# ---- block 1 ----
<file path="src/rtl/pong_match_ctrl.sv">
// rtl/pong_match_ctrl.sv - Pong match sequencer: game FSM, tick divider, scores, serve direction.
module pong_match_ctrl #(
    parameter int TICK_DIV    = 65536,
    parameter int SERVE_TICKS = 60,
    parameter int POINT_TICKS = 90,
    parameter int WIN_SCORE   = 9
) (
    input  logic       i_clk,
    input  logic       i_rst_n,
    input  logic       i_start_btn,
    input  logic       i_miss_left,
    input  logic       i_miss_right,
    output logic       o_ball_step,
    output logic       o_ball_recenter,
    output logic       o_serve_right,
    output logic [3:0] o_score_left,
    output logic [3:0] o_score_right,
    output logic [2:0] o_state,
    output logic       o_playing,
    output logic       o_game_over
);

    localparam int DIV_W   = $clog2(TICK_DIV);
    localparam int CNT_MAX = (SERVE_TICKS > POINT_TICKS) ? SERVE_TICKS : POINT_TICKS;
    localparam int CNT_W   = (CNT_MAX > 1) ? $clog2(CNT_MAX) : 1;

    localparam logic [DIV_W-1:0] DIV_LAST   = DIV_W'(TICK_DIV - 1);
    localparam logic [CNT_W-1:0] SERVE_LOAD = CNT_W'(SERVE_TICKS - 1);
    localparam logic [CNT_W-1:0] POINT_LOAD = CNT_W'(POINT_TICKS - 1);
    localparam logic [3:0]       WIN        = 4'(WIN_SCORE);

    typedef enum logic [2:0] {
        S_IDLE  = 3'd0,
        S_SERVE = 3'd1,
        S_PLAY  = 3'd2,
        S_POINT = 3'd3,
        S_OVER  = 3'd4
    } state_t;

    logic             r_sync1, r_sync2, r_sync3;
    logic [DIV_W-1:0] r_div;
    logic             r_tick;
    state_t           r_state;
    logic [CNT_W-1:0] r_cnt;
    logic [3:0]       r_score_l, r_score_r;
    logic             r_serve_right;
    logic             r_ball_step, r_recenter;
    logic             r_playing, r_game_over;

    logic             w_start_edge;
    state_t           w_state_nxt;
    logic [CNT_W-1:0] w_cnt_nxt;
    logic [3:0]       w_score_l_nxt, w_score_r_nxt;
    logic             w_serve_nxt, w_step_nxt, w_recenter_nxt;

    assign w_start_edge = r_sync2 & ~r_sync3;

    // Button synchronizer, free-running tick divider and registered tick
    always_ff @(posedge i_clk or negedge i_rst_n) begin
        if (!i_rst_n) begin
            r_sync1 <= 1'b0;
            r_sync2 <= 1'b0;
            r_sync3 <= 1'b0;
            r_div   <= '0;
            r_tick  <= 1'b0;
        end else begin
            r_sync1 <= i_start_btn;
            r_sync2 <= r_sync1;
            r_sync3 <= r_sync2;
            r_div   <= (r_div == DIV_LAST) ? '0 : r_div + 1'b1;
            r_tick  <= (r_div == DIV_LAST);
        end
    end

    always_comb begin
        w_state_nxt    = r_state;
        w_cnt_nxt      = r_cnt;
        w_score_l_nxt  = r_score_l;
        w_score_r_nxt  = r_score_r;
        w_serve_nxt    = r_serve_right;
        w_step_nxt     = 1'b0;
        w_recenter_nxt = 1'b0;
        case (r_state)
            S_IDLE, S_OVER: begin
                if (w_start_edge) begin
                    w_state_nxt    = S_SERVE;
                    w_score_l_nxt  = 4'd0;
                    w_score_r_nxt  = 4'd0;
                    w_serve_nxt    = 1'b1;
                    w_recenter_nxt = 1'b1;
                    w_cnt_nxt      = SERVE_LOAD;
                end
            end
            S_SERVE: begin
                if (r_tick) begin
                    if (r_cnt == '0) w_state_nxt = S_PLAY;
                    else             w_cnt_nxt   = r_cnt - 1'b1;
                end
            end
            S_PLAY: begin
                // Left miss has priority; any miss swallows a coincident step
                if (i_miss_left) begin
                    w_score_r_nxt = r_score_r + 4'd1;
                    w_serve_nxt   = 1'b0;
                    w_state_nxt   = ((r_score_r + 4'd1) == WIN) ? S_OVER : S_POINT;
                    w_cnt_nxt     = POINT_LOAD;
                end else if (i_miss_right) begin
                    w_score_l_nxt = r_score_l + 4'd1;
                    w_serve_nxt   = 1'b1;
                    w_state_nxt   = ((r_score_l + 4'd1) == WIN) ? S_OVER : S_POINT;
                    w_cnt_nxt     = POINT_LOAD;
                end else if (r_tick) begin
                    w_step_nxt = 1'b1;
                end
            end
            S_POINT: begin
                if (r_tick) begin
                    if (r_cnt == '0) begin
                        w_state_nxt    = S_SERVE;
                        w_recenter_nxt = 1'b1;
                        w_cnt_nxt      = SERVE_LOAD;
                    end else begin
                        w_cnt_nxt = r_cnt - 1'b1;
                    end
                end
            end
            default: w_state_nxt = S_IDLE;
        endcase
    end

    always_ff @(posedge i_clk or negedge i_rst_n) begin
        if (!i_rst_n) begin
            r_state       <= S_IDLE;
            r_cnt         <= '0;
            r_score_l     <= 4'd0;
            r_score_r     <= 4'd0;
            r_serve_right <= 1'b1;
            r_ball_step   <= 1'b0;
            r_recenter    <= 1'b0;
            r_playing     <= 1'b0;
            r_game_over   <= 1'b0;
        end else begin
            r_state       <= w_state_nxt;
            r_cnt         <= w_cnt_nxt;
            r_score_l     <= w_score_l_nxt;
            r_score_r     <= w_score_r_nxt;
            r_serve_right <= w_serve_nxt;
            r_ball_step   <= w_step_nxt;
            r_recenter    <= w_recenter_nxt;
            r_playing     <= (w_state_nxt == S_PLAY);
            r_game_over   <= (w_state_nxt == S_OVER);
        end
    end

    assign o_state         = r_state;
    assign o_score_left    = r_score_l;
    assign o_score_right   = r_score_r;
    assign o_serve_right   = r_serve_right;
    assign o_ball_step     = r_ball_step;
    assign o_ball_recenter = r_recenter;
    assign o_playing       = r_playing;
    assign o_game_over     = r_game_over;

endmodule

</file>
<file path="config.mk">
export PLATFORM = sky130hd
export DESIGN_NAME = pong_match_ctrl
export DESIGN_NICKNAME = d
export VERILOG_FILES = /design/src/rtl/pong_match_ctrl.sv
export SDC_FILE = /design/constraint.sdc
export NUM_CORES = 1
export LEC_CHECK = 0
export CORE_MARGIN = 2
export CORE_UTILIZATION = 25
export DETAILED_ROUTE_END_ITERATION = 10
export PLACE_DENSITY_LB_ADDON = 0.12
export SKIP_LAST_GASP = 1
export SYNTH_ARGS = -nofsm -noshare
export SYNTH_HDL_FRONTEND = slang
export SYNTH_SLANG_ARGS = --single-unit
</file>
<file path="constraint.sdc">
create_clock -name i_clk -period 2.8 [get_ports i_clk]
set_input_delay 0.42 -clock i_clk [delete_from_list [all_inputs] [get_ports i_clk]]
set_output_delay 0.42 -clock i_clk [all_outputs]
set_load 0.05 [all_outputs]
</file>
# ---- block 2 ----
**config.mk**
```make
export PLATFORM = sky130hd
export DESIGN_NAME = input_conditioner
export DESIGN_NICKNAME = d
export VERILOG_FILES = /design/src/rtl/input_conditioner.sv
export SDC_FILE = /design/constraint.sdc
export NUM_CORES = 1
export LEC_CHECK = 0
export ABC_AREA = 1
export CORE_MARGIN = 5
export CORE_UTILIZATION = 31
export CTS_BUF_LIST = sky130_fd_sc_hd__clkbuf_8
export DETAILED_ROUTE_END_ITERATION = 7
export GPL_ROUTABILITY_DRIVEN = 0
export PLACE_DENSITY_LB_ADDON = 0.05
export SETUP_SLACK_MARGIN = 0.02
export SYNTH_ARGS = -nofsm -noshare
export SYNTH_HDL_FRONTEND = slang
export SYNTH_SLANG_ARGS = --single-unit
export TNS_END_PERCENT = 30
```
**constraint.sdc**
```tcl
create_clock -name clock -period 0.8 [get_ports clock]
set_input_delay 0.2 -clock clock [delete_from_list [all_inputs] [get_ports clock]]
set_output_delay 0.2 -clock clock [all_outputs]
set_load 0.02 [all_outputs]
```
**src/rtl/input_conditioner.sv**
```systemverilog
// rtl/input_conditioner.sv - per-channel polarity fix, two-flop synchroniser, debounce filter and edge pulses
// INPUT_CONDITIONER_DEBOUNCE_EN builds the stability counter; without it levels pass straight through the synchroniser.
module input_conditioner #(
   parameter int               WIDTH         = 4,
   parameter int               STABLE_CYCLES = 27000,
   parameter logic [WIDTH-1:0] INVERT_MASK   = 4'b1100
) (
   input  logic             clock,
   input  logic             reset,
   input  logic [WIDTH-1:0] raw_inputs,
   output logic [WIDTH-1:0] clean_inputs,
   output logic [WIDTH-1:0] rise_pulse,
   output logic [WIDTH-1:0] fall_pulse
);

   logic [WIDTH-1:0] sync0;
   logic [WIDTH-1:0] sync1;
   logic [WIDTH-1:0] stable;
   logic [WIDTH-1:0] stable_nxt;
   logic [WIDTH-1:0] commit;
   logic [WIDTH-1:0] rise_nxt;
   logic [WIDTH-1:0] fall_nxt;
   logic [WIDTH-1:0] rise_q;
   logic [WIDTH-1:0] fall_q;

   if (STABLE_CYCLES < 2) begin : g_bad_stable_cycles
      $error("input_conditioner: STABLE_CYCLES must be at least 2");
   end

   always_ff @(posedge clock or posedge reset) begin
      if (reset) begin
         sync0  <= '0;
         sync1  <= '0;
         stable <= '0;
         rise_q <= '0;
         fall_q <= '0;
      end else begin
         sync0  <= raw_inputs ^ INVERT_MASK;
         sync1  <= sync0;
         stable <= stable_nxt;
         rise_q <= rise_nxt;
         fall_q <= fall_nxt;
      end
   end

`ifdef INPUT_CONDITIONER_DEBOUNCE_EN
   localparam int            CW   = $clog2(STABLE_CYCLES);
   localparam logic [CW-1:0] LAST = CW'(STABLE_CYCLES - 1);

   logic [CW-1:0] count     [WIDTH];
   logic [CW-1:0] count_nxt [WIDTH];

   always_ff @(posedge clock or posedge reset) begin
      if (reset) begin
         count <= '{default: '0};
      end else begin
         count <= count_nxt;
      end
   end

   // A channel is pending while sync1 disagrees with stable; agreement at any point drops the count.
   always_comb begin
      stable_nxt = stable;
      commit     = '0;
      for (int i = 0; i < WIDTH; i++) begin
         count_nxt[i] = '0;
         if (sync1[i] != stable[i]) begin
            if (count[i] == LAST) begin
               commit[i]     = 1'b1;
               stable_nxt[i] = sync1[i];
            end else begin
               count_nxt[i] = count[i] + CW'(1);
            end
         end
      end
   end
`else
   always_comb begin
      stable_nxt = sync1;
      commit     = sync1 ^ stable;
   end
`endif

   always_comb begin
      rise_nxt = commit & sync1;
      fall_nxt = commit & ~sync1;
   end

   assign clean_inputs = stable;
   assign rise_pulse   = rise_q;
   assign fall_pulse   = fall_q;

endmodule

```
# ---- block 3 ----
--- config.mk ---
export PLATFORM = sky130hd
export DESIGN_NAME = mem_arbiter
export DESIGN_NICKNAME = d
export VERILOG_FILES = /design/src/rtl/rv32_pkg.sv /design/src/rtl/arb_owner_fifo.sv /design/src/rtl/mem_arbiter.sv
export SDC_FILE = /design/constraint.sdc
export NUM_CORES = 1
export LEC_CHECK = 0
export ABC_AREA = 1
export CAP_MARGIN = 20
export CORE_ASPECT_RATIO = 1.25
export CORE_MARGIN = 8
export CORE_UTILIZATION = 25
export DETAILED_ROUTE_END_ITERATION = 12
export PLACE_DENSITY = 0.95
export SLEW_MARGIN = 20
export SYNTH_ARGS = -nofsm -noshare
export SYNTH_HDL_FRONTEND = slang
export SYNTH_SLANG_ARGS = --single-unit
--- constraint.sdc ---
create_clock -name clk -period 3.23 [get_ports clk]
set_input_delay 0.969 -clock clk [delete_from_list [all_inputs] [get_ports clk]]
set_output_delay 0.969 -clock clk [all_outputs]
set_load 0.005 [all_outputs]
--- src/rtl/rv32_pkg.sv ---
// Shared types for the core's memory-port arbiter.
package rv32_pkg;

  typedef enum logic {OWN_IF = 1'b0, OWN_D = 1'b1} arb_owner_e;
  typedef enum logic {ARB_IDLE = 1'b0, ARB_WAIT_GNT = 1'b1} arb_state_e;

  localparam int MEM_ARB_MAX_OUT_LIMIT = 4;

  // Clamp a requested outstanding depth into the supported 1..limit range.
  function automatic int arb_depth(input int n);
    if (n < 1) return 1;
    if (n > MEM_ARB_MAX_OUT_LIMIT) return MEM_ARB_MAX_OUT_LIMIT;
    return n;
  endfunction

endpackage

--- src/rtl/arb_owner_fifo.sv ---
// Owner FIFO: remembers which requester issued each in-flight memory
// transaction so in-order responses can be routed back. DEPTH is 1..4.
module arb_owner_fifo
  import rv32_pkg::*;
#(
  parameter int DEPTH = 2
) (
  input  logic       clk,
  input  logic       rst,
  input  logic       push,
  input  arb_owner_e push_owner,
  input  logic       pop,
  output logic       full,
  output logic       empty,
  output logic [2:0] count,
  output arb_owner_e head
);

  // Storage is sized to the package limit so the 2-bit pointers always fit;
  // only the first DEPTH entries are ever used.
  arb_owner_e r_mem [MEM_ARB_MAX_OUT_LIMIT];
  logic [1:0] r_wr_ptr;
  logic [1:0] r_rd_ptr;
  logic [2:0] r_count;
  logic       w_push;
  logic       w_pop;

  function automatic logic [1:0] next_ptr(input logic [1:0] p);
    return (p == 2'(DEPTH - 1)) ? 2'd0 : p + 2'd1;
  endfunction

  assign w_pop  = pop & (r_count != 3'd0);
  assign w_push = push & ((r_count != 3'(DEPTH)) | w_pop);

  assign full  = (r_count == 3'(DEPTH));
  assign empty = (r_count == 3'd0);
  assign count = r_count;
  assign head  = r_mem[r_rd_ptr];

  // Write the pushed owner into the slot at the write pointer.
  always_ff @(posedge clk) begin
    if (w_push) r_mem[r_wr_ptr] <= push_owner;
  end

  // Advance pointers and occupancy; push+pop together leaves count unchanged.
  always_ff @(posedge clk or posedge rst) begin
    if (rst) begin
      r_wr_ptr <= 2'd0;
      r_rd_ptr <= 2'd0;
      r_count  <= 3'd0;
    end else begin
      if (w_push) r_wr_ptr <= next_ptr(r_wr_ptr);
      if (w_pop)  r_rd_ptr <= next_ptr(r_rd_ptr);
      if (w_push && !w_pop)      r_count <= r_count + 3'd1;
      else if (w_pop && !w_push) r_count <= r_count - 3'd1;
    end
  end

endmodule

--- src/rtl/mem_arbiter.sv ---
// Shares the single memory port between instruction fetch and load/store.
// Build option MEM_ARB_RR_EN: round-robin instead of data-over-fetch priority.
module mem_arbiter
  import rv32_pkg::*;
#(
  parameter int MAX_OUTSTANDING = 2
) (
  input  logic        clk,
  input  logic        rst,
  input  logic        if_req,
  input  logic [31:0] if_addr,
  output logic        if_gnt,
  output logic        if_rvalid,
  input  logic        d_req,
  input  logic        d_we,
  input  logic [3:0]  d_be,
  input  logic [31:0] d_addr,
  input  logic [31:0] d_wdata,
  output logic        d_gnt,
  output logic        d_rvalid,
  output logic [31:0] rdata,
  output logic        mem_req,
  output logic        mem_we,
  output logic [3:0]  mem_be,
  output logic [31:0] mem_addr,
  output logic [31:0] mem_wdata,
  input  logic        mem_gnt,
  input  logic        mem_rvalid,
  input  logic [31:0] mem_rdata,
  output logic        resp_err
);

  localparam int DEPTH = arb_depth(MAX_OUTSTANDING);

  arb_state_e r_state;
  arb_owner_e r_owner;
  logic       r_err;
  arb_owner_e w_sel;
  arb_owner_e w_owner;
  arb_owner_e w_head;
  logic       w_full;
  logic       w_empty;
  logic [2:0] w_count;
  logic       w_issue;
  logic       w_req;
  logic       w_grant;
  logic       w_pop;
  logic       w_unused;

`ifdef MEM_ARB_RR_EN
  arb_owner_e r_last;

  // Round-robin pick: on contention, favour whoever was not granted last.
  always_comb begin
    if (d_req && if_req) w_sel = (r_last == OWN_D) ? OWN_IF : OWN_D;
    else if (d_req)      w_sel = OWN_D;
    else                 w_sel = OWN_IF;
  end

  // Remember the last granted requester; only a real grant moves it.
  always_ff @(posedge clk or posedge rst) begin
    if (rst)          r_last <= OWN_IF;
    else if (w_grant) r_last <= w_owner;
  end
`else
  assign w_sel = d_req ? OWN_D : OWN_IF;
`endif

  // A new issue needs a free FIFO slot; a locked request was checked at issue.
  assign w_issue = (if_req | d_req) & ~w_full;
  assign w_req   = (r_state == ARB_WAIT_GNT) | w_issue;
  assign w_owner = (r_state == ARB_WAIT_GNT) ? r_owner : w_sel;

  assign mem_req = w_req & ~rst;
  assign w_grant = mem_req & mem_gnt;
  assign if_gnt  = w_grant & (w_owner == OWN_IF);
  assign d_gnt   = w_grant & (w_owner == OWN_D);

  // No same-cycle bypass: a response with an empty FIFO is an error, not a pop.
  assign w_pop     = mem_rvalid & ~w_empty & ~rst;
  assign if_rvalid = w_pop & (w_head == OWN_IF);
  assign d_rvalid  = w_pop & (w_head == OWN_D);
  assign rdata     = mem_rdata;
  assign resp_err  = r_err;

  // Occupancy is available on the FIFO for debug taps but not needed here.
  assign w_unused = &{1'b0, w_count};

  // Steer the owning requester's fields onto the memory port.
  always_comb begin
    if (w_owner == OWN_D) begin
      mem_we    = d_we;
      mem_be    = d_be;
      mem_addr  = d_addr;
      mem_wdata = d_wdata;
    end else begin
      mem_we    = 1'b0;
      mem_be    = 4'hF;
      mem_addr  = if_addr;
      mem_wdata = 32'd0;
    end
  end

  // Lock the owner while a presented request waits for mem_gnt.
  always_ff @(posedge clk or posedge rst) begin
    if (rst) begin
      r_state <= ARB_IDLE;
      r_owner <= OWN_IF;
    end else if (r_state == ARB_IDLE) begin
      if (w_req && !mem_gnt) begin
        r_state <= ARB_WAIT_GNT;
        r_owner <= w_sel;
      end
    end else if (mem_gnt) begin
      r_state <= ARB_IDLE;
    end
  end

  // Sticky flag for a response that arrives with nothing outstanding.
  always_ff @(posedge clk or posedge rst) begin
    if (rst)                        r_err <= 1'b0;
    else if (mem_rvalid && w_empty) r_err <= 1'b1;
  end

  arb_owner_fifo #(
    .DEPTH(DEPTH)
  ) u_owner_fifo (
    .clk       (clk),
    .rst       (rst),
    .push      (w_grant),
    .push_owner(w_owner),
    .pop       (w_pop),
    .full      (w_full),
    .empty     (w_empty),
    .count     (w_count),
    .head      (w_head)
  );

endmodule

# ---- block 4 ----
===== config.mk =====
export PLATFORM = sky130hd
export DESIGN_NAME = sar_search_4bit_flat
export DESIGN_NICKNAME = d
export VERILOG_FILES = /design/src/rtl/sar_search_4bit_pkg.sv /design/src/rtl/sar_search_4bit_if.sv /design/src/rtl/sar_search_4bit_step.sv /design/src/rtl/sar_search_4bit.sv /design/src/flat_wrapper.sv
export SDC_FILE = /design/constraint.sdc
export NUM_CORES = 1
export LEC_CHECK = 0
export ABC_AREA = 1
export ABC_CLOCK_PERIOD_IN_PS = 1420
export CELL_PAD_IN_SITES_DETAIL_PLACEMENT = 0
export CELL_PAD_IN_SITES_GLOBAL_PLACEMENT = 2
export CORE_UTILIZATION = 24
export CTS_CLUSTER_SIZE = 24
export DETAILED_ROUTE_END_ITERATION = 12
export PLACE_DENSITY = 0.7
export REMOVE_ABC_BUFFERS = 1
export SLEW_MARGIN = 5
export SYNTH_ARGS = -nofsm -noshare
export SYNTH_HDL_FRONTEND = slang
export SYNTH_HIERARCHICAL = 1
export SYNTH_SLANG_ARGS = --single-unit

===== constraint.sdc =====
create_clock -name clk -period 1.42 [get_ports clk]
set_input_delay 0.426 -clock clk [delete_from_list [all_inputs] [get_ports clk]]
set_output_delay 0.426 -clock clk [all_outputs]
set_load 0.005 [all_outputs]

===== src/rtl/sar_search_4bit_pkg.sv =====
// Shared types and defaults for the successive-approximation search block.
package sar_search_4bit_pkg;

  typedef enum logic [1:0] {
    ST_IDLE  = 2'b00,
    ST_WAIT  = 2'b01,
    ST_TRIAL = 2'b10,
    ST_DONE  = 2'b11
  } state_t;

  localparam int DEF_WIDTH    = 4;
  localparam int DEF_CMP_WAIT = 0;

  // A trustworthy comparator asserts exactly one of its three flags.
  function automatic logic flags_onehot(input logic eq, input logic gt, input logic lt);
    logic ok;
    case ({eq, gt, lt})
      3'b100, 3'b010, 3'b001: ok = 1'b1;
      default:                ok = 1'b0;
    endcase
    return ok;
  endfunction

endpackage


===== src/rtl/sar_search_4bit_if.sv =====
// Search request/result bundle plus the external comparator flags.
interface sar_search_4bit_if import sar_search_4bit_pkg::*; #(
  parameter int WIDTH = DEF_WIDTH
) ();

  logic             start;
  logic [WIDTH-1:0] guess;
  logic             cmp_equal;
  logic             cmp_greater;
  logic             cmp_lesser;
  logic             busy;
  logic             done;
  logic [WIDTH-1:0] result;
  logic             exact;
  logic             error;

  modport master (
    output start, cmp_equal, cmp_greater, cmp_lesser,
    input  guess, busy, done, result, exact, error
  );

  modport slave (
    input  start, cmp_equal, cmp_greater, cmp_lesser,
    output guess, busy, done, result, exact, error
  );

endinterface


===== src/rtl/sar_search_4bit_step.sv =====
// One successive-approximation step: resolve the current bit from the flags
// and pre-set the next lower bit.
module sar_step import sar_search_4bit_pkg::*; #(
  parameter int WIDTH = DEF_WIDTH,
  parameter int IDX_W = $clog2(DEF_WIDTH)
) (
  input  logic [WIDTH-1:0] guess,
  input  logic [IDX_W-1:0] index,
  input  logic             cmp_equal,
  input  logic             cmp_greater,
  input  logic             cmp_lesser,
  output logic [WIDTH-1:0] adj_guess,
  output logic [WIDTH-1:0] next_guess,
  output logic [IDX_W-1:0] next_index,
  output logic             flags_ok,
  output logic             last_bit
);

  localparam logic [WIDTH-1:0] ONE = WIDTH'(1);

  logic [WIDTH-1:0] mask_s;

  // Bit resolution and next-trial value.
  always_comb begin
    mask_s   = ONE << index;
    flags_ok = flags_onehot(cmp_equal, cmp_greater, cmp_lesser);
    last_bit = (index == IDX_W'(0));
    if (cmp_greater) begin
      adj_guess = guess & ~mask_s;
    end else begin
      adj_guess = guess;
    end
    if (!last_bit) begin
      next_guess = adj_guess | (mask_s >> 1);
      next_index = index - IDX_W'(1);
    end else begin
      next_guess = adj_guess;
      next_index = index;
    end
  end

endmodule


===== src/rtl/sar_search_4bit.sv =====
// Successive-approximation search driving an external magnitude comparator;
// FSM, settle counter and result registers live here, bit arithmetic in sar_step.
module sar_search_4bit import sar_search_4bit_pkg::*; #(
  parameter int WIDTH    = DEF_WIDTH,
  parameter int CMP_WAIT = DEF_CMP_WAIT
) (
  input logic             clk,
  input logic             rst,
  sar_search_4bit_if.slave bus
);

  localparam int               IDX_W       = $clog2(WIDTH);
  localparam logic [WIDTH-1:0] MSB_ONLY    = {1'b1, {(WIDTH-1){1'b0}}};
  localparam logic [IDX_W-1:0] IDX_TOP     = IDX_W'(WIDTH - 1);
  localparam int               WAIT_LOAD_I = (CMP_WAIT > 0) ? CMP_WAIT - 1 : 0;
  localparam logic [1:0]       WAIT_LOAD   = 2'(WAIT_LOAD_I);
  // With no settle time the comparator flags are already valid on entry.
  localparam state_t           TRIAL_ENTRY = (CMP_WAIT == 0) ? ST_TRIAL : ST_WAIT;

  state_t           state_r, state_s;
  logic [WIDTH-1:0] guess_r, guess_s;
  logic [IDX_W-1:0] idx_r, idx_s;
  logic [1:0]       cnt_r, cnt_s;
  logic [WIDTH-1:0] result_r, result_s;
  logic             exact_r, exact_s;
  logic             error_r, error_s;
  logic             busy_r, busy_s;
  logic             done_r, done_s;

  logic [WIDTH-1:0] adj_guess_s;
  logic [WIDTH-1:0] step_guess_s;
  logic [IDX_W-1:0] step_index_s;
  logic             flags_ok_s;
  logic             last_bit_s;

  sar_step #(
    .WIDTH (WIDTH),
    .IDX_W (IDX_W)
  ) u_step (
    .guess       (guess_r),
    .index       (idx_r),
    .cmp_equal   (bus.cmp_equal),
    .cmp_greater (bus.cmp_greater),
    .cmp_lesser  (bus.cmp_lesser),
    .adj_guess   (adj_guess_s),
    .next_guess  (step_guess_s),
    .next_index  (step_index_s),
    .flags_ok    (flags_ok_s),
    .last_bit    (last_bit_s)
  );

  // Next-state and next-register values; everything holds unless a case moves it.
  always_comb begin
    state_s  = state_r;
    guess_s  = guess_r;
    idx_s    = idx_r;
    cnt_s    = cnt_r;
    result_s = result_r;
    exact_s  = exact_r;
    error_s  = error_r;
    case (state_r)
      ST_IDLE: begin
        if (bus.start) begin
          state_s  = TRIAL_ENTRY;
          guess_s  = MSB_ONLY;
          idx_s    = IDX_TOP;
          cnt_s    = WAIT_LOAD;
          result_s = {WIDTH{1'b0}};
          exact_s  = 1'b0;
          error_s  = 1'b0;
        end else begin
          state_s = ST_IDLE;
        end
      end
      ST_WAIT: begin
        if (cnt_r == 2'd0) begin
          state_s = ST_TRIAL;
        end else begin
          cnt_s = cnt_r - 2'd1;
        end
      end
      ST_TRIAL: begin
        if (!flags_ok_s) begin
          state_s  = ST_DONE;
          result_s = guess_r;
          error_s  = 1'b1;
        end else if (bus.cmp_equal) begin
          state_s  = ST_DONE;
          result_s = guess_r;
          exact_s  = 1'b1;
        end else if (last_bit_s) begin
          state_s  = ST_DONE;
          guess_s  = adj_guess_s;
          result_s = adj_guess_s;
        end else begin
          state_s = TRIAL_ENTRY;
          guess_s = step_guess_s;
          idx_s   = step_index_s;
          cnt_s   = WAIT_LOAD;
        end
      end
      ST_DONE: begin
        state_s = ST_IDLE;
      end
      default: begin
        state_s = ST_IDLE;
      end
    endcase
    busy_s = (state_s == ST_WAIT) || (state_s == ST_TRIAL);
    done_s = (state_s == ST_DONE);
  end

  // State and output registers with synchronous reset.
  always_ff @(posedge clk) begin
    if (rst) begin
      state_r  <= ST_IDLE;
      guess_r  <= {WIDTH{1'b0}};
      idx_r    <= {IDX_W{1'b0}};
      cnt_r    <= 2'd0;
      result_r <= {WIDTH{1'b0}};
      exact_r  <= 1'b0;
      error_r  <= 1'b0;
      busy_r   <= 1'b0;
      done_r   <= 1'b0;
    end else begin
      state_r  <= state_s;
      guess_r  <= guess_s;
      idx_r    <= idx_s;
      cnt_r    <= cnt_s;
      result_r <= result_s;
      exact_r  <= exact_s;
      error_r  <= error_s;
      busy_r   <= busy_s;
      done_r   <= done_s;
    end
  end

  assign bus.guess  = guess_r;
  assign bus.result = result_r;
  assign bus.exact  = exact_r;
  assign bus.error  = error_r;
  assign bus.busy   = busy_r;
  assign bus.done   = done_r;

endmodule


===== src/flat_wrapper.sv =====
// flat-port wrapper written by rule: the top's interface ports become plain ports
module sar_search_4bit_flat import sar_search_4bit_pkg::*;
#(
  parameter int WIDTH    = DEF_WIDTH,
  parameter int CMP_WAIT = DEF_CMP_WAIT
)
  (clk, rst, bus_start, bus_cmp_equal, bus_cmp_greater, bus_cmp_lesser, bus_guess, bus_busy, bus_done, bus_result, bus_exact, bus_error);
  sar_search_4bit_if #(.WIDTH(WIDTH)) bus_i ();
  input logic clk;
  input logic rst;
  input wire logic [$bits(bus_i.start)-1:0] bus_start;
  input wire logic [$bits(bus_i.cmp_equal)-1:0] bus_cmp_equal;
  input wire logic [$bits(bus_i.cmp_greater)-1:0] bus_cmp_greater;
  input wire logic [$bits(bus_i.cmp_lesser)-1:0] bus_cmp_lesser;
  output wire logic [$bits(bus_i.guess)-1:0] bus_guess;
  output wire logic [$bits(bus_i.busy)-1:0] bus_busy;
  output wire logic [$bits(bus_i.done)-1:0] bus_done;
  output wire logic [$bits(bus_i.result)-1:0] bus_result;
  output wire logic [$bits(bus_i.exact)-1:0] bus_exact;
  output wire logic [$bits(bus_i.error)-1:0] bus_error;
  assign bus_i.start = bus_start;
  assign bus_i.cmp_equal = bus_cmp_equal;
  assign bus_i.cmp_greater = bus_cmp_greater;
  assign bus_i.cmp_lesser = bus_cmp_lesser;
  assign bus_guess = bus_i.guess;
  assign bus_busy = bus_i.busy;
  assign bus_done = bus_i.done;
  assign bus_result = bus_i.result;
  assign bus_exact = bus_i.exact;
  assign bus_error = bus_i.error;
  sar_search_4bit #(.WIDTH(WIDTH), .CMP_WAIT(CMP_WAIT)) u_core (.clk(clk), .rst(rst), .bus(bus_i));
endmodule

Block 3, placement density heat map:
(4 px per µm) The die is cut into 9 by 11 equal tiles; dark blue is low, red is high, 0 to 100% covered.
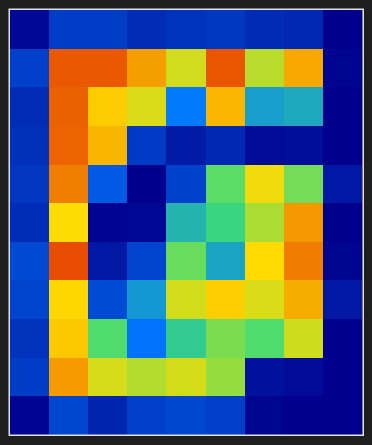
mean over tiles: 36%
nearly empty tiles: 16%
tiles over 75% full: 20%
fullest tile: 91%

==> run notes, block 3 <==
Reports from this run.

- Yosys attributes the largest share of cell area to nand2_1 25%, dfrtp_1 15%, buf_4 15%, inv_1 11%, nor2_1 9.9%.
- The yosys stat cell total reads 286.
- The run finished with clean final reports.
- The most common cell after layout, fill and taps aside is clkdlybuf4s50_1.
- The register bit total from synthesis reads 14.
- The sum of routed wire length over all layers is approximately 7700 µm.
- The final instance area reads about 3500 µm².
- The number of H-tree levels is 1.
- The via count of the first global-routing pass reads approximately 2400.
- The detailed-routing wirelength on met1 is between 2000 and 2500 µm.
- The total standard cell area after synthesis is 1630 µm².
- In this run, the number of DRC markers left after iteration 0 of detailed routing was roughly 47.
- The placeable core area reads 6440 µm².
- The worst clock skew on the final layout reads 0.00339 ns.
- Across every metal layer, demand over resource in global routing totals ~16%.
- The buffer-and-inverter tally for the worst setup path reads 4.
- The post-synthesis cell type with the largest combined area reads nand2_1.
- The insertion delay at the late pin of the worst-skew pair is 0.25 ns.
- The register with the most flip-flops in the final layout is u_owner_fifo.r_mem.
- The routed layout reports a DRC error count of 0.
[block 3: metal layers]
layer	global-route usage (%)	vias up
met2	28.4	114
met1	15.7	970
li1	-	1133
met4	3.27	0
met5	0	-
met3	9.88	9
[block 3: logic make-up (layout without fill, tap and decap cells)]
family	count (synthesis)	after routing	synth area share (%)
compound gates	11	11	4.08
xor+xnor	3	3	1.62
fa+ha+maj	2	2	2.00
buf+inv	90	258	28.9
flops	14	14	22.8
mux	1	1	0.693
simple gates	165	165	39.9
[block 3: through the flow]
step | setup WS [ns] | std cells | hold WS, ns | power, W
after floorplan | 0.462 | 286 | 0.451 | 0.000685
after global placement | -0.329 | 527 | 0.439 | 0.00127
after detailed placement | -0.372 | 527 | 0.452 | 0.00131
after CTS | 0.00301 | 541 | 0.465 | 0.00148
after global routing | 0.00183 | 541 | 0.485 | 0.00157
final | 0.0580 | 541 | 0.458 | 0.00144
[block 3: Yosys cell counts (all sizes together), types with 2 or more instances]
| library cell | number |
|---|---|
| a21oi | 4 |
| o21ai | 5 |
| inv | 48 |
| dfrtp | 10 |
| nor2 | 43 |
| xor2 | 2 |
| nand4 | 3 |
| or2 | 5 |
| buf | 42 |
| edfxtp | 4 |
| nand2 | 110 |
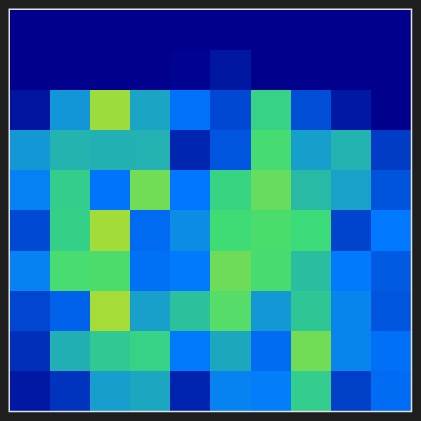
Block 1: placement density heat map
(4 px per µm) The die is cut into 10 by 10 equal tiles; dark blue is low, red is high, 0 to 100% covered.
emptiest ninth of the die: upper right
mean over tiles: 26%
nearly empty tiles: 20%
fullest tile: 64%

==> run notes, block 1 <==
Reports from this run.

- The run finished with clean final reports.
- The synthesis run shows the most used standard cells to be 42 x dfrtp_1, 20 x nor2_1, 16 x nand3_1.
- Counting both buffers and inverters, the worst setup path holds a total of 1.
- The number of antenna repair diodes is 0.
- The type of origin of the critical path is a flip-flop.
- The wire length per cell after detailed routing is 14.4 µm.
- Per the final report, the share of cell area in non-clock buffers is under 10%.
- The fraction of area in multi-input gates reads a little over two fifths.
- The report puts the cell count of the worst reg-to-reg path at 4.
- The share of total power consumed by net switching is a little under a quarter.
- The power density over the cells is between 300 and 400 nW/µm².
- STA classifies the critical path endpoint as a primary output.
- The maximum achievable frequency reads 0.432 GHz.
- Across the whole layout, storage elements make up 39.2% of the cell area.
- The source of the worst register-to-register timing path is o_state[1].
- Measured against its own limit, the worst slew margin works out to roughly a third.
- The capture point of the worst register-to-register path is recorded as r_cnt[5].
- In the synthesized netlist the async set-or-reset flop fraction comes to 100%.
- The area of the multi-input gates is 1160 µm².
- The global-route met3 utilization reads 2.37%.
## block 1: sequential cells by signal, summed over array words and instances, names as in the netlist
register / cells
r_sync1: 1
o_ball_step: 1
r_div: 16
o_score_left: 4
r_cnt: 7
o_game_over: 1
o_playing: 1
o_state: 3
r_tick: 1
r_sync3: 1
o_score_right: 4
r_sync2: 1
o_ball_recenter: 1
o_serve_right: 1
## block 1: metrics by stage
stage	area [µm²]	setup slack (ns)	total power, W	hold slack (ns)	instances
finish	2750	0.483	0.00109	0.277	368
global route	2750	0.389	0.00114	0.362	368
CTS	2750	0.477	0.00111	0.331	368
detailed placement	2650	0.682	0.000659	0.340	360
global placement	2650	0.724	0.000659	0.338	360
floorplan	2310	0.826	0.000638	0.124	231
## block 1: kinds of logic after synthesis
logic type | after synthesis | synth area share (%)
multiplexers | 4 | 2.16
flip-flops | 43 | 46.6
buffers and inverters | 20 | 3.41
AND-OR/OR-AND | 52 | 16.7
AND/OR/NAND/NOR | 91 | 22.0
XOR/XNOR | 14 | 5.30
adder cells (fa/ha/maj) | 7 | 3.79
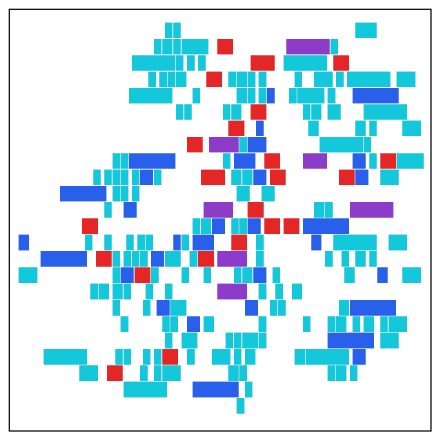
Block 4: sizing map
(6 px per µm)
legend:
  drive 6 and up:
    colour: purple
    cells: 7
  drive 1 or less:
    colour: cyan
    cells: 162
  drive 3 to 4:
    colour: red
    cells: 22
  drive 2:
    colour: blue
    cells: 31

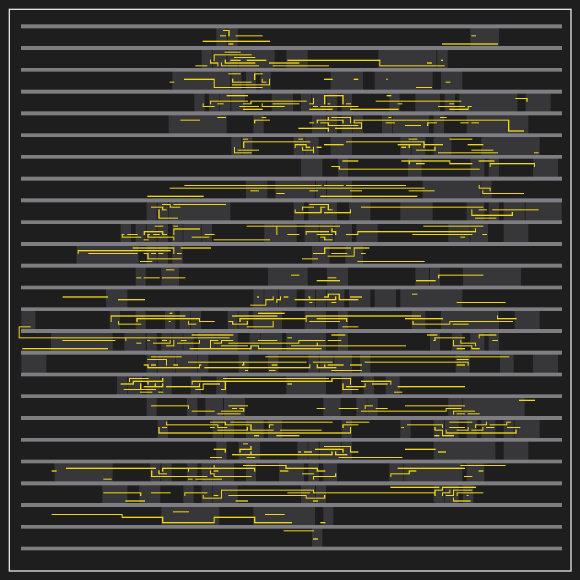
Block 4: metal 1
(8 px per µm) Supply wires on this layer in grey. Cells faint in the background.
main direction: horizontal
nets with wire on the layer: 212
longest straight run: 31.7 µm

==> run notes, block 4 <==
Reports from this run.

- After layout, the worst path uses between 90 and 100% of the clock period.
- The required time reported for the critical path endpoint reads roughly 1.6 ns.
- The number of H-tree levels reads 1.
- In the CTS report, the clock slew at the register clock pins of the worst setup and hold paths is listed as ~0.070 ns.
- The floorplan step defined a core boundary enclosing 4410 µm².
- The area after detailed placement is roughly 1500 µm².
- In this run the critical path is formed by nor2_2, buf_4, o21ai_2, nand2_1, ha_1, inv_1, nor2_1.
- The leakage power is 0.868 nW.
- The run finished with clean final reports.
- The peak supply drop is roughly 0.47 mV.
- After detailed placement, the design holds a cell count of ~270.
- The destination of the critical timing path reads u_core/bus.busy.
- The area fraction of the largest cell type after synthesis is about a third.
- During tapcell insertion the tool placed about 52 well taps.
- Counting flops with a built-in enable in the synthesized netlist gives 0.
- The number of buffers inserted by post-CTS setup repair reads 1.
- The count of routing violations after the opening detailed-route iteration reads 23.
- The final count of negative-setup-slack endpoints reads 0.
-- block 4: power by group --
part | switching, W | leakage, nW | internal [W]
clock | 0.000183 | 0.0288 | 0.000246
combinational | 0.000523 | 0.688 | 0.000451
sequential | 0.0000775 | 0.151 | 0.000621
total | 0.000784 | 0.868 | 0.00132
-- block 4: cell usage in the layout (no fill, tap or decap), types with 3 or more instances in the layout --
cell           synthesis  routed
nor2_1                28      28
dfxtp_1               18      10
nand2_1               46      44
inv_1                 32      31
nand3_1               13      12
dlygate4sd2_1          0      12
buf_4                  2      20
nand2_2                4       6
o211ai_1               4       4
or2_2                  7       7
dfxtp_2                0       8
a21oi_1                7       7
clkbuf_8               0       4
inv_2                  2       3
o21ai_0                6       6
-- block 4: tightest hold or removal path, stage by stage, from the launching register on --
cell and delay, ns:
dfxtp_2 0.32, inv_1 0.05, a21oi_1 0.05
-- block 4: logic make-up (layout without fill, tap and decap cells) --
logic type                 Yosys count  count (layout)  synth area share, %
DFF                                 18              18                 32.4
and+or+nand+nor                    104             104                 41.7
AOI/OAI and AO/OA                   20              20                 10.4
adders and majority gates            2               2                 2.25
buffers and inverters               37              78                 13.3
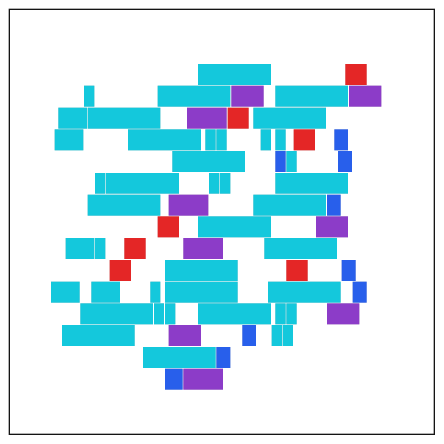
Block 2: sizing map
(8 px per µm)
legend:
  drive 1 or less:
    colour: cyan
    cells: 42
  drive 6 and up:
    colour: purple
    cells: 9
  drive 3 to 4:
    colour: red
    cells: 7
  drive 2:
    colour: blue
    cells: 9

==> run notes, block 2 <==
Reports from this run.

- The leakage power is 0.462 nW.
- Setup repair after global routing could not meet its margin everywhere.
- The post-synthesis to final-layout area growth is 49.5%.
- The buffer-and-inverter tally for the worst setup path is 1.
- The total number of warnings across the stage logs reads 28.
- The flow ran to the end, but the final reports show violations.
- The critical path goes through buf_6.
- For the worst-skew pair, the clock arrives at the later sink with an insertion delay of ~0.24 ns.
- Per the post-CTS timing run, clock transition at the registers of the reported paths is ~0.07 ns.
- The synthesized instance count reads 39.
- The number of sinks on the clock net is 20.
- The kind of capture point of the worst setup path is a primary output.
- The most common cell after layout, fill and taps aside reads dfrtp_1.
- The mean instance size in the synthesized netlist is approximately 15 µm².
- The count of distinct cell types in the synthesized netlist reads 3.
- Across the whole layout, storage elements make up 58.6% of the cell area.
- The number of antenna repair diodes reads 0.
- The clock buffer instance count of the final layout is 4.
- The non-clock buffering overhead in the final layout is a little under a quarter.
- The inverter count of the layout excluding clock inverters is 11.
- The final reports fail on negative setup slack.
- Derived from the worst setup path, the maximum achievable clock frequency is approximately 1 GHz.
- After layout, the worst setup slack is -0.179 ns.
- Hold is met by around 0.24 ns.
- The area fraction of clock buffers and clock inverters reads 6.44%.
- The fraction of area in multi-input gates is 3.81%.
- In the final report, the number of endpoints failing setup comes to 13.
==> block 2: path summary, 6_finish.rpt <==
| path | from | endpoint |
|---|---|---|
| worst min register to register | sync0[2] | stable_nxt[2] |
| max in group asynchronous | reset | fall_pulse[1] |
| worst min-delay path | reset | sync0[2] |
| worst max register to register | clean_inputs[2] | fall_pulse[2] |
| min in group clock | sync0[2] | stable_nxt[2] |
| worst max-delay path | clean_inputs[0] | clean_inputs[0] |
==> block 2: routing by layer <==
metal  part of all wire, %  vias to the layer above  wire (µm)  global-route usage, %
met5                     0                        -          0                      0
met4                     0                        0          0                   2.55
met3                    10                        0         91                   1.97
met2                    52                       14        459                   12.8
met1                    37                      169        330                   9.39
li1                      -                      164          -                      -
==> block 2: where the power goes <==
group	internal (W)	switching (W)	total [W]
combinational	0.0000877	0.0000925	0.000180
sequential	0.00106	0.0000222	0.00108
clock	0.000436	0.000287	0.000723
==> block 2: cells by family (layout without fill, tap and decap cells) <==
logic type	Yosys count	count (layout)	share of synthesized area [%]
flops	20	20	87.5
simple gates	8	8	5.25
buf+inv	11	39	7.22
==> block 2: cell usage after synthesis, drive strengths merged <==
library cell,number,share of area (%)
nor2,8,5.3
dfrtp,20,88
inv,11,7.2

# ---- block 5 ----
Block 5, placement density heat map:
(2 px per µm) The die is cut into 19 by 19 equal tiles; dark blue is low, red is high, 0 to 100% covered.
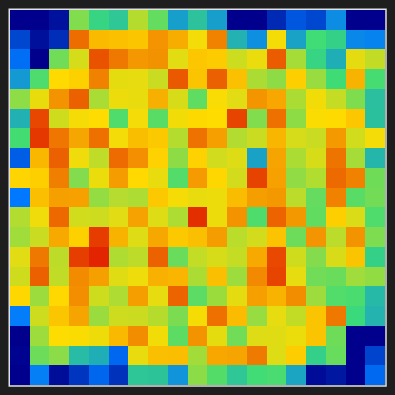

--- src/rtl/palette_lut_pipe.sv ---
// Runtime-writable multi-bank colour palette with a 2-cycle lookup pipeline,
// frame-synchronous bank switching and a frame-stepped brightness fade engine.
module palette_lut_pipe #(
  parameter int INDEX_W          = 4,
  parameter int CH_W             = 4,
  parameter int BANKS            = 2,
  parameter int TRANSP_INDEX     = 0,
  parameter int FADE_STEP_FRAMES = 4,
  localparam int BANK_W          = (BANKS > 1) ? $clog2(BANKS) : 1
) (
  input  logic                clk,
  input  logic                rst_n,
  input  logic                pix_valid,
  input  logic [INDEX_W-1:0]  pix_index,
  input  logic                frame_start,
  input  logic                wr_en,
  input  logic [BANK_W-1:0]   wr_bank,
  input  logic [INDEX_W-1:0]  wr_addr,
  input  logic [3*CH_W-1:0]   wr_data,
  input  logic                bank_sel_wr,
  input  logic [BANK_W-1:0]   bank_sel,
  input  logic                fade_cmd_valid,
  input  logic                fade_cmd,
  output logic [CH_W-1:0]     red,
  output logic [CH_W-1:0]     green,
  output logic [CH_W-1:0]     blue,
  output logic                out_valid,
  output logic                out_transparent,
  output logic [BANK_W-1:0]   active_bank,
  output logic [4:0]          brightness,
  output logic                fade_busy
);

  localparam int ENTRIES = 2 ** INDEX_W;
  localparam int CNT_W   = $clog2(FADE_STEP_FRAMES + 1);

  typedef enum logic [1:0] {
    IDLE     = 2'd0,
    FADE_OUT = 2'd1,
    FADE_IN  = 2'd2
  } fade_state_t;

  logic [3*CH_W-1:0] mem_r [BANKS][ENTRIES];
  logic [3*CH_W-1:0] s1_data_r;
  logic              s1_valid_r;
  logic              s1_transp_r;
  logic [BANK_W-1:0] active_bank_r;
  logic [BANK_W-1:0] pend_bank_r;
  logic              pend_valid_r;
  fade_state_t       state_r, state_s;
  logic [4:0]        bright_r, bright_s;
  logic [CNT_W-1:0]  cnt_r, cnt_s;
  logic              bank_sel_ok_s;

  // (c * level) >> 4 evaluated at CH_W+5 bits, keeping the low CH_W bits
  function automatic logic [CH_W-1:0] scale(input logic [CH_W-1:0] c, input logic [4:0] lvl);
    logic [CH_W+4:0] prod;
    prod = {5'd0, c} * {{CH_W{1'b0}}, lvl};
    return prod[CH_W+3:4];
  endfunction

  assign bank_sel_ok_s = (int'(bank_sel) < BANKS);

  // Palette storage; the stage-1 read below sees the pre-write contents
  always_ff @(posedge clk or negedge rst_n) begin
    if (!rst_n) begin
      for (int b = 0; b < BANKS; b++)
        for (int e = 0; e < ENTRIES; e++)
          mem_r[b][e] <= '0;
    end else if (wr_en && (int'(wr_bank) < BANKS)) begin
      mem_r[wr_bank][wr_addr] <= wr_data;
    end
  end

  // Lookup stage 1 and stage 2 (brightness scaling, colour held when idle)
  always_ff @(posedge clk or negedge rst_n) begin
    if (!rst_n) begin
      s1_data_r       <= '0;
      s1_valid_r      <= 1'b0;
      s1_transp_r     <= 1'b0;
      red             <= '0;
      green           <= '0;
      blue            <= '0;
      out_valid       <= 1'b0;
      out_transparent <= 1'b0;
    end else begin
      s1_data_r   <= mem_r[active_bank_r][pix_index];
      s1_valid_r  <= pix_valid;
      s1_transp_r <= pix_valid && (int'(pix_index) == TRANSP_INDEX);
      out_valid   <= s1_valid_r;
      out_transparent <= s1_transp_r;
      if (s1_valid_r) begin
        red   <= scale(s1_data_r[3*CH_W-1:2*CH_W], bright_r);
        green <= scale(s1_data_r[2*CH_W-1:CH_W], bright_r);
        blue  <= scale(s1_data_r[CH_W-1:0], bright_r);
      end
    end
  end

  // Bank requests stay pending until frame_start; a same-cycle request wins
  always_ff @(posedge clk or negedge rst_n) begin
    if (!rst_n) begin
      active_bank_r <= '0;
      pend_bank_r   <= '0;
      pend_valid_r  <= 1'b0;
    end else if (frame_start) begin
      pend_valid_r <= 1'b0;
      if (bank_sel_wr && bank_sel_ok_s) begin
        active_bank_r <= bank_sel;
      end else if (pend_valid_r) begin
        active_bank_r <= pend_bank_r;
      end
    end else if (bank_sel_wr && bank_sel_ok_s) begin
      pend_bank_r  <= bank_sel;
      pend_valid_r <= 1'b1;
    end
  end

  // Fade engine state register
  always_ff @(posedge clk or negedge rst_n) begin
    if (!rst_n) begin
      state_r  <= IDLE;
      bright_r <= 5'd16;
      cnt_r    <= '0;
    end else begin
      state_r  <= state_s;
      bright_r <= bright_s;
      cnt_r    <= cnt_s;
    end
  end

  // Fade engine next-state: one brightness step per FADE_STEP_FRAMES frames
  always_comb begin
    state_s  = state_r;
    bright_s = bright_r;
    cnt_s    = cnt_r;
    case (state_r)
      IDLE: begin
        cnt_s = '0;
        if (fade_cmd_valid && !fade_cmd && (bright_r != 5'd0)) begin
          state_s = FADE_OUT;
        end else if (fade_cmd_valid && fade_cmd && (bright_r != 5'd16)) begin
          state_s = FADE_IN;
        end else begin
          state_s = IDLE;
        end
      end
      FADE_OUT, FADE_IN: begin
        if (frame_start) begin
          if (cnt_r == CNT_W'(FADE_STEP_FRAMES - 1)) begin
            cnt_s = '0;
            if (state_r == FADE_OUT) begin
              bright_s = bright_r - 5'd1;
              state_s  = (bright_r == 5'd1) ? IDLE : FADE_OUT;
            end else begin
              bright_s = bright_r + 5'd1;
              state_s  = (bright_r == 5'd15) ? IDLE : FADE_IN;
            end
          end else begin
            cnt_s = cnt_r + CNT_W'(1);
          end
        end else begin
          cnt_s = cnt_r;
        end
      end
      default: begin
        state_s = IDLE;
        cnt_s   = '0;
      end
    endcase
  end

  assign active_bank = active_bank_r;
  assign brightness  = bright_r;
  assign fade_busy   = (state_r != IDLE);

endmodule

--- config.mk ---
export PLATFORM = sky130hd
export DESIGN_NAME = palette_lut_pipe
export DESIGN_NICKNAME = d
export VERILOG_FILES = /design/src/rtl/palette_lut_pipe.sv
export SDC_FILE = /design/constraint.sdc
export NUM_CORES = 1
export LEC_CHECK = 0
export CAP_MARGIN = 20
export CORE_UTILIZATION = 60
export DETAILED_ROUTE_END_ITERATION = 6
export PLACE_DENSITY = 0.75
export REMOVE_ABC_BUFFERS = 1
export SKIP_LAST_GASP = 1
export SLEW_MARGIN = 25
export SYNTH_ARGS = -nofsm -noshare
export SYNTH_HDL_FRONTEND = slang
export SYNTH_SLANG_ARGS = --single-unit
--- constraint.sdc ---
create_clock -name clk -period 4.94 [get_ports clk]
set_clock_uncertainty 0.15 [all_clocks]
set_input_delay 0.494 -clock clk [delete_from_list [all_inputs] [get_ports clk]]
set_output_delay 0.494 -clock clk [all_outputs]
set_load 0.05 [all_outputs]
# ---- block 6 ----
===== src/rtl/alu_acc_sequencer_if.sv =====
// Bus bundle for alu_acc_sequencer: instruction channel, ALU drive/return
// and result channel. The sequencer takes the slave view, the surrounding
// environment (instruction source, ALU, result consumer) takes the master view.
// Optional macro: ALU_SEQ_CARRY_EN adds out_carry.
interface alu_acc_sequencer_if;
   logic       in_valid;
   logic       in_ready;
   logic       in_load;
   logic [2:0] in_op;
   logic [3:0] in_operand;

   logic [3:0] alu_a;
   logic [3:0] alu_b;
   logic [2:0] alu_sel;
   logic [3:0] alu_result;

   logic       out_valid;
   logic       out_ready;
   logic [3:0] out_data;
   logic       out_zero;
   logic       busy;
`ifdef ALU_SEQ_CARRY_EN
   logic       out_carry;
`endif

`ifdef ALU_SEQ_CARRY_EN
   modport master (
      output in_valid, in_load, in_op, in_operand, alu_result, out_ready,
      input  in_ready, alu_a, alu_b, alu_sel, out_valid, out_data, out_zero,
             busy, out_carry
   );
   modport slave (
      input  in_valid, in_load, in_op, in_operand, alu_result, out_ready,
      output in_ready, alu_a, alu_b, alu_sel, out_valid, out_data, out_zero,
             busy, out_carry
   );
`else
   modport master (
      output in_valid, in_load, in_op, in_operand, alu_result, out_ready,
      input  in_ready, alu_a, alu_b, alu_sel, out_valid, out_data, out_zero,
             busy
   );
   modport slave (
      input  in_valid, in_load, in_op, in_operand, alu_result, out_ready,
      output in_ready, alu_a, alu_b, alu_sel, out_valid, out_data, out_zero,
             busy
   );
`endif
endinterface


===== src/rtl/alu_acc_sequencer.sv =====
// alu_acc_sequencer: buffers {load, op, operand} instructions in a small
// FIFO, drives the external combinational ALU from the accumulator and the
// FIFO head, writes the result back and offers every new accumulator value
// on a valid/ready channel (one result per two cycles when unstalled).
// Optional macro: ALU_SEQ_CARRY_EN adds a registered carry/borrow output.
module alu_acc_sequencer #(
   parameter int unsigned DEPTH = 4,
   parameter int unsigned PTR_W = 2
) (
   input  logic               clk,
   input  logic               rst_n,
   alu_acc_sequencer_if.slave bus
);

   typedef enum logic [1:0] {
      IDLE = 2'd0,
      EXEC = 2'd1,
      RESP = 2'd2
   } state_t;

   localparam logic [PTR_W:0] FULL_CNT = (PTR_W+1)'(DEPTH);

   state_t           state;
   state_t           state_nxt;

   logic [7:0]       mem [DEPTH];
   logic [PTR_W-1:0] wr_ptr;
   logic [PTR_W-1:0] rd_ptr;
   logic [PTR_W:0]   count;

   logic             push;
   logic             pop;
   logic             fifo_empty;
   logic             fifo_full;

   logic [7:0]       head;
   logic             head_load;
   logic [2:0]       head_op;
   logic [3:0]       head_operand;

   logic [3:0]       acc;
   logic [3:0]       acc_nxt;
   logic             zero_q;

   assign fifo_empty   = (count == '0);
   assign fifo_full    = (count == FULL_CNT);
   assign push         = bus.in_valid && !fifo_full;
   assign pop          = (state == EXEC);

   assign head         = mem[rd_ptr];
   assign head_load    = head[7];
   assign head_op      = head[6:4];
   assign head_operand = head[3:0];

   assign acc_nxt      = head_load ? head_operand : bus.alu_result;

   // FIFO storage: written on every accepted instruction, never reset
   always_ff @(posedge clk) begin
      if (push) begin
         mem[wr_ptr] <= {bus.in_load, bus.in_op, bus.in_operand};
      end
   end

   // FIFO pointers and occupancy; pointers wrap naturally modulo DEPTH
   always_ff @(posedge clk or negedge rst_n) begin
      if (!rst_n) begin
         wr_ptr <= '0;
         rd_ptr <= '0;
         count  <= '0;
      end else begin
         if (push) begin
            wr_ptr <= wr_ptr + PTR_W'(1);
         end
         if (pop) begin
            rd_ptr <= rd_ptr + PTR_W'(1);
         end
         case ({push, pop})
            2'b10:   count <= count + (PTR_W+1)'(1);
            2'b01:   count <= count - (PTR_W+1)'(1);
            default: count <= count;
         endcase
      end
   end

   // FSM state register
   always_ff @(posedge clk or negedge rst_n) begin
      if (!rst_n) begin
         state <= IDLE;
      end else begin
         state <= state_nxt;
      end
   end

   // FSM next state; RESP looks at the registered count only, so an entry
   // pushed in the handshake cycle is picked up one cycle later via IDLE
   always_comb begin
      state_nxt = state;
      case (state)
         IDLE: begin
            if (!fifo_empty) begin
               state_nxt = EXEC;
            end
         end
         EXEC: begin
            state_nxt = RESP;
         end
         RESP: begin
            if (bus.out_ready) begin
               state_nxt = fifo_empty ? IDLE : EXEC;
            end
         end
         default: begin
            state_nxt = IDLE;
         end
      endcase
   end

   // FSM outputs and combinational ALU/handshake drive
   always_comb begin
      bus.out_valid = (state == RESP);
      bus.busy      = !fifo_empty || (state != IDLE);
      bus.in_ready  = !fifo_full;
      bus.alu_a     = acc;
      bus.alu_b     = fifo_empty ? 4'd0 : head_operand;
      bus.alu_sel   = fifo_empty ? 3'b000 : head_op;
      bus.out_data  = acc;
      bus.out_zero  = zero_q;
   end

   // Accumulator and zero flag, updated only when an instruction executes
   always_ff @(posedge clk or negedge rst_n) begin
      if (!rst_n) begin
         acc    <= '0;
         zero_q <= 1'b1;
      end else if (state == EXEC) begin
         acc    <= acc_nxt;
         zero_q <= (acc_nxt == 4'd0);
      end
   end

`ifdef ALU_SEQ_CARRY_EN
   logic [4:0] eval;
   logic       carry_nxt;
   logic       carry_q;

   // 5-bit re-evaluation of the arithmetic ops; bit 4 is carry or borrow
   always_comb begin
      eval = '0;
      if (!head_load) begin
         case (head_op)
            3'b000:  eval = {1'b0, acc} + {1'b0, head_operand};
            3'b001:  eval = {1'b0, acc} - {1'b0, head_operand};
            3'b110:  eval = {1'b0, acc} + 5'd1;
            3'b111:  eval = {1'b0, acc} - 5'd1;
            default: eval = '0;
         endcase
      end
      carry_nxt = (eval > 5'd15);
   end

   // Carry register, captured alongside the accumulator
   always_ff @(posedge clk or negedge rst_n) begin
      if (!rst_n) begin
         carry_q <= 1'b0;
      end else if (state == EXEC) begin
         carry_q <= carry_nxt;
      end
   end

   assign bus.out_carry = carry_q;
`endif

endmodule


===== src/flat_wrapper.sv =====
// flat-port wrapper written by rule: the top's interface ports become plain ports
module alu_acc_sequencer_flat 
#(
   parameter int unsigned DEPTH = 4,
   parameter int unsigned PTR_W = 2
)
  (clk, rst_n, bus_in_valid, bus_in_load, bus_in_op, bus_in_operand, bus_alu_result, bus_out_ready, bus_in_ready, bus_alu_a, bus_alu_b, bus_alu_sel, bus_out_valid, bus_out_data, bus_out_zero, bus_busy);
  alu_acc_sequencer_if bus_i ();
  input  logic clk;
  input  logic rst_n;
  input wire logic [$bits(bus_i.in_valid)-1:0] bus_in_valid;
  input wire logic [$bits(bus_i.in_load)-1:0] bus_in_load;
  input wire logic [$bits(bus_i.in_op)-1:0] bus_in_op;
  input wire logic [$bits(bus_i.in_operand)-1:0] bus_in_operand;
  input wire logic [$bits(bus_i.alu_result)-1:0] bus_alu_result;
  input wire logic [$bits(bus_i.out_ready)-1:0] bus_out_ready;
  output wire logic [$bits(bus_i.in_ready)-1:0] bus_in_ready;
  output wire logic [$bits(bus_i.alu_a)-1:0] bus_alu_a;
  output wire logic [$bits(bus_i.alu_b)-1:0] bus_alu_b;
  output wire logic [$bits(bus_i.alu_sel)-1:0] bus_alu_sel;
  output wire logic [$bits(bus_i.out_valid)-1:0] bus_out_valid;
  output wire logic [$bits(bus_i.out_data)-1:0] bus_out_data;
  output wire logic [$bits(bus_i.out_zero)-1:0] bus_out_zero;
  output wire logic [$bits(bus_i.busy)-1:0] bus_busy;
  assign bus_i.in_valid = bus_in_valid;
  assign bus_i.in_load = bus_in_load;
  assign bus_i.in_op = bus_in_op;
  assign bus_i.in_operand = bus_in_operand;
  assign bus_i.alu_result = bus_alu_result;
  assign bus_i.out_ready = bus_out_ready;
  assign bus_in_ready = bus_i.in_ready;
  assign bus_alu_a = bus_i.alu_a;
  assign bus_alu_b = bus_i.alu_b;
  assign bus_alu_sel = bus_i.alu_sel;
  assign bus_out_valid = bus_i.out_valid;
  assign bus_out_data = bus_i.out_data;
  assign bus_out_zero = bus_i.out_zero;
  assign bus_busy = bus_i.busy;
  alu_acc_sequencer #(.DEPTH(DEPTH), .PTR_W(PTR_W)) u_core (.clk(clk), .rst_n(rst_n), .bus(bus_i));
endmodule

===== config.mk =====
export PLATFORM = sky130hd
export DESIGN_NAME = alu_acc_sequencer_flat
export DESIGN_NICKNAME = d
export VERILOG_FILES = /design/src/rtl/alu_acc_sequencer_if.sv /design/src/rtl/alu_acc_sequencer.sv /design/src/flat_wrapper.sv
export SDC_FILE = /design/constraint.sdc
export NUM_CORES = 1
export LEC_CHECK = 0
export ABC_AREA = 0
export CORE_MARGIN = 5
export CORE_UTILIZATION = 45
export DETAILED_ROUTE_END_ITERATION = 16
export PLACE_DENSITY = 0.73
export SLEW_MARGIN = 20
export SYNTH_ARGS = -nofsm -noshare
export SYNTH_HDL_FRONTEND = slang
export SYNTH_SLANG_ARGS = --single-unit

===== constraint.sdc =====
create_clock -name clk -period 1.68 [get_ports clk]
set_input_delay 0.252 -clock clk [delete_from_list [all_inputs] [get_ports clk]]
set_output_delay 0.252 -clock clk [all_outputs]
set_load 0.01 [all_outputs]


==> screenshots <==
Cell placement.
Plate I
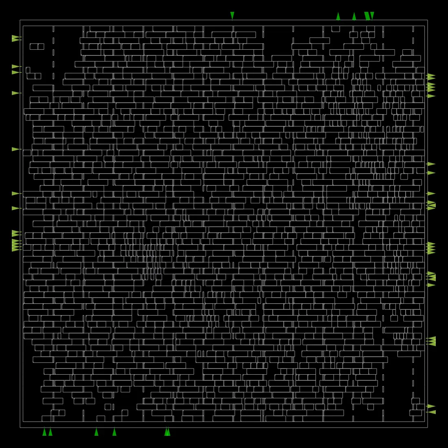
Plate II
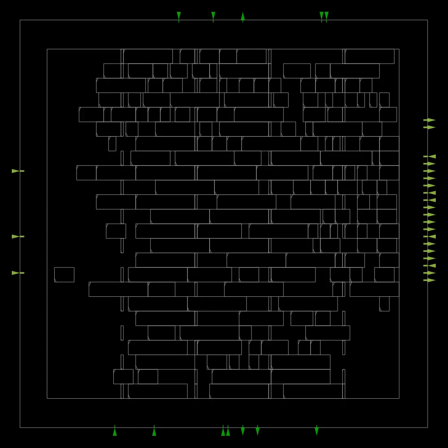
block 5: Plate I
block 6: Plate II
Of these, most sequential cells: Plate I

Block 6, placement density heat map:
(4 px per µm) The die is cut into 8 by 8 equal tiles; dark blue is low, red is high, 0 to 100% covered.
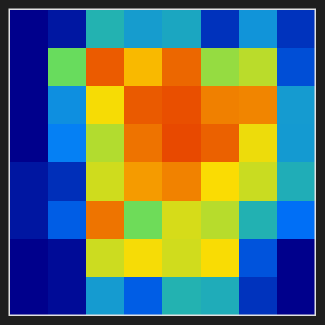
fullest tile: 92%
tiles over 75% full: 20%
densest ninth of the die: centre
emptiest ninth of the die: lower left

==> run notes, block 6 <==
Reports from this run.

- The worst min-delay path category reads input port to async pin.
- The fraction of area in multi-input gates is ~22%.
- The via density per instance is 4.92.
- The net count of the mapped netlist is around 140.
- The flow ran to the end, but the final reports show violations.
- On the worst path, the slowest cell contributes a delay of just over 0.5 ns.
- STA classifies the critical path startpoint as a flip-flop.
- The final count of negative-setup-slack endpoints reads 9.
- On the critical path the largest part of the delay comes from multiplexers.
- The total placed cells including tap cells reads about 220.
- The share of total power dissipated in sequential elements is between 30% and 40%.
- The final setup slack of the worst path is -0.186 ns.
- The count of max-cap constraint violations is 0.
- The cell group occupying the most layout area reads sequential cells.
- The internal cell power reads roughly 0.0032 W.
- The layer with the highest usage reads met2.
- The number of setup buffers added after CTS is 6.
- The largest net degree at the start of global routing is 15.
- The insertion delay at the late pin of the worst-skew pair is about 0.30 ns.
- The die is around 76 µm tall.
- The final reports fail on negative setup slack.
- The number of instances resized during post-cts repair is approximately 50.
- The post-DP HPWL is 2590 µm.
- In the synthesized netlist, the dominant kind of combinational cell is multiplexers.
- The simple logic cell fraction of the synthesized area reads between 7 and 8%.
- For this design, the CTS-stage hold fixing added 0 buffers.
- The setup slack of the worst register-to-register path is -0.11 ns.
- The combinational gate power reads approximately 0.0023 W.
- The number of top-level pins is 35.
- The final timing report lists a hold violation count of 0.
- The placer congestion estimate is ~0.76.
- The kind of capture point of the worst setup path reads a primary output.
- The number of sinks on the clock net is approximately 46.
- The area of the multi-input gates is between 500 and 600 µm².
block 6: worst paths after layout:
check	endpoint	cells past startpoint
worst max-delay path	bus_alu_b[0]	4
worst min-delay path	u_core.count[1]	1
worst max register to register	u_core.bus.out_zero	6
worst min register to register	u_core.state[0]	1
max in group asynchronous	u_core.bus.out_zero	2
min in group clk	u_core.state[0]	1
block 6: cell usage after synthesis, types with 2 or more instances:
master	instances	area share (%)
nand2_1	6	1.1
edfxtp_1	32	49
buf_4	4	1.5
ha_1	5	3.2
dfrtp_1	13	17
mux2i_1	3	1.5
inv_1	6	1.1
and3_1	5	1.6
nor2b_1	8	2.5
mux2_2	2	1.1
nor2_1	5	0.95
o21ai_0	4	1.0
mux4_1	7	9.3
xnor2_1	5	2.2
block 6: per-stage QoR:
stage	instance area (µm²)	utilization, %	total power, W	setup TNS [ns]
after global placement	2520	58.8	0.00393	-3.61
after detailed placement	2520	58.8	0.00402	-4.11
after floorplan	1990	-	0.00301	-0.182
after CTS	2620	61.0	0.00476	-1.32
after global routing	2630	61.1	0.00506	-1.99
final	2630	61.1	0.00471	-1.29
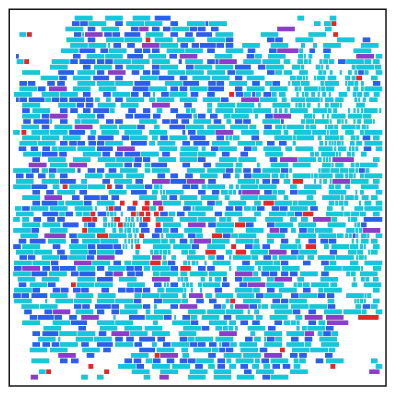
Block 5: sizing map
(2 px per µm)
legend:
  drive 3 to 4:
    colour: red
    cells: 51
  drive 6 and up:
    colour: purple
    cells: 60
  drive 2:
    colour: blue
    cells: 459
  drive 1 or less:
    colour: cyan
    cells: 979

## Picture notes: 'placement density heat map' of block 5
tiles over 75% full: 36%
fullest tile: 96%
mean over tiles: 64%

==> run notes, block 5 <==
Reports from this run.

- The run finished with clean final reports.
- The post-layout total power reads around 0.010 W.
- The fraction of synthesized area in multiplexers reads 31.5%.
- The register bit total from synthesis reads 425.
- The die outline height is around 190 µm.
- STA classifies the critical path endpoint as a flip-flop.
- The wire length per cell after detailed routing reads around 23 µm.
- For this block, the initial DRC count from the detailed router was approximately 740.
- The layout has 2451 filler cells.
- On the critical path the data arrives at 3.79 ns.
- The well tap count is 448.
- The post-route report lists met1 wire length as ~20000 µm.
- The worst min-delay path category is flip-flop to flip-flop.
- The final report lists a non-filler cell total of between 1500 and 2000.
- The placeable core area is 33700 µm².
- The synthesized design spends more area on one cell type than any other, namely dfrtp_1.
- The worst-case clock buffer depth is 3.
-- block 5: power groups by stage --
stage	clock network, W	logic (W)	registers (W)
floorplan	0	0.00142	0.00475
global placement	0	0.00215	0.00466
detailed placement	0	0.00222	0.00471
CTS	0.00339	0.00224	0.00466
global route	0.00353	0.00242	0.00476
finish	0.00334	0.00221	0.00466
-- block 5: sequential cells by signal, summed over array words and instances (netlist names), 2 cells and up --
name / flops
mem_r: 384
s1_data_r: 12
brightness: 5
blue: 4
green: 4
red: 4
cnt_r: 3
state_r: 2
-- block 5: per-stage QoR --
| step | area [µm²] | utilization (%) |
|---|---|---|
| after floorplan | 20100 | - |
| after global placement | 21500 | 63.8 |
| after detailed placement | 21500 | 63.8 |
| after CTS | 23000 | 68.1 |
| after global routing | 23000 | 68.1 |
| final | 23000 | 68.1 |
-- block 5: worst max-delay path, delay by kind of cell (launching register included) --
kind | cells | cell delay [ns]
AND/OR/NAND/NOR | 3 | 0.73
buffers and inverters | 2 | 0.09
adder cells (fa/ha/maj) | 3 | 1.41
flip-flops | 1 | 0.62
AND-OR/OR-AND | 2 | 0.37

# ---- block 7 ----
Block 7, sizing map:
(6 px per µm)
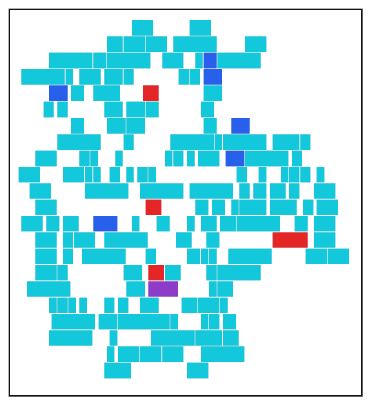

**src/rtl/mod_count_sequencer.sv**
```systemverilog
// Run/pause/step controller for a modulo counter with a run-time modulus and lap target.
// Reports each wrap-around and pulses done when the requested number of laps completes.
module mod_count_sequencer #(
  parameter int WIDTH       = 4,
  parameter int LAP_W       = 4,
  parameter int DEFAULT_MOD = 12
) (
  input  logic             clk,
  input  logic             rst,
  input  logic             start,
  input  logic             stop,
  input  logic             pause,
  input  logic             step,
  input  logic [WIDTH-1:0] mod_val,
  input  logic [LAP_W-1:0] laps,
  output logic [WIDTH-1:0] count,
  output logic [LAP_W-1:0] lap_count,
  output logic             wrap,
  output logic             busy,
  output logic             done,
  output logic             err
);

  typedef enum logic [1:0] {IDLE, RUN, PAUSE, DONE} state_t;

  localparam logic [WIDTH-1:0] MOD_DEFAULT  = WIDTH'(DEFAULT_MOD);
  localparam logic [WIDTH-1:0] MOD_USE_DEF  = '1;

  state_t           state;
  logic [WIDTH-1:0] mod_r;
  logic [LAP_W-1:0] laps_r;
  logic [WIDTH-1:0] last;
  logic [LAP_W-1:0] lap_next;
  logic             at_top;
  logic             hit;
  logic             adv;

  // mod_r is never 0 once latched, so mod_r-1 stays inside WIDTH bits.
  always_comb begin
    last     = mod_r - WIDTH'(1);
    at_top   = (count == last);
    lap_next = lap_count + LAP_W'(1);
    hit      = (laps_r != '0) && (lap_next == laps_r);
    adv      = ((state == RUN)   && !stop && !pause) ||
               ((state == PAUSE) && !stop &&  pause && step);
  end

  // NOTE: state registers use non-blocking assignments so every read in this
  // block sees the pre-edge value, regardless of statement order.
  always_ff @(posedge clk) begin
    if (rst) begin
      state     <= IDLE;
      count     <= '0;
      lap_count <= '0;
      mod_r     <= MOD_DEFAULT;
      laps_r    <= '0;
      wrap      <= 1'b0;
      done      <= 1'b0;
      err       <= 1'b0;
      busy      <= 1'b0;
    end else begin
      wrap <= 1'b0;
      done <= 1'b0;
      err  <= 1'b0;

      case (state)
        IDLE: begin
          if (start) begin
            if (mod_val == '0) begin
              err <= 1'b1;
            end else begin
              mod_r     <= (mod_val == MOD_USE_DEF) ? MOD_DEFAULT : mod_val;
              laps_r    <= laps;
              count     <= '0;
              lap_count <= '0;
              state     <= RUN;
              busy      <= 1'b1;
            end
          end
        end
        RUN: begin
          if (stop) begin
            state <= IDLE;
            count <= '0;
            busy  <= 1'b0;
          end else if (pause) begin
            state <= PAUSE;
          end
        end
        PAUSE: begin
          if (stop) begin
            state <= IDLE;
            count <= '0;
            busy  <= 1'b0;
          end else if (!pause) begin
            state <= RUN;
          end
        end
        DONE: begin
          state <= IDLE;
          busy  <= 1'b0;
          if (stop) count <= '0;
        end
        default: begin
          state <= IDLE;
          busy  <= 1'b0;
        end
      endcase

      // adv already excludes stop and pause transitions, so this never
      // competes with the state changes above except for reaching DONE.
      if (adv) begin
        if (at_top) begin
          count     <= '0;
          wrap      <= 1'b1;
          lap_count <= lap_next;
          if (hit) begin
            state <= DONE;
            done  <= 1'b1;
          end
        end else begin
          count <= count + WIDTH'(1);
        end
      end
    end
  end

endmodule

```
**config.mk**
```make
export PLATFORM = sky130hd
export DESIGN_NAME = mod_count_sequencer
export DESIGN_NICKNAME = d
export VERILOG_FILES = /design/src/rtl/mod_count_sequencer.sv
export SDC_FILE = /design/constraint.sdc
export NUM_CORES = 1
export LEC_CHECK = 0
export CAP_MARGIN = 20
export CORE_ASPECT_RATIO = 1.1
export CORE_UTILIZATION = 34
export CTS_CLUSTER_SIZE = 12
export DETAILED_ROUTE_END_ITERATION = 7
export RECOVER_POWER = 100
export SETUP_SLACK_MARGIN = 0.15
export SYNTH_ARGS = -nofsm -noshare
export SYNTH_HDL_FRONTEND = slang
export SYNTH_SLANG_ARGS = --single-unit
```
**constraint.sdc**
```tcl
create_clock -name clk -period 4.4 [get_ports clk]
set_input_delay 0.44 -clock clk [delete_from_list [all_inputs] [get_ports clk]]
set_output_delay 0.44 -clock clk [all_outputs]
set_load 0.005 [all_outputs]
```
# ---- block 8 ----
===== src/rtl/nv_csa_tree_acc.sv =====
// Carry-save 3:2 reduction tree over NUM_INPUTS operands feeding a carry-save burst accumulator.
// Latency: PIPE_STAGES tree registers plus one accumulator/output register.
// Backpressure: a single global enable (!out_pvld | out_prdy) freezes every stage; in_prdy = enable.
module nv_csa_tree_acc #(
  parameter int NUM_INPUTS  = 8,
  parameter int IN_W        = 8,
  parameter int OUT_W       = 19,
  parameter int PIPE_STAGES = 2
) (
  input  logic                       nvdla_core_clk,
  input  logic                       nvdla_core_rst,
  input  logic                       in_pvld,
  output logic                       in_prdy,
  input  logic [NUM_INPUTS*IN_W-1:0] in_data,
  input  logic                       in_signed,
  input  logic                       in_first,
  input  logic                       in_last,
  output logic                       out_pvld,
  input  logic                       out_prdy,
  output logic [OUT_W-1:0]           out_sum0,
  output logic [OUT_W-1:0]           out_sum1,
  output logic [OUT_W-1:0]           out_total
);

  // Operand count present at the output of tree level lvl (level 0 = raw operands).
  function automatic int n_at(input int lvl);
    int n;
    n = NUM_INPUTS;
    for (int i = 0; i < lvl; i++) n = n - n / 3;
    return n;
  endfunction

  // Number of 3:2 levels needed to reach two words.
  function automatic int level_count();
    int n;
    int c;
    n = NUM_INPUTS;
    c = 0;
    while (n > 2) begin
      n = n - n / 3;
      c = c + 1;
    end
    return c;
  endfunction

  localparam int L = level_count();

  // A register follows level floor(j*L/PIPE_STAGES) for j = 1..PIPE_STAGES.
  function automatic logic is_reg(input int lvl);
    logic r;
    r = 1'b0;
    for (int j = 1; j <= PIPE_STAGES; j++) begin
      if ((j * L) / PIPE_STAGES == lvl) r = 1'b1;
    end
    return r;
  endfunction

  function automatic logic [OUT_W-1:0] maj3(input logic [OUT_W-1:0] a,
                                            input logic [OUT_W-1:0] b,
                                            input logic [OUT_W-1:0] c);
    return (a & b) | (a & c) | (b & c);
  endfunction

  logic en;
  assign en      = !out_pvld | out_prdy;
  assign in_prdy = en;

  // Each level exposes c_* (combinational result) and q_* (after the optional stage register).
  for (genvar k = 0; k <= L; k++) begin : g_lvl
    localparam int NO = n_at(k);
    logic [OUT_W-1:0] c_w [NO];
    logic [OUT_W-1:0] q_w [NO];
    logic             c_v, c_f, c_l;
    logic             q_v, q_f, q_l;

    if (k == 0) begin : g_src
      for (genvar i = 0; i < NO; i++) begin : g_ext
        logic [IN_W-1:0] op;
        assign op     = in_data[i*IN_W +: IN_W];
        assign c_w[i] = {{(OUT_W-IN_W){in_signed & op[IN_W-1]}}, op};
      end
      assign c_v = in_pvld & en;
      assign c_f = in_first;
      assign c_l = in_last;
    end else begin : g_csa
      localparam int NI = n_at(k-1);
      localparam int T  = NI / 3;
      for (genvar t = 0; t < T; t++) begin : g_fa
        logic [OUT_W-1:0] a, b, c;
        assign a          = g_lvl[k-1].q_w[3*t];
        assign b          = g_lvl[k-1].q_w[3*t+1];
        assign c          = g_lvl[k-1].q_w[3*t+2];
        assign c_w[2*t]   = a ^ b ^ c;
        assign c_w[2*t+1] = maj3(a, b, c) << 1;
      end
      // Leftover operands that did not form a full triple skip this level.
      for (genvar r = 0; r < NI - 3*T; r++) begin : g_pass
        assign c_w[2*T+r] = g_lvl[k-1].q_w[3*T+r];
      end
      assign c_v = g_lvl[k-1].q_v;
      assign c_f = g_lvl[k-1].q_f;
      assign c_l = g_lvl[k-1].q_l;
    end

    if (is_reg(k)) begin : g_reg
      // Stage register: advances only with the global enable; only the valid is reset.
      always_ff @(posedge nvdla_core_clk) begin
        if (nvdla_core_rst) q_v <= 1'b0;
        else if (en)        q_v <= c_v;
        if (en) begin
          q_w <= c_w;
          q_f <= c_f;
          q_l <= c_l;
        end
      end
    end else begin : g_wire
      for (genvar i = 0; i < NO; i++) begin : g_w
        assign q_w[i] = c_w[i];
      end
      assign q_v = c_v;
      assign q_f = c_f;
      assign q_l = c_l;
    end
  end

  // Accumulator: 4:2 compression of the two tree words with the two accumulator words.
  logic [OUT_W-1:0] acc0, acc1;
  logic [OUT_W-1:0] t0, t1, a0, a1, s1, c1, s2, c2;
  logic             acc_v, acc_f, acc_l;

  assign t0    = g_lvl[L].q_w[0];
  assign t1    = g_lvl[L].q_w[1];
  assign acc_v = g_lvl[L].q_v;
  assign acc_f = g_lvl[L].q_f;
  assign acc_l = g_lvl[L].q_l;

  // A first beat starts from zero instead of the previous burst's accumulator.
  assign a0 = acc_f ? '0 : acc0;
  assign a1 = acc_f ? '0 : acc1;
  assign s1 = t0 ^ t1 ^ a0;
  assign c1 = maj3(t0, t1, a0) << 1;
  assign s2 = s1 ^ c1 ^ a1;
  assign c2 = maj3(s1, c1, a1) << 1;

  // Accumulate every valid beat; publish on last, otherwise drop a consumed result.
  always_ff @(posedge nvdla_core_clk) begin
    if (nvdla_core_rst) begin
      acc0     <= '0;
      acc1     <= '0;
      out_sum0 <= '0;
      out_sum1 <= '0;
      out_pvld <= 1'b0;
    end else if (en) begin
      if (acc_v) begin
        acc0 <= s2;
        acc1 <= c2;
      end
      if (acc_v && acc_l) begin
        out_sum0 <= s2;
        out_sum1 <= c2;
        out_pvld <= 1'b1;
      end else begin
        out_pvld <= 1'b0;
      end
    end
  end

  assign out_total = out_sum0 + out_sum1;

endmodule


===== config.mk =====
export PLATFORM = sky130hd
export DESIGN_NAME = nv_csa_tree_acc
export DESIGN_NICKNAME = d
export VERILOG_FILES = /design/src/rtl/nv_csa_tree_acc.sv
export SDC_FILE = /design/constraint.sdc
export NUM_CORES = 1
export LEC_CHECK = 0
export ABC_AREA = 0
export ABC_CLOCK_PERIOD_IN_PS = 11700
export CAP_MARGIN = 10
export CORE_ASPECT_RATIO = 1.1
export CORE_MARGIN = 5
export CORE_UTILIZATION = 60
export CTS_BUF_LIST = sky130_fd_sc_hd__clkbuf_8
export DETAILED_ROUTE_END_ITERATION = 10
export GPL_ROUTABILITY_DRIVEN = 0
export GPL_TIMING_DRIVEN = 0
export MAX_ROUTING_LAYER = met4
export PLACE_DENSITY = 0.93
export SLEW_MARGIN = 20
export SYNTH_ARGS = -nofsm -noshare
export SYNTH_HDL_FRONTEND = slang
export SYNTH_SLANG_ARGS = --single-unit
export TNS_END_PERCENT = 50

===== constraint.sdc =====
create_clock -name nvdla_core_clk -period 11.7 [get_ports nvdla_core_clk]
set_input_delay 2.34 -clock nvdla_core_clk [delete_from_list [all_inputs] [get_ports nvdla_core_clk]]
set_output_delay 2.34 -clock nvdla_core_clk [all_outputs]
set_load 0.02 [all_outputs]

# ---- block 9 ----
### src/rtl/pool_stream.sv
`default_nettype none
// ============================================================================
//  Module   : pool_stream
//  Purpose  : Streaming POOLxPOOL non-overlapping max/average pooling stage
//             with frame resync and stall tolerance.
//  Option   : POOL_AVG_EN - builds the average-pooling datapath; max-only if undefined.
//  Revision : 1.0 - initial release
// ============================================================================
module pool_stream #(
    parameter int DW    = 9,
    parameter int IMG_W = 28,
    parameter int IMG_H = 28,
    parameter int POOL  = 2
) (
    input  logic                 clk,
    input  logic                 reset,
    input  logic signed [DW-1:0] pxl_in,
    input  logic                 pxl_valid,
    input  logic                 sof,
    input  logic                 mode,
    output logic signed [DW-1:0] pool_out,
    output logic                 valid,
    output logic                 last
);

    localparam int LP   = $clog2(POOL);
    localparam int SH   = 2 * LP;
    localparam int NSEG = IMG_W / POOL;
    localparam int CW   = $clog2(IMG_W);
    localparam int RW   = $clog2(IMG_H);
    localparam int IW   = (NSEG > 1) ? $clog2(NSEG) : 1;
`ifdef POOL_AVG_EN
    localparam int AW   = DW + SH;
`else
    localparam int AW   = DW;
`endif

    logic [CW-1:0]          c_q, c_d, col;
    logic [RW-1:0]          r_q, r_d, row;
    logic signed [AW-1:0]   h_q, h_d;
    logic signed [AW-1:0]   pix_x, seg_val, lb_rd, v_comb, lb_wdata;
    logic signed [DW-1:0]   pool_out_q, pool_out_d, win_out;
    logic                   valid_q, valid_d, last_q, last_d;
    logic                   seg_first, seg_end, at_origin, lb_we;
    logic [IW-1:0]          idx;
    logic signed [AW-1:0]   lb_q [NSEG];

    function automatic logic signed [AW-1:0] smax(input logic signed [AW-1:0] a,
                                                  input logic signed [AW-1:0] b);
        return (a > b) ? a : b;
    endfunction

`ifdef POOL_AVG_EN
    logic mode_q, mode_d, mode_cur;
`else
    logic unused_mode;
    assign unused_mode = mode;
`endif

    always_comb begin
        // sof overrides the counters so the pixel is processed as (0,0)
        col       = sof ? '0 : c_q;
        row       = sof ? '0 : r_q;
        at_origin = (col == '0) && (row == '0);
        seg_first = (col[LP-1:0] == '0);
        seg_end   = (col[LP-1:0] == LP'(POOL - 1));
        idx       = IW'(col >> LP);
        lb_rd     = lb_q[idx];
        pix_x     = AW'(pxl_in);
`ifdef POOL_AVG_EN
        mode_cur  = at_origin ? mode : mode_q;
        seg_val   = seg_first ? pix_x : (mode_cur ? h_q + pix_x : smax(h_q, pix_x));
        v_comb    = mode_cur ? lb_rd + seg_val : smax(lb_rd, seg_val);
        win_out   = mode_cur ? DW'(v_comb >>> SH) : DW'(v_comb);
        mode_d    = mode_q;
`else
        seg_val   = seg_first ? pix_x : smax(h_q, pix_x);
        v_comb    = smax(lb_rd, seg_val);
        win_out   = v_comb;
`endif
        c_d        = c_q;
        r_d        = r_q;
        h_d        = h_q;
        lb_we      = 1'b0;
        lb_wdata   = seg_val;
        valid_d    = 1'b0;
        last_d     = 1'b0;
        pool_out_d = pool_out_q;

        if (pxl_valid) begin
            h_d = seg_val;
`ifdef POOL_AVG_EN
            if (at_origin) mode_d = mode;
`endif
            if (col == CW'(IMG_W - 1)) begin
                c_d = '0;
                r_d = (row == RW'(IMG_H - 1)) ? '0 : row + RW'(1);
            end else begin
                c_d = col + CW'(1);
                r_d = row;
            end

            if (seg_end) begin
                if (row[LP-1:0] == '0) begin
                    lb_we = 1'b1;
                end else if (row[LP-1:0] == LP'(POOL - 1)) begin
                    valid_d    = 1'b1;
                    last_d     = (row == RW'(IMG_H - 1)) && (col == CW'(IMG_W - 1));
                    pool_out_d = win_out;
                end else begin
                    lb_we    = 1'b1;
                    lb_wdata = v_comb;
                end
            end
        end
    end

    always_ff @(posedge clk or negedge reset) begin
        if (!reset) begin
            c_q        <= '0;
            r_q        <= '0;
            h_q        <= '0;
            pool_out_q <= '0;
            valid_q    <= 1'b0;
            last_q     <= 1'b0;
`ifdef POOL_AVG_EN
            mode_q     <= 1'b0;
`endif
        end else begin
            c_q        <= c_d;
            r_q        <= r_d;
            h_q        <= h_d;
            pool_out_q <= pool_out_d;
            valid_q    <= valid_d;
            last_q     <= last_d;
`ifdef POOL_AVG_EN
            mode_q     <= mode_d;
`endif
        end
    end

    // Line buffer carries no reset; row-0 segments always overwrite it
    always_ff @(posedge clk) begin
        if (lb_we) lb_q[idx] <= lb_wdata;
    end

    assign pool_out = pool_out_q;
    assign valid    = valid_q;
    assign last     = last_q;

endmodule
`default_nettype wire

### config.mk
export PLATFORM = sky130hd
export DESIGN_NAME = pool_stream
export DESIGN_NICKNAME = d
export VERILOG_FILES = /design/src/rtl/pool_stream.sv
export SDC_FILE = /design/constraint.sdc
export NUM_CORES = 1
export LEC_CHECK = 0
export ABC_AREA = 1
export CAP_MARGIN = 20
export CELL_PAD_IN_SITES_DETAIL_PLACEMENT = 1
export CELL_PAD_IN_SITES_GLOBAL_PLACEMENT = 1
export CORE_ASPECT_RATIO = 1.2
export CORE_MARGIN = 2
export CORE_UTILIZATION = 52
export CTS_CLUSTER_DIAMETER = 40
export CTS_CLUSTER_SIZE = 16
export DETAILED_ROUTE_END_ITERATION = 16
export GPL_TIMING_DRIVEN = 0
export PLACE_DENSITY_LB_ADDON = 0.1
export SLEW_MARGIN = 10
export SYNTH_ARGS = -nofsm -noshare
export SYNTH_HDL_FRONTEND = slang
export SYNTH_SLANG_ARGS = --single-unit
### constraint.sdc
create_clock -name clk -period 6.4 [get_ports clk]
set_input_delay 0.64 -clock clk [delete_from_list [all_inputs] [get_ports clk]]
set_output_delay 0.64 -clock clk [all_outputs]
set_load 0.02 [all_outputs]
# ---- block 10 ----
===== src/rtl/debug_latch_dumper.sv =====
// debug_latch_dumper
// Debug sequencer behind the pipeline latch-select mux. On request it walks
// the mux selector through a fixed table of latch codes, captures each
// registered 32-bit word and streams it MSB byte first to a byte-wide UART
// transmitter. A dump is one header byte followed by every table word.
module debug_latch_dumper #(
    parameter int         DATA_W    = 32,
    parameter int         SEL_W     = 7,
    parameter int         N_ENTRIES = 20,
    parameter logic [7:0] HEADER    = 8'hA5
) (
    input  logic              clk,
    input  logic              rst,
    input  logic              i_start,
    input  logic [DATA_W-1:0] i_mux_data,
    input  logic              i_tx_ready,
    input  logic              i_tx_done,
    output logic [SEL_W-1:0]  o_mux_sel,
    output logic [7:0]        o_tx_data,
    output logic              o_tx_start,
    output logic              o_busy,
    output logic              o_done
);

    // Index widths for the entry counter and the byte-within-word counter.
    localparam int IDX_W     = (N_ENTRIES > 1) ? $clog2(N_ENTRIES) : 1;
    localparam int TBL_DEPTH = 1 << IDX_W;
    localparam int N_BYTES   = DATA_W / 8;
    localparam int BYTE_W    = (N_BYTES > 1) ? $clog2(N_BYTES) : 1;

    localparam logic [IDX_W-1:0]  LAST_IDX  = IDX_W'(N_ENTRIES - 1);
    localparam logic [BYTE_W-1:0] LAST_BYTE = BYTE_W'(N_BYTES - 1);

    typedef enum logic [3:0] {
        IDLE,
        HDR,
        HWAIT,
        SEL,
        SETTLE,
        LOAD,
        SEND,
        BWAIT,
        FIN
    } state_t;

    // Fixed dump order of latch codes; unused slots of the power-of-two
    // table read as code 0 so the lookup never indexes outside the array.
    function automatic logic [SEL_W-1:0] tableCode(input int idx);
        logic [SEL_W-1:0] code;
        case (idx)
            0:       code = SEL_W'(7'h00);
            1:       code = SEL_W'(7'h01);
            2:       code = SEL_W'(7'h10);
            3:       code = SEL_W'(7'h11);
            4:       code = SEL_W'(7'h13);
            5:       code = SEL_W'(7'h14);
            6:       code = SEL_W'(7'h15);
            7:       code = SEL_W'(7'h16);
            8:       code = SEL_W'(7'h20);
            9:       code = SEL_W'(7'h21);
            10:      code = SEL_W'(7'h23);
            11:      code = SEL_W'(7'h24);
            12:      code = SEL_W'(7'h25);
            13:      code = SEL_W'(7'h30);
            14:      code = SEL_W'(7'h31);
            15:      code = SEL_W'(7'h32);
            16:      code = SEL_W'(7'h33);
            17:      code = SEL_W'(7'h34);
            18:      code = SEL_W'(7'h40);
            19:      code = SEL_W'(7'h41);
            default: code = '0;
        endcase
        return code;
    endfunction

    state_t              stateReg,  stateNext;
    logic [IDX_W-1:0]    idxReg,    idxNext;
    logic [BYTE_W-1:0]   byteReg,   byteNext;
    logic [DATA_W-1:0]   capReg,    capNext;
    logic [SEL_W-1:0]    muxSelReg, muxSelNext;

    logic [SEL_W-1:0]    selTable [TBL_DEPTH];
    logic [7:0]          capBytes [N_BYTES];

    // Selector lookup table, one constant entry per slot.
    generate
        for (genvar gi = 0; gi < TBL_DEPTH; gi++) begin : g_sel_table
            assign selTable[gi] = tableCode(gi);
        end
    endgenerate

    // Byte lanes of the captured word; lane 0 is the most significant byte
    // so the byte counter directly gives transmit order.
    generate
        for (genvar gi = 0; gi < N_BYTES; gi++) begin : g_cap_bytes
            assign capBytes[gi] = capReg[DATA_W-1-8*gi -: 8];
        end
    endgenerate

    // State and datapath registers; reset aborts any dump immediately.
    always_ff @(posedge clk or posedge rst) begin
        if (rst) begin
            stateReg  <= IDLE;
            idxReg    <= '0;
            byteReg   <= '0;
            capReg    <= '0;
            muxSelReg <= '0;
        end else begin
            stateReg  <= stateNext;
            idxReg    <= idxNext;
            byteReg   <= byteNext;
            capReg    <= capNext;
            muxSelReg <= muxSelNext;
        end
    end

    // Next-state logic. The selector is registered on leaving SEL so the mux
    // register updates one clock later and LOAD samples it exactly two clocks
    // after the selector changed.
    always_comb begin
        stateNext  = stateReg;
        idxNext    = idxReg;
        byteNext   = byteReg;
        capNext    = capReg;
        muxSelNext = muxSelReg;

        case (stateReg)
            IDLE: begin
                muxSelNext = '0;
                idxNext    = '0;
                byteNext   = '0;
                if (i_start) begin
                    stateNext = HDR;
                end
            end
            HDR: begin
                if (i_tx_ready) begin
                    stateNext = HWAIT;
                end
            end
            HWAIT: begin
                if (i_tx_done) begin
                    idxNext   = '0;
                    stateNext = SEL;
                end
            end
            SEL: begin
                muxSelNext = selTable[idxReg];
                stateNext  = SETTLE;
            end
            SETTLE: begin
                stateNext = LOAD;
            end
            LOAD: begin
                capNext   = i_mux_data;
                byteNext  = '0;
                stateNext = SEND;
            end
            SEND: begin
                if (i_tx_ready) begin
                    stateNext = BWAIT;
                end
            end
            BWAIT: begin
                if (i_tx_done) begin
                    if (byteReg != LAST_BYTE) begin
                        byteNext  = byteReg + BYTE_W'(1);
                        stateNext = SEND;
                    end else if (idxReg != LAST_IDX) begin
                        idxNext   = idxReg + IDX_W'(1);
                        stateNext = SEL;
                    end else begin
                        muxSelNext = '0;
                        stateNext  = FIN;
                    end
                end
            end
            FIN: begin
                stateNext = IDLE;
            end
            default: begin
                stateNext = IDLE;
            end
        endcase
    end

    // Output decode. Transmit data is held from launch through the wait
    // state so it stays stable until the byte has been shifted out; the
    // launch strobe is gated by ready so it can never fire while TX is busy.
    always_comb begin
        o_tx_data  = '0;
        o_tx_start = 1'b0;
        o_busy     = 1'b0;
        o_done     = 1'b0;
        o_mux_sel  = muxSelReg;

        case (stateReg)
            HDR: begin
                o_tx_data  = HEADER;
                o_tx_start = i_tx_ready;
            end
            HWAIT: begin
                o_tx_data = HEADER;
            end
            SEND: begin
                o_tx_data  = capBytes[byteReg];
                o_tx_start = i_tx_ready;
            end
            BWAIT: begin
                o_tx_data = capBytes[byteReg];
            end
            FIN: begin
                o_done = 1'b1;
            end
            default: begin
                o_tx_data = '0;
            end
        endcase

        o_busy = (stateReg != IDLE) && (stateReg != FIN);
    end

endmodule


===== config.mk =====
export PLATFORM = sky130hd
export DESIGN_NAME = debug_latch_dumper
export DESIGN_NICKNAME = d
export VERILOG_FILES = /design/src/rtl/debug_latch_dumper.sv
export SDC_FILE = /design/constraint.sdc
export NUM_CORES = 1
export LEC_CHECK = 0
export CORE_MARGIN = 3
export CORE_UTILIZATION = 50
export DETAILED_ROUTE_END_ITERATION = 8
export HOLD_SLACK_MARGIN = 0.08
export PLACE_DENSITY = 0.78
export SLEW_MARGIN = 20
export SYNTH_ARGS = -nofsm -noshare
export SYNTH_HDL_FRONTEND = slang
export SYNTH_SLANG_ARGS = --single-unit

===== constraint.sdc =====
create_clock -name clk -period 1.97 [get_ports clk]
set_input_delay 0.4925 -clock clk [delete_from_list [all_inputs] [get_ports clk]]
set_output_delay 0.4925 -clock clk [all_outputs]
set_load 0.02 [all_outputs]


==> notes/layouts.md <==
Pictures saved along the way, in no particular order.

Metal 1.
image #1
(4 px per µm) Supply wires on this layer in grey. Cells faint in the background.
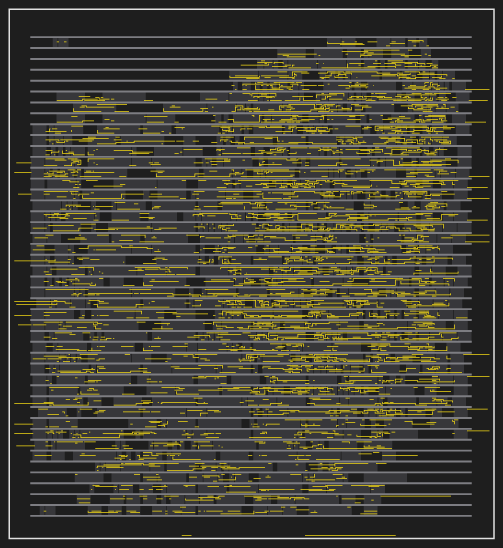
image #2
(10 px per µm) Supply wires on this layer in grey. Cells faint in the background.
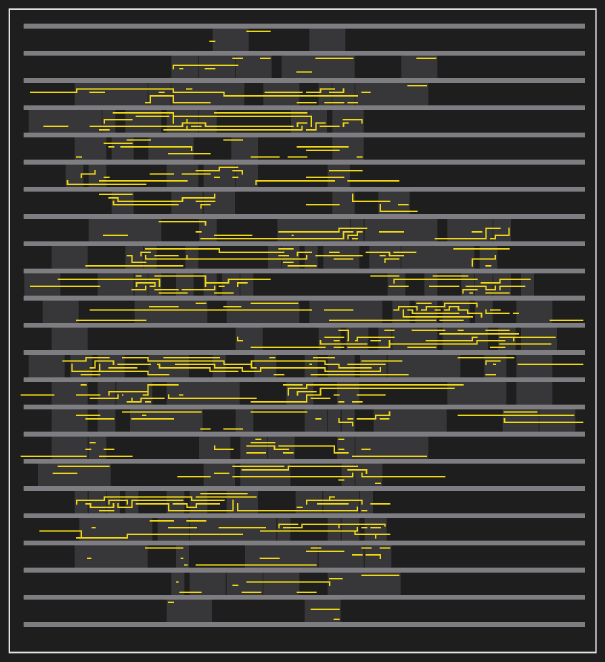
image #3
(8 px per µm) Supply wires on this layer in grey. Cells faint in the background.
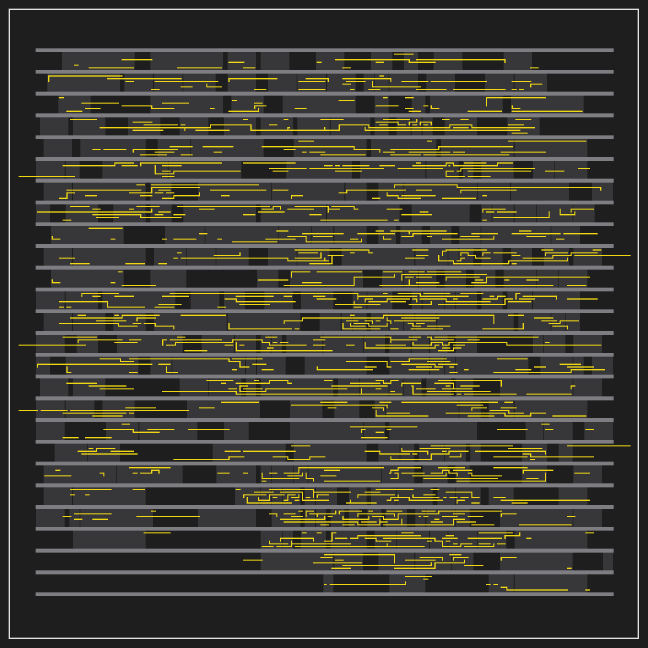
image #4
(4 px per µm) Supply wires on this layer in grey. Cells faint in the background.
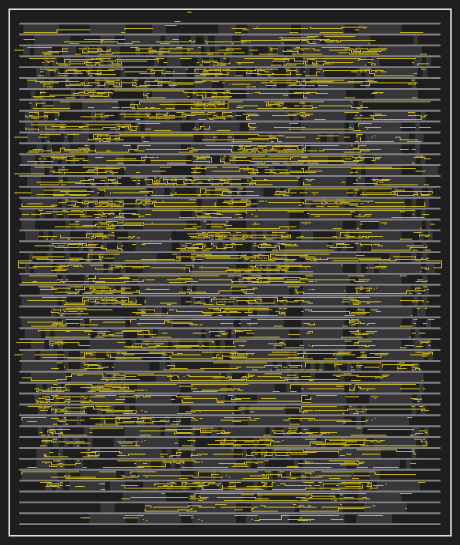
image #2: block 7
image #3: block 10
image #4: block 9
image #1: block 8
- smallest die: image #2

Block 9, placement density heat map:
(3 px per µm) The die is cut into 11 by 13 equal tiles; dark blue is low, red is high, 0 to 100% covered.
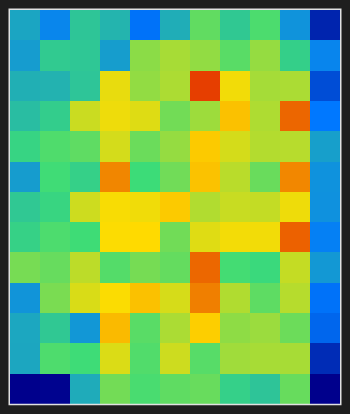
mean over tiles: 55%
fullest tile: 93%
tiles over 75% full: 11%

==> run notes, block 9 <==
Reports from this run.

- Per the detail_route log, met3 wirelength is 1020 µm.
- Ranked by power, first place goes to sequential cells.
- The combinational gate power is 0.000429 W.
- The flow reports power dissipated in the clock network as about 0.0011 W.
- The portion of the post-synthesis area used by sequential elements reads 64.6%.
- The library cell appearing most often on the critical path reads nand2_1.
- The first detailed-routing pass took 6 iterations.
- The area of the multi-input gates reads between 2000 and 2500 µm².
- For this design the ratio of total power to cell area is around 340 nW/µm².
- The flip-flop and latch share of the layout cell area reads roughly 56%.
- Per the post-synthesis report, the number of cells in the design is slightly below 700.
- The post-layout total power reads around 0.0027 W.
- Traced cell by cell, the critical path runs through clkdlybuf4s50_1, inv_1, ha_1, nand2_1, nor2_1, nand3_1, nand4_1, nand2_1, nand2_1, inv_1, ha_1, nand2_1, inv_1, nand2_1, nand2_1, nand2_1, nand3_1, nand2_1, nand2_1, nand2_1, clkbuf_1, nand3_1, nand2_1, nand2_1.
- After layout, the setup clock skew is reported as between 0.01 and 0.015 ns.
- The run finished with clean final reports.
- After detailed routing, the number of remaining DRC violations is 0.
[block 9: logic make-up (layout without fill, tap and decap cells)]
logic type,after synthesis,in the layout,synth area share [%]
AND/OR/NAND/NOR,397,397,23.8
AND-OR/OR-AND,41,41,3.23
XOR/XNOR,2,2,0.250
buffers and inverters,76,130,4.58
adder cells (fa/ha/maj),20,20,3.57
flip-flops,156,156,64.6
[block 9: cells in the mapped netlist]
cell      number
nand4_1       28
o21ai_0       15
o21a_1         1
or2_2          1
a22oi_1        1
inv_1         54
a31oi_1        1
a21oi_1       16
nand2_1      258
o22ai_1        4
nand2_4        1
buf_4          2
xor2_1         2
a32o_1         2
buf_2          9
buf_1          1
nor3_2         1
ha_1          20
nand2_2        1
edfxtp_1     126
inv_4          1
clkbuf_1       4
buf_6          2
nand3_1       30
o21ai_1        1
clkinv_1       1
nor2_2         3
nor2_4         5
dfrtp_1       30
inv_2          2
nor3_1         1
nand3b_1       1
nor2_1        67
[block 9: flip-flops by register name, summed over array words and instances, names as in the netlist]
signal,flops
c_q,5
pool_out,9
lb_q,126
r_q,5
last,1
h_q,9
valid,1
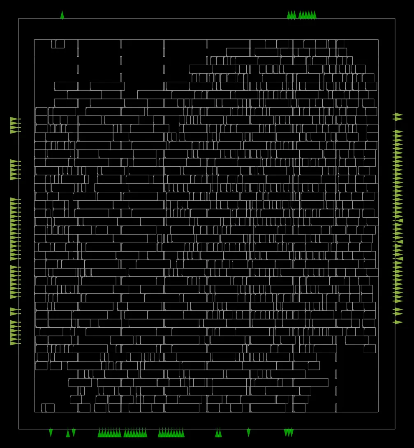
Block 8: cell placement
flip-flops: 142
area of the placeable core: 13200 µm²
final standard cell utilization of the core: 75.5%
number of filler instances in the final layout: 844
total number of tap cells: 161

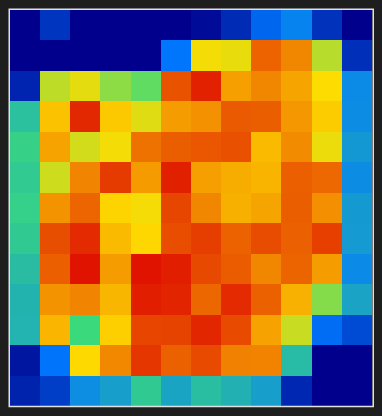
Block 8: placement density heat map
(3 px per µm) The die is cut into 12 by 13 equal tiles; dark blue is low, red is high, 0 to 100% covered.
mean over tiles: 61%
tiles over 75% full: 54%
emptiest ninth of the die: upper left

==> run notes, block 8 <==
Reports from this run.

- The script logs the mean routed wire length per placed instance as ~15 µm.
- The worst min-delay path category is flip-flop to flip-flop.
- The first routing iteration left approximately 340 violations.
- For reference, the placement row count at floorplan is approximately 44.
- The remaining number of nets flagged by the antenna check after routing is 0.
- The first element of the critical path reads out_prdy.
- The area of the multi-input gates reads 3960 µm².
- The flip-flop and latch area is approximately 3500 µm².
- Global routing finished with a remaining overflow of 0.
- The flow ran to the end, and the final reports show no timing, DRC or antenna violations.
- The global-route met1 utilization is between 20% and 30%.
- The internal cell power is 0.00110 W.
- The number of buffers inserted during clock tree synthesis reads 17.
- The post-layout minimum cycle time reads 6.66 ns.
- The most common cell in the synthesized netlist is nand2_1.
- The setup TNS is 0 ns.
- The clock transition at the registers of the reported paths reads 0.07 ns.
- The worst clock skew on the final layout reads between 0.01 and 0.015 ns.
- The fraction of area in multi-input gates is between 30% and 40%.
- Summing over every cut layer, the via total after detailed routing is approximately 5700.
- Looking at the max-slew report, the worst-margin pin has a slew of around 0.57 ns.
- The relative contribution of combinational cells to total power reads a little under two fifths.
- The clock share of power reads about 22%.
- The prevailing post-synth register cell is dfxtp_1.
- The share of synthesized area in the top cell type comes to between 20 and 25%.
- The maximum achievable frequency is about 0.15 GHz.
==> block 8: state kept, by name (all words and copies together), names as in the netlist <==
register / flops
g_lvl.g_csa.g_fa.c: 20
acc0: 19
out_sum0: 19
acc1: 17
out_sum1: 17
t0: 12
t1: 11
g_lvl.g_csa.g_fa.a: 10
g_lvl.g_csa.g_fa.b: 10
acc_f: 1
acc_l: 1
acc_v: 1
g_lvl.q_f: 1
g_lvl.q_l: 1
g_lvl.q_v: 1
out_pvld: 1
==> block 8: cells by family after synthesis <==
kind of cell / synth area share [%]
flops: 43.3
xor+xnor: 1.73
mux: 0.370
simple gates: 12.5
buf+inv: 7.90
compound gates: 8.35
other cells: 0.0463
fa+ha+maj: 25.8
==> block 8: through the flow <==
stage | utilization, % | hold WS [ns] | worst slack, ns | power [W] | instances
2_1_floorplan | - | 0.400 | 4.78 | 0.00109 | 782
3_3_place_gp | 72.5 | 0.401 | 2.70 | 0.00127 | 1069
3_5_place_dp | 72.6 | 0.405 | 5.03 | 0.00132 | 1070
4_1_cts | 75.5 | 0.436 | 5.02 | 0.00169 | 1102
5_1_grt | 75.5 | 0.451 | 4.95 | 0.00181 | 1102
6_report | 75.5 | 0.434 | 5.04 | 0.00169 | 1102
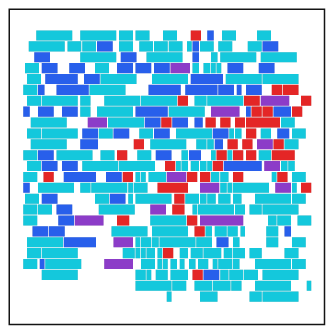
Block 10: sizing map
(4 px per µm)
legend:
  drive 2:
    colour: blue
    cells: 60
  drive 1 or less:
    colour: cyan
    cells: 186
  drive 6 and up:
    colour: purple
    cells: 14
  drive 3 to 4:
    colour: red
    cells: 41

==> run notes, block 10 <==
Reports from this run.

- The type of origin of the critical path reads a flip-flop.
- Of the total power, registers draw about a third.
- The final setup slack of the worst path is -0.206 ns.
- After layout the signal buffers, clock cells excluded, come to a little under a quarter of cell area.
- The number of instances resized during post-cts repair is ~55.
- The flow ran to the end, but the final reports show violations.
- The checks that failed: negative setup slack.
- The share of final-layout standard cells stronger than drive strength 1 reads a little under two fifths.
- The remaining number of nets flagged by the antenna check after routing reads 0.
- The routed layout reports a DRC error count of 0.
- The analysis reports a worst IR drop on VDD of 0.917 mV.
- The power drawn by the clock network is roughly 0.00072 W.
- The total count of max-transition violations in the final report is 0.
- The final count of negative-setup-slack endpoints is 8.
- The insertion delay at the late pin of the worst-skew pair is about 0.3 ns.
- After clock tree synthesis, the setup repair step added 2 buffers.
- The count of standard-cell rows reads 25.
- The number of enable-type register cells in the synthesized netlist is 0.
- The worst clock skew on the final layout reads about 0.008 ns.
- The count of distinct cell types in the synthesized netlist reads 44.
- The total placed cells including tap cells is 356.
- The post-DP HPWL is approximately 4500 µm.
## block 10: cell usage after synthesis (2+ instances only)
cell / n / area share (%)
nor3b_1: 9 / 2.6
nand3_1: 2 / 0.38
mux2_2: 33 / 14
nor2_1: 8 / 1.1
clkbuf_1: 8 / 1.1
a22o_1: 3 / 1.0
o2bb2ai_1: 3 / 1.0
nor3_1: 6 / 1.1
dfrtp_1: 49 / 47
and2_1: 2 / 0.48
a21oi_1: 10 / 1.9
nand2_1: 16 / 2.3
ha_1: 6 / 2.9
inv_1: 9 / 1.3
o22a_1: 2 / 0.67
nand2b_1: 2 / 0.48
nor2b_1: 2 / 0.48
o21bai_1: 4 / 1.1
mux4_2: 8 / 6.9
o21ai_0: 3 / 0.57
buf_6: 3 / 1.3
buf_2: 5 / 0.95
mux2i_1: 6 / 2.3
## block 10: sequential cells by signal, indices dropped and copies added (netlist names)
signal / cells
idxReg: 5
byteReg: 2
stateReg: 4
capBytes: 32
o_mux_sel: 6
## block 10: per-layer routing
| metal | routed length [µm] | track usage [%] |
|---|---|---|
| met5 | 0 | 0 |
| met1 | 2560 | 25.3 |
| met3 | 339 | 6.42 |
| met4 | 56 | 6.82 |
| met2 | 3070 | 35.3 |
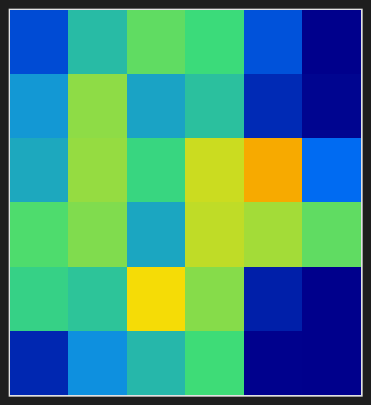
Block 7: placement density heat map
(6 px per µm) The die is cut into 6 by 6 equal tiles; dark blue is low, red is high, 0 to 100% covered.
tiles over 75% full: 2.8%
fullest tile: 81%
emptiest ninth of the die: lower right
nearly empty tiles: 14%
mean over tiles: 38%

## Picture notes: 'sizing map' of block 7
legend:
  drive 6 and up:
    colour: purple
    cells: 1
  drive 3 to 4:
    colour: red
    cells: 4
  drive 1 or less:
    colour: cyan
    cells: 148
  drive 2:
    colour: blue
    cells: 6

==> run notes, block 7 <==
Reports from this run.

- The power density over the cells reads approximately 270 nW/µm².
- The clock transition at the registers of the reported paths reads between 0.1 and 0.15 ns.
- The number of hold violations in the final report reads 0.
- The analysis attributes to cell leakage a power of 0.560 nW.
- The total iterations of the first detailed-routing run is 4.
- Net switching is between 20% and 30% of the power.
- The kind of capture point of the worst setup path is a flip-flop.
- The flow measured a signed area growth from synthesis to layout of 24.8%.
- The clock root buffer master is clkbuf_4.
- The portion of synthesized area spent on multiplexers is 2.51%.
- The relative max-transition margin reads between 40% and 50%.
- The kind of cell with the highest combined delay along the critical path is simple AND/OR/NAND/NOR gates.
- The synthesized netlist devotes between 8 and 9% of its cell area to XOR and XNOR gates.
- The post-layout minimum cycle time is 2.39 ns.
- The wire length per cell after detailed routing reads between 10 and 15 µm.
- The flow ran to the end, and the final reports show no timing, DRC or antenna violations.
- The final setup slack of the worst path reads slightly above 2 ns.
- In the post-synthesis netlist, the cell with the most instances is dfxtp_1.
- The cell group occupying the most layout area is combinational gates.
- The first global-routing pass estimated approximately 4200 µm of wire.
- The count of buffers inserted at the top-level ports is 25.
- The type of origin of the critical path is an input port.
- In the Yosys report the total cell count is 134.
- The insertion delay at the late pin of the worst-skew pair reads 0.31 ns.
- The largest family of logic cells by area reads simple AND/OR/NAND/NOR gates.
- In this run, placement finished with an instance count of roughly 200.
- The number of setup buffers added after CTS is 0.
- Sequential cells placed in the final layout were counted as 22.
- The number of sinks on the clock net is 22.
[block 7: worst paths after layout]
check                                 from        end  slack, ns  cells past startpoint
worst max-delay path            mod_val[0]   count[2]       2.01                      6
worst min-delay path             laps_r[3]  laps_r[3]       0.48                      2
worst max register to register    mod_r[0]   state[1]       2.12                      7
worst min register to register   laps_r[3]  laps_r[3]       0.48                      2
[block 7: through the flow]
stage | cell area, µm² | power [W] | util (%) | hold slack (ns)
finish | 1490 | 0.000398 | 44.4 | 0.482
global placement | 1490 | 0.000295 | 44.3 | 0.464
detailed placement | 1490 | 0.000297 | 44.3 | 0.462
floorplan | 1190 | 0.000270 | - | 0.446
global route | 1490 | 0.000427 | 44.4 | 0.526
CTS | 1530 | 0.000410 | 45.4 | 0.480
[block 7: worst min-delay path: cells and delay by family (launching register included)]
kind,cells,cell delay [ns]
and+or+nand+nor,1,0.05
AOI/OAI and AO/OA,1,0.05
DFF,1,0.34
[block 7: layer usage]
layer | global-route usage (%) | share of wire [%]
met4 | 7.14 | 2.1
met3 | 1.82 | 3.4
met5 | 0 | 0
met2 | 21.8 | 43
met1 | 20.5 | 51

# ---- block 11 ----
Block 11, cell placement:
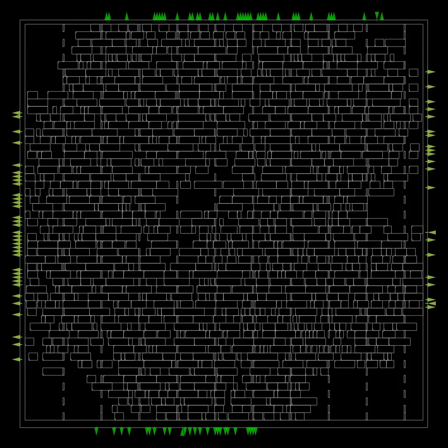
### src/rtl/switch_cfg_pkg.sv
// Shared constants, entry layout and FSM states for the switch-matrix configuration loader.
// Entry layout: [2:0] side code, [5:3] source index; entry k lives at cfg_bus[6k+5:6k].
package switch_cfg_pkg;

  localparam int N_TB      = 5;
  localparam int N_LR      = 4;
  localparam int ENTRY_W   = 6;
  localparam int N_ENTRIES = 2*N_TB + 2*N_LR;
  localparam int CFG_W     = N_ENTRIES * ENTRY_W;
  localparam int CSUM_W    = 8;
  localparam logic [7:0] SYNC = 8'hA5;

  localparam int TOP_BASE    = 0;
  localparam int BOTTOM_BASE = TOP_BASE + N_TB;
  localparam int LEFT_BASE   = BOTTOM_BASE + N_TB;
  localparam int RIGHT_BASE  = LEFT_BASE + N_LR;

  localparam logic [2:0] SIDE_OFF    = 3'd0;
  localparam logic [2:0] SIDE_TOP    = 3'd1;
  localparam logic [2:0] SIDE_RIGHT  = 3'd2;
  localparam logic [2:0] SIDE_BOTTOM = 3'd3;
  localparam logic [2:0] SIDE_LEFT   = 3'd4;

  localparam logic [1:0] ERR_NONE      = 2'd0;
  localparam logic [1:0] ERR_BAD_ENTRY = 2'd1;
  localparam logic [1:0] ERR_CSUM      = 2'd2;

  typedef struct packed {
    logic [2:0] idx;
    logic [2:0] side;
  } entry_t;

  typedef enum logic [2:0] {
    ST_HUNT,
    ST_LOAD,
    ST_CSUM,
    ST_CHECK,
    ST_COMMIT,
    ST_REJECT
  } state_t;

  // Number of pins on a source side; zero for the off code and for unused codes.
  function automatic logic [2:0] side_pins(input logic [2:0] side);
    logic [2:0] n;
    n = 3'd0;
    case (side)
      SIDE_TOP, SIDE_BOTTOM: n = 3'(N_TB);
      SIDE_RIGHT, SIDE_LEFT: n = 3'(N_LR);
      default:               n = 3'd0;
    endcase
    return n;
  endfunction

endpackage

### src/rtl/cfg_entry_check.sv
// Combinational validity check of one routing entry (side code and source index in range).
// Shared with the tile self-check logic; no state, zero latency.
module cfg_entry_check
  import switch_cfg_pkg::*;
(
  input  logic [ENTRY_W-1:0] i_entry,
  output logic               o_valid
);

  entry_t w_e;

  assign w_e     = entry_t'(i_entry);
  assign o_valid = (w_e.side == SIDE_OFF) || (w_e.idx < side_pins(w_e.side));

endmodule

### src/rtl/switch_cfg_loader.sv
// Hunts SYNC in a serial stream, deserialises 18 entries + checksum, commits or rejects atomically.
// Commit/reject pulse two cycles after the last checksum bit; in_ready drops only in CHECK and COMMIT/REJECT.
module switch_cfg_loader
  import switch_cfg_pkg::*;
(
  input  logic             i_clk,
  input  logic             i_rst,
  input  logic             i_in_bit,
  input  logic             i_in_valid,
  output logic             o_in_ready,
  output logic [CFG_W-1:0] o_cfg_bus,
  output logic             o_cfg_update,
  output logic             o_cfg_err,
  output logic [1:0]       o_err_code,
  output logic             o_busy
);

  state_t r_state;
  state_t w_state_nxt;

  logic [7:0]         r_sr;
  logic [ENTRY_W-2:0] r_part;
  logic [2:0]         r_bitc;
  logic [4:0]         r_entc;
  logic [CFG_W-1:0]   r_stage;
  logic [7:0]         r_sum;
  logic               r_bad;
  logic [CSUM_W-1:0]  r_csum;
  logic [CFG_W-1:0]   r_cfg_bus;
  logic [1:0]         r_err_code;

  logic               w_rdy;
  logic               w_acc;
  logic [7:0]         w_sr_nxt;
  logic               w_sync_hit;
  logic               w_load_acc;
  logic               w_csum_acc;
  logic               w_ent_done;
  logic               w_load_done;
  logic               w_csum_done;
  logic [ENTRY_W-1:0] w_entry;
  logic               w_entry_ok;
  logic               w_clean;

  assign w_rdy = !((r_state == ST_CHECK) || (r_state == ST_COMMIT) || (r_state == ST_REJECT));
  assign w_acc = i_in_valid && w_rdy;

  assign w_sr_nxt    = {i_in_bit, r_sr[7:1]};
  assign w_sync_hit  = (r_state == ST_HUNT) && w_acc && (w_sr_nxt == SYNC);
  assign w_load_acc  = (r_state == ST_LOAD) && w_acc;
  assign w_csum_acc  = (r_state == ST_CSUM) && w_acc;
  assign w_ent_done  = w_load_acc && (r_bitc == 3'(ENTRY_W-1));
  assign w_load_done = w_ent_done && (r_entc == 5'(N_ENTRIES-1));
  assign w_csum_done = w_csum_acc && (r_bitc == 3'(CSUM_W-1));

  // The 6th bit completes the entry; it is checked in the same cycle it is accepted.
  assign w_entry = {i_in_bit, r_part};
  assign w_clean = !r_bad && (r_csum == r_sum);

  cfg_entry_check u_entry_check (
    .i_entry (w_entry),
    .o_valid (w_entry_ok)
  );

  always_ff @(posedge i_clk) begin
    if (i_rst) begin
      r_state <= ST_HUNT;
    end else begin
      r_state <= w_state_nxt;
    end
  end

  always_comb begin
    w_state_nxt = r_state;
    unique case (r_state)
      ST_HUNT:   if (w_sync_hit)  w_state_nxt = ST_LOAD;
      ST_LOAD:   if (w_load_done) w_state_nxt = ST_CSUM;
      ST_CSUM:   if (w_csum_done) w_state_nxt = ST_CHECK;
      ST_CHECK:  w_state_nxt = w_clean ? ST_COMMIT : ST_REJECT;
      ST_COMMIT: w_state_nxt = ST_HUNT;
      ST_REJECT: w_state_nxt = ST_HUNT;
      default:   w_state_nxt = ST_HUNT;
    endcase
  end

  assign o_in_ready   = w_rdy;
  assign o_busy       = (r_state != ST_HUNT);
  assign o_cfg_update = (r_state == ST_COMMIT);
  assign o_cfg_err    = (r_state == ST_REJECT);
  assign o_cfg_bus    = r_cfg_bus;
  assign o_err_code   = r_err_code;

  always_ff @(posedge i_clk) begin
    if (i_rst) begin
      r_sr       <= '0;
      r_part     <= '0;
      r_bitc     <= '0;
      r_entc     <= '0;
      r_stage    <= '0;
      r_sum      <= '0;
      r_bad      <= 1'b0;
      r_csum     <= '0;
      r_cfg_bus  <= '0;
      r_err_code <= ERR_NONE;
    end else begin
      // The window is cleared on a match so the tail of one SYNC can never seed the next hunt.
      if ((r_state == ST_HUNT) && w_acc) begin
        r_sr <= w_sync_hit ? 8'h00 : w_sr_nxt;
      end

      if (w_sync_hit) begin
        r_part  <= '0;
        r_bitc  <= '0;
        r_entc  <= '0;
        r_stage <= '0;
        r_sum   <= '0;
        r_bad   <= 1'b0;
        r_csum  <= '0;
      end

      if (w_load_acc) begin
        r_part <= {i_in_bit, r_part[ENTRY_W-2:1]};
        if (w_ent_done) begin
          r_bitc  <= '0;
          r_entc  <= r_entc + 5'd1;
          r_stage <= {w_entry, r_stage[CFG_W-1:ENTRY_W]};
          r_sum   <= r_sum + 8'(w_entry);
          r_bad   <= r_bad | ~w_entry_ok;
        end else begin
          r_bitc <= r_bitc + 3'd1;
        end
      end

      if (w_csum_acc) begin
        r_csum <= {i_in_bit, r_csum[CSUM_W-1:1]};
        r_bitc <= w_csum_done ? 3'd0 : r_bitc + 3'd1;
      end

      if (r_state == ST_CHECK) begin
        if (w_clean) begin
          r_cfg_bus <= r_stage;
        end else begin
          r_err_code <= r_bad ? ERR_BAD_ENTRY : ERR_CSUM;
        end
      end
    end
  end

endmodule

### config.mk
export PLATFORM = sky130hd
export DESIGN_NAME = switch_cfg_loader
export DESIGN_NICKNAME = d
export VERILOG_FILES = /design/src/rtl/switch_cfg_pkg.sv /design/src/rtl/cfg_entry_check.sv /design/src/rtl/switch_cfg_loader.sv
export SDC_FILE = /design/constraint.sdc
export NUM_CORES = 1
export LEC_CHECK = 0
export CAP_MARGIN = 25
export CORE_MARGIN = 1.5
export CORE_UTILIZATION = 45
export DETAILED_ROUTE_END_ITERATION = 6
export HOLD_SLACK_MARGIN = 0.02
export PLACE_DENSITY = 0.69
export SLEW_MARGIN = 0
export SYNTH_ARGS = -nofsm -noshare
export SYNTH_HDL_FRONTEND = slang
export SYNTH_SLANG_ARGS = --single-unit
### constraint.sdc
create_clock -name i_clk -period 1.85 [get_ports i_clk]
set_clock_uncertainty 0.15 [all_clocks]
set_input_delay 0.37 -clock i_clk [delete_from_list [all_inputs] [get_ports i_clk]]
set_output_delay 0.37 -clock i_clk [all_outputs]
set_load 0.03 [all_outputs]
==> run notes <==
Reports from this run.

- The clock root buffer master reads clkbuf_16.
- The final setup slack of the worst path reads -0.204 ns.
- The worst hold path was traced through 2 stages.
- The prevailing post-synth register cell reads dfxtp_1.
- The run finished, with violations left.
- Per Yosys stat, the portion of area used by sequential elements is 54.3%.
- The dominant power group reads the clock network.
- In the layout the commonest cells are 246 x dfxtp_1, 243 x nor2_1, 115 x a22oi_2.
- The final clock period utilization by the worst path reads 111%.
- The placeable core area reads 20900 µm².
- The sequential group power is between 0.005 and 0.006 W.
- The post-synthesis share of cell area spent on and-or and or-and gates reads 12.4%.
- The kind of capture point of the worst setup path is a flip-flop.
- The power drawn by the clock network is around 0.0057 W.
- The flip-flop and latch area is between 5000 and 6000 µm².
- The required time reported for the critical path endpoint is between 2 and 2.5 ns.
- The total count of max-transition violations in the final report is 0.
- The overall track demand over capacity in global routing is between 20% and 30%.
- The inverter count of the layout excluding clock inverters is 9.
- Summing the areas of all xor and xnor instances in the mapped netlist gives between 1 and 1.5% of the synthesized area.
- For reference, the top cells by count after synthesis are 258 x dfxtp_1, 245 x nor2_1, 116 x a22oi_1.
- Counting the warning lines in the Yosys log gives 0.
- The number of top-level pins is between 100 and 150.
- Per the summary, power density relative to cell area is a little under 800 nW/µm².
- The remaining global-route overflow reads 0.
- The launch point of the critical path was reported as r_state[1].
- The power report puts the net switching power at ~0.0024 W.
- The well tap count is about 280.
- The maximum fanout along the worst path reads 6.
- Per STA, the highest per-stage delay on the worst path measures about 0.37 ns.
- Dividing the detail-routed via count by the number of cells gives roughly 5.4.
- Across all stage logs, warnings added up to 31.
- The fraction of synthesized area in multiplexers is 11.5%.
- In the log, the iteration count for the first detailed-route pass is 5.
- The count of max-cap constraint violations is 0.
- In the final report, the number of endpoints failing setup comes to ~240.
- The checks that failed: negative setup slack.
- The placement-stage worst setup slack is -0.528 ns.
- The number of enable-type register cells in the synthesized netlist reads 0.
- Before placement the cells fill 45.6% of the core.
- Each instance of the synthesized netlist takes up on average slightly below 10 µm².
- The number of antenna repair diodes is 0.
- The post-synthesis to final-layout area growth reads 52.1%.
## Picture notes: 'cell placement' of block 11
proportion of cell area occupied by registers: 35.9%
number of filler instances in the final layout: 1533
final standard cell utilization of the core: 69.3%
post-layout instance count excluding filler cells: 1465

==> repair_timing <==
item | in CTS | in global routing
resized | 201 | 193
gates cloned | 17 | 15
pin swaps | 16 | 49
setup buffers | 21 | 18
endpoints found under the setup margin | 292 | 268
==> metal layers <==
layer  part of all wire (%)  up-vias  global-route usage [%]  routed length (µm)
met1                     44     3946                    29.5               12100
met2                     50      183                    35.4               13500
met5                      0        -                       0                   0
met4                    2.0        0                    5.79                 540
met3                    3.9       35                    3.31                1050
li1                       -     3785                       -                   -
==> state kept, by name (all words and copies together), names as in the netlist <==
register and flops:
o_cfg_bus 108, r_stage 108, r_csum 8, r_sum 8, r_sr 7, r_entc 5, r_part 5, r_bitc 3
r_state 3, o_err_code 2, r_bad 1
==> stage by stage <==
step | total power, W | util [%] | TNS (ns) | std cells
after detailed placement | 0.00583 | 55.5 | -79.83 | 1351
after CTS | 0.0114 | 63.7 | -14.37 | 1437
final | 0.0114 | 69.3 | -20.46 | 1465
after floorplan | 0.00578 | - | -2.95 | 958
after global placement | 0.00583 | 55.5 | -70.60 | 1351
after global routing | 0.0117 | 69.3 | -41.82 | 1465


==> gallery <==
Sizing map.
panel A
(3 px per µm)
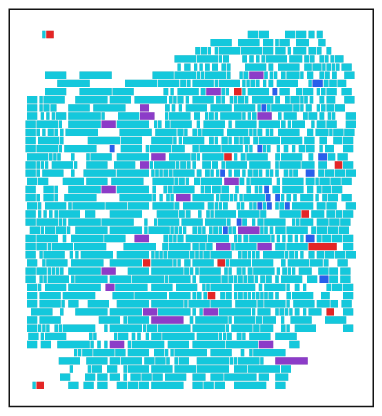
panel B
(4 px per µm)
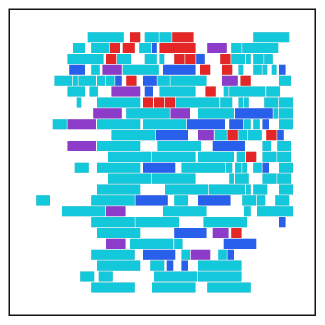
panel C
(4 px per µm)
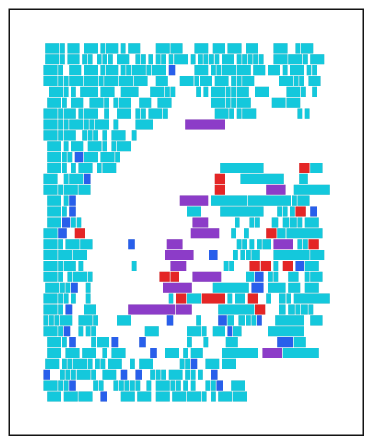
panel D
(3 px per µm)
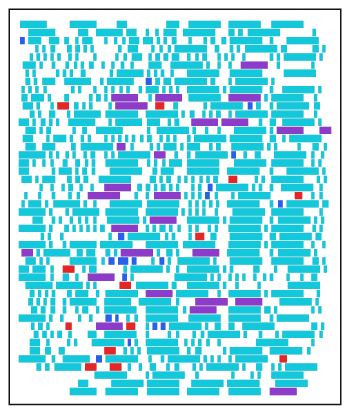
panel E
(2 px per µm)
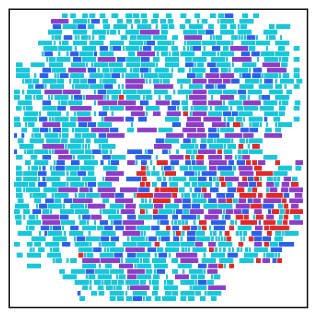
panel F
(4 px per µm)
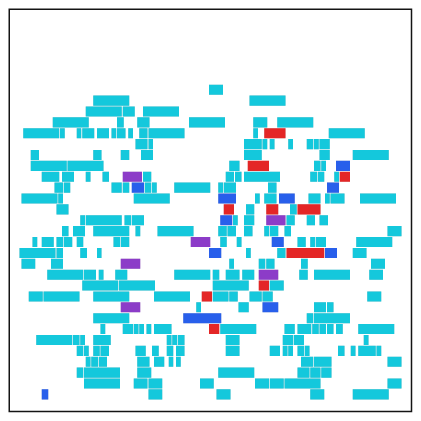
Of these, smallest die: panel B
- panel A = block 8
- panel B = block 6
- panel C = block 3
- panel E = block 11
- panel F = block 1
- panel D = block 9

Key to panel D:
legend:
  drive 3 to 4:
    colour: red
    cells: 13
  drive 6 and up:
    colour: purple
    cells: 26
  drive 2:
    colour: blue
    cells: 19
  drive 1 or less:
    colour: cyan
    cells: 688


==> screenshots <==
Metal 1.
picture 1
(3 px per µm) Supply wires on this layer in grey. Cells faint in the background.
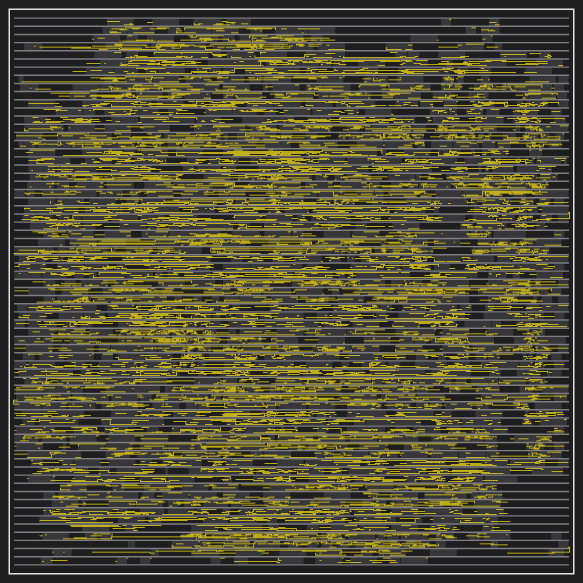
picture 2
(6 px per µm) Supply wires on this layer in grey. Cells faint in the background.
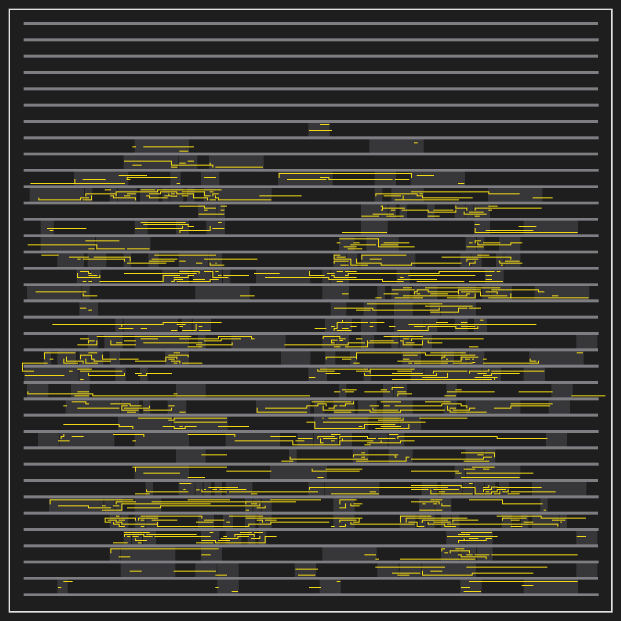
picture 3
(6 px per µm) Supply wires on this layer in grey. Cells faint in the background.
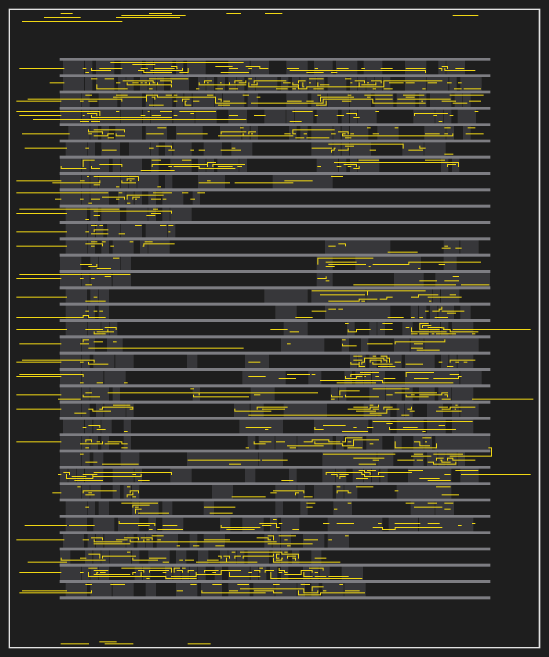
picture 4
(12 px per µm) Supply wires on this layer in grey. Cells faint in the background.
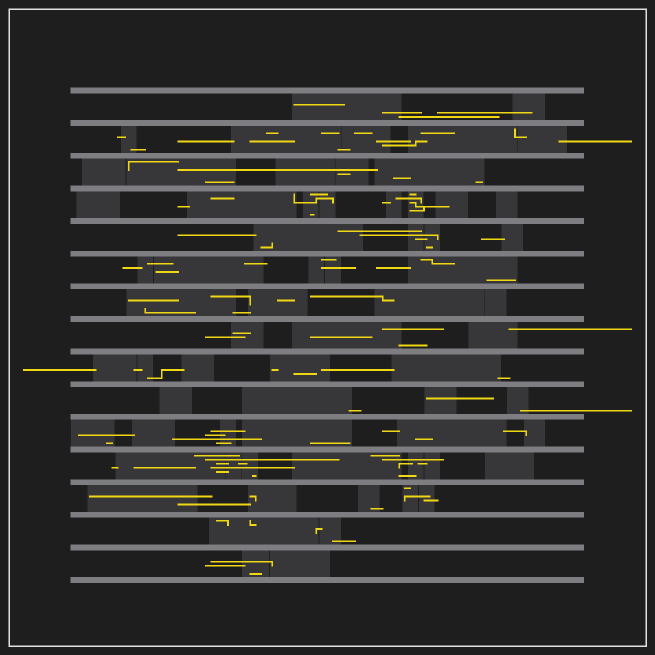
picture 5
(4 px per µm) Supply wires on this layer in grey. Cells faint in the background.
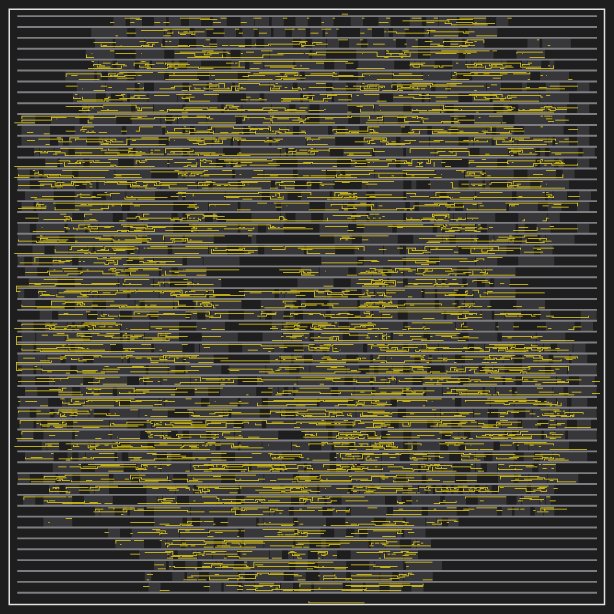
picture 6
(8 px per µm) Supply wires on this layer in grey. Cells faint in the background.
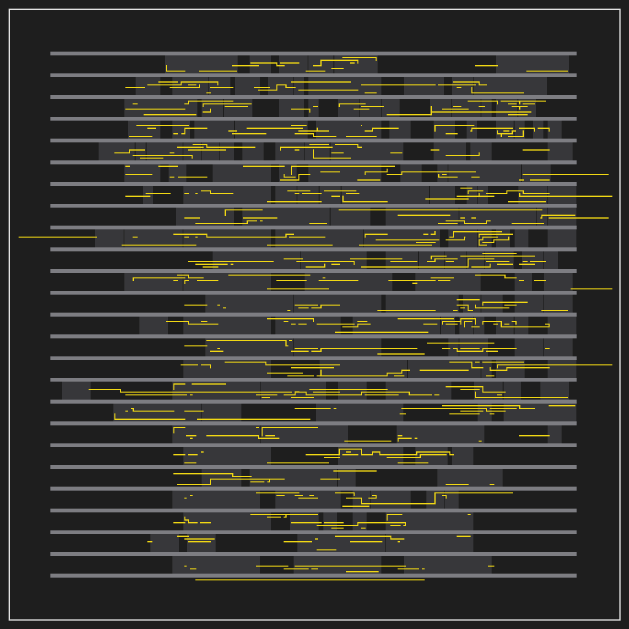
- largest die: picture 1
- smallest die: picture 4
- picture 2 = block 1
- picture 3 = block 3
- picture 6 = block 6
- picture 1 = block 5
- picture 5 = block 11
- picture 4 = block 2

Key to picture 3:
wire length on this layer: 2490 µm
share of all routed wire: 33%

No activity file was given, so power comes from the tool's default toggle rates.
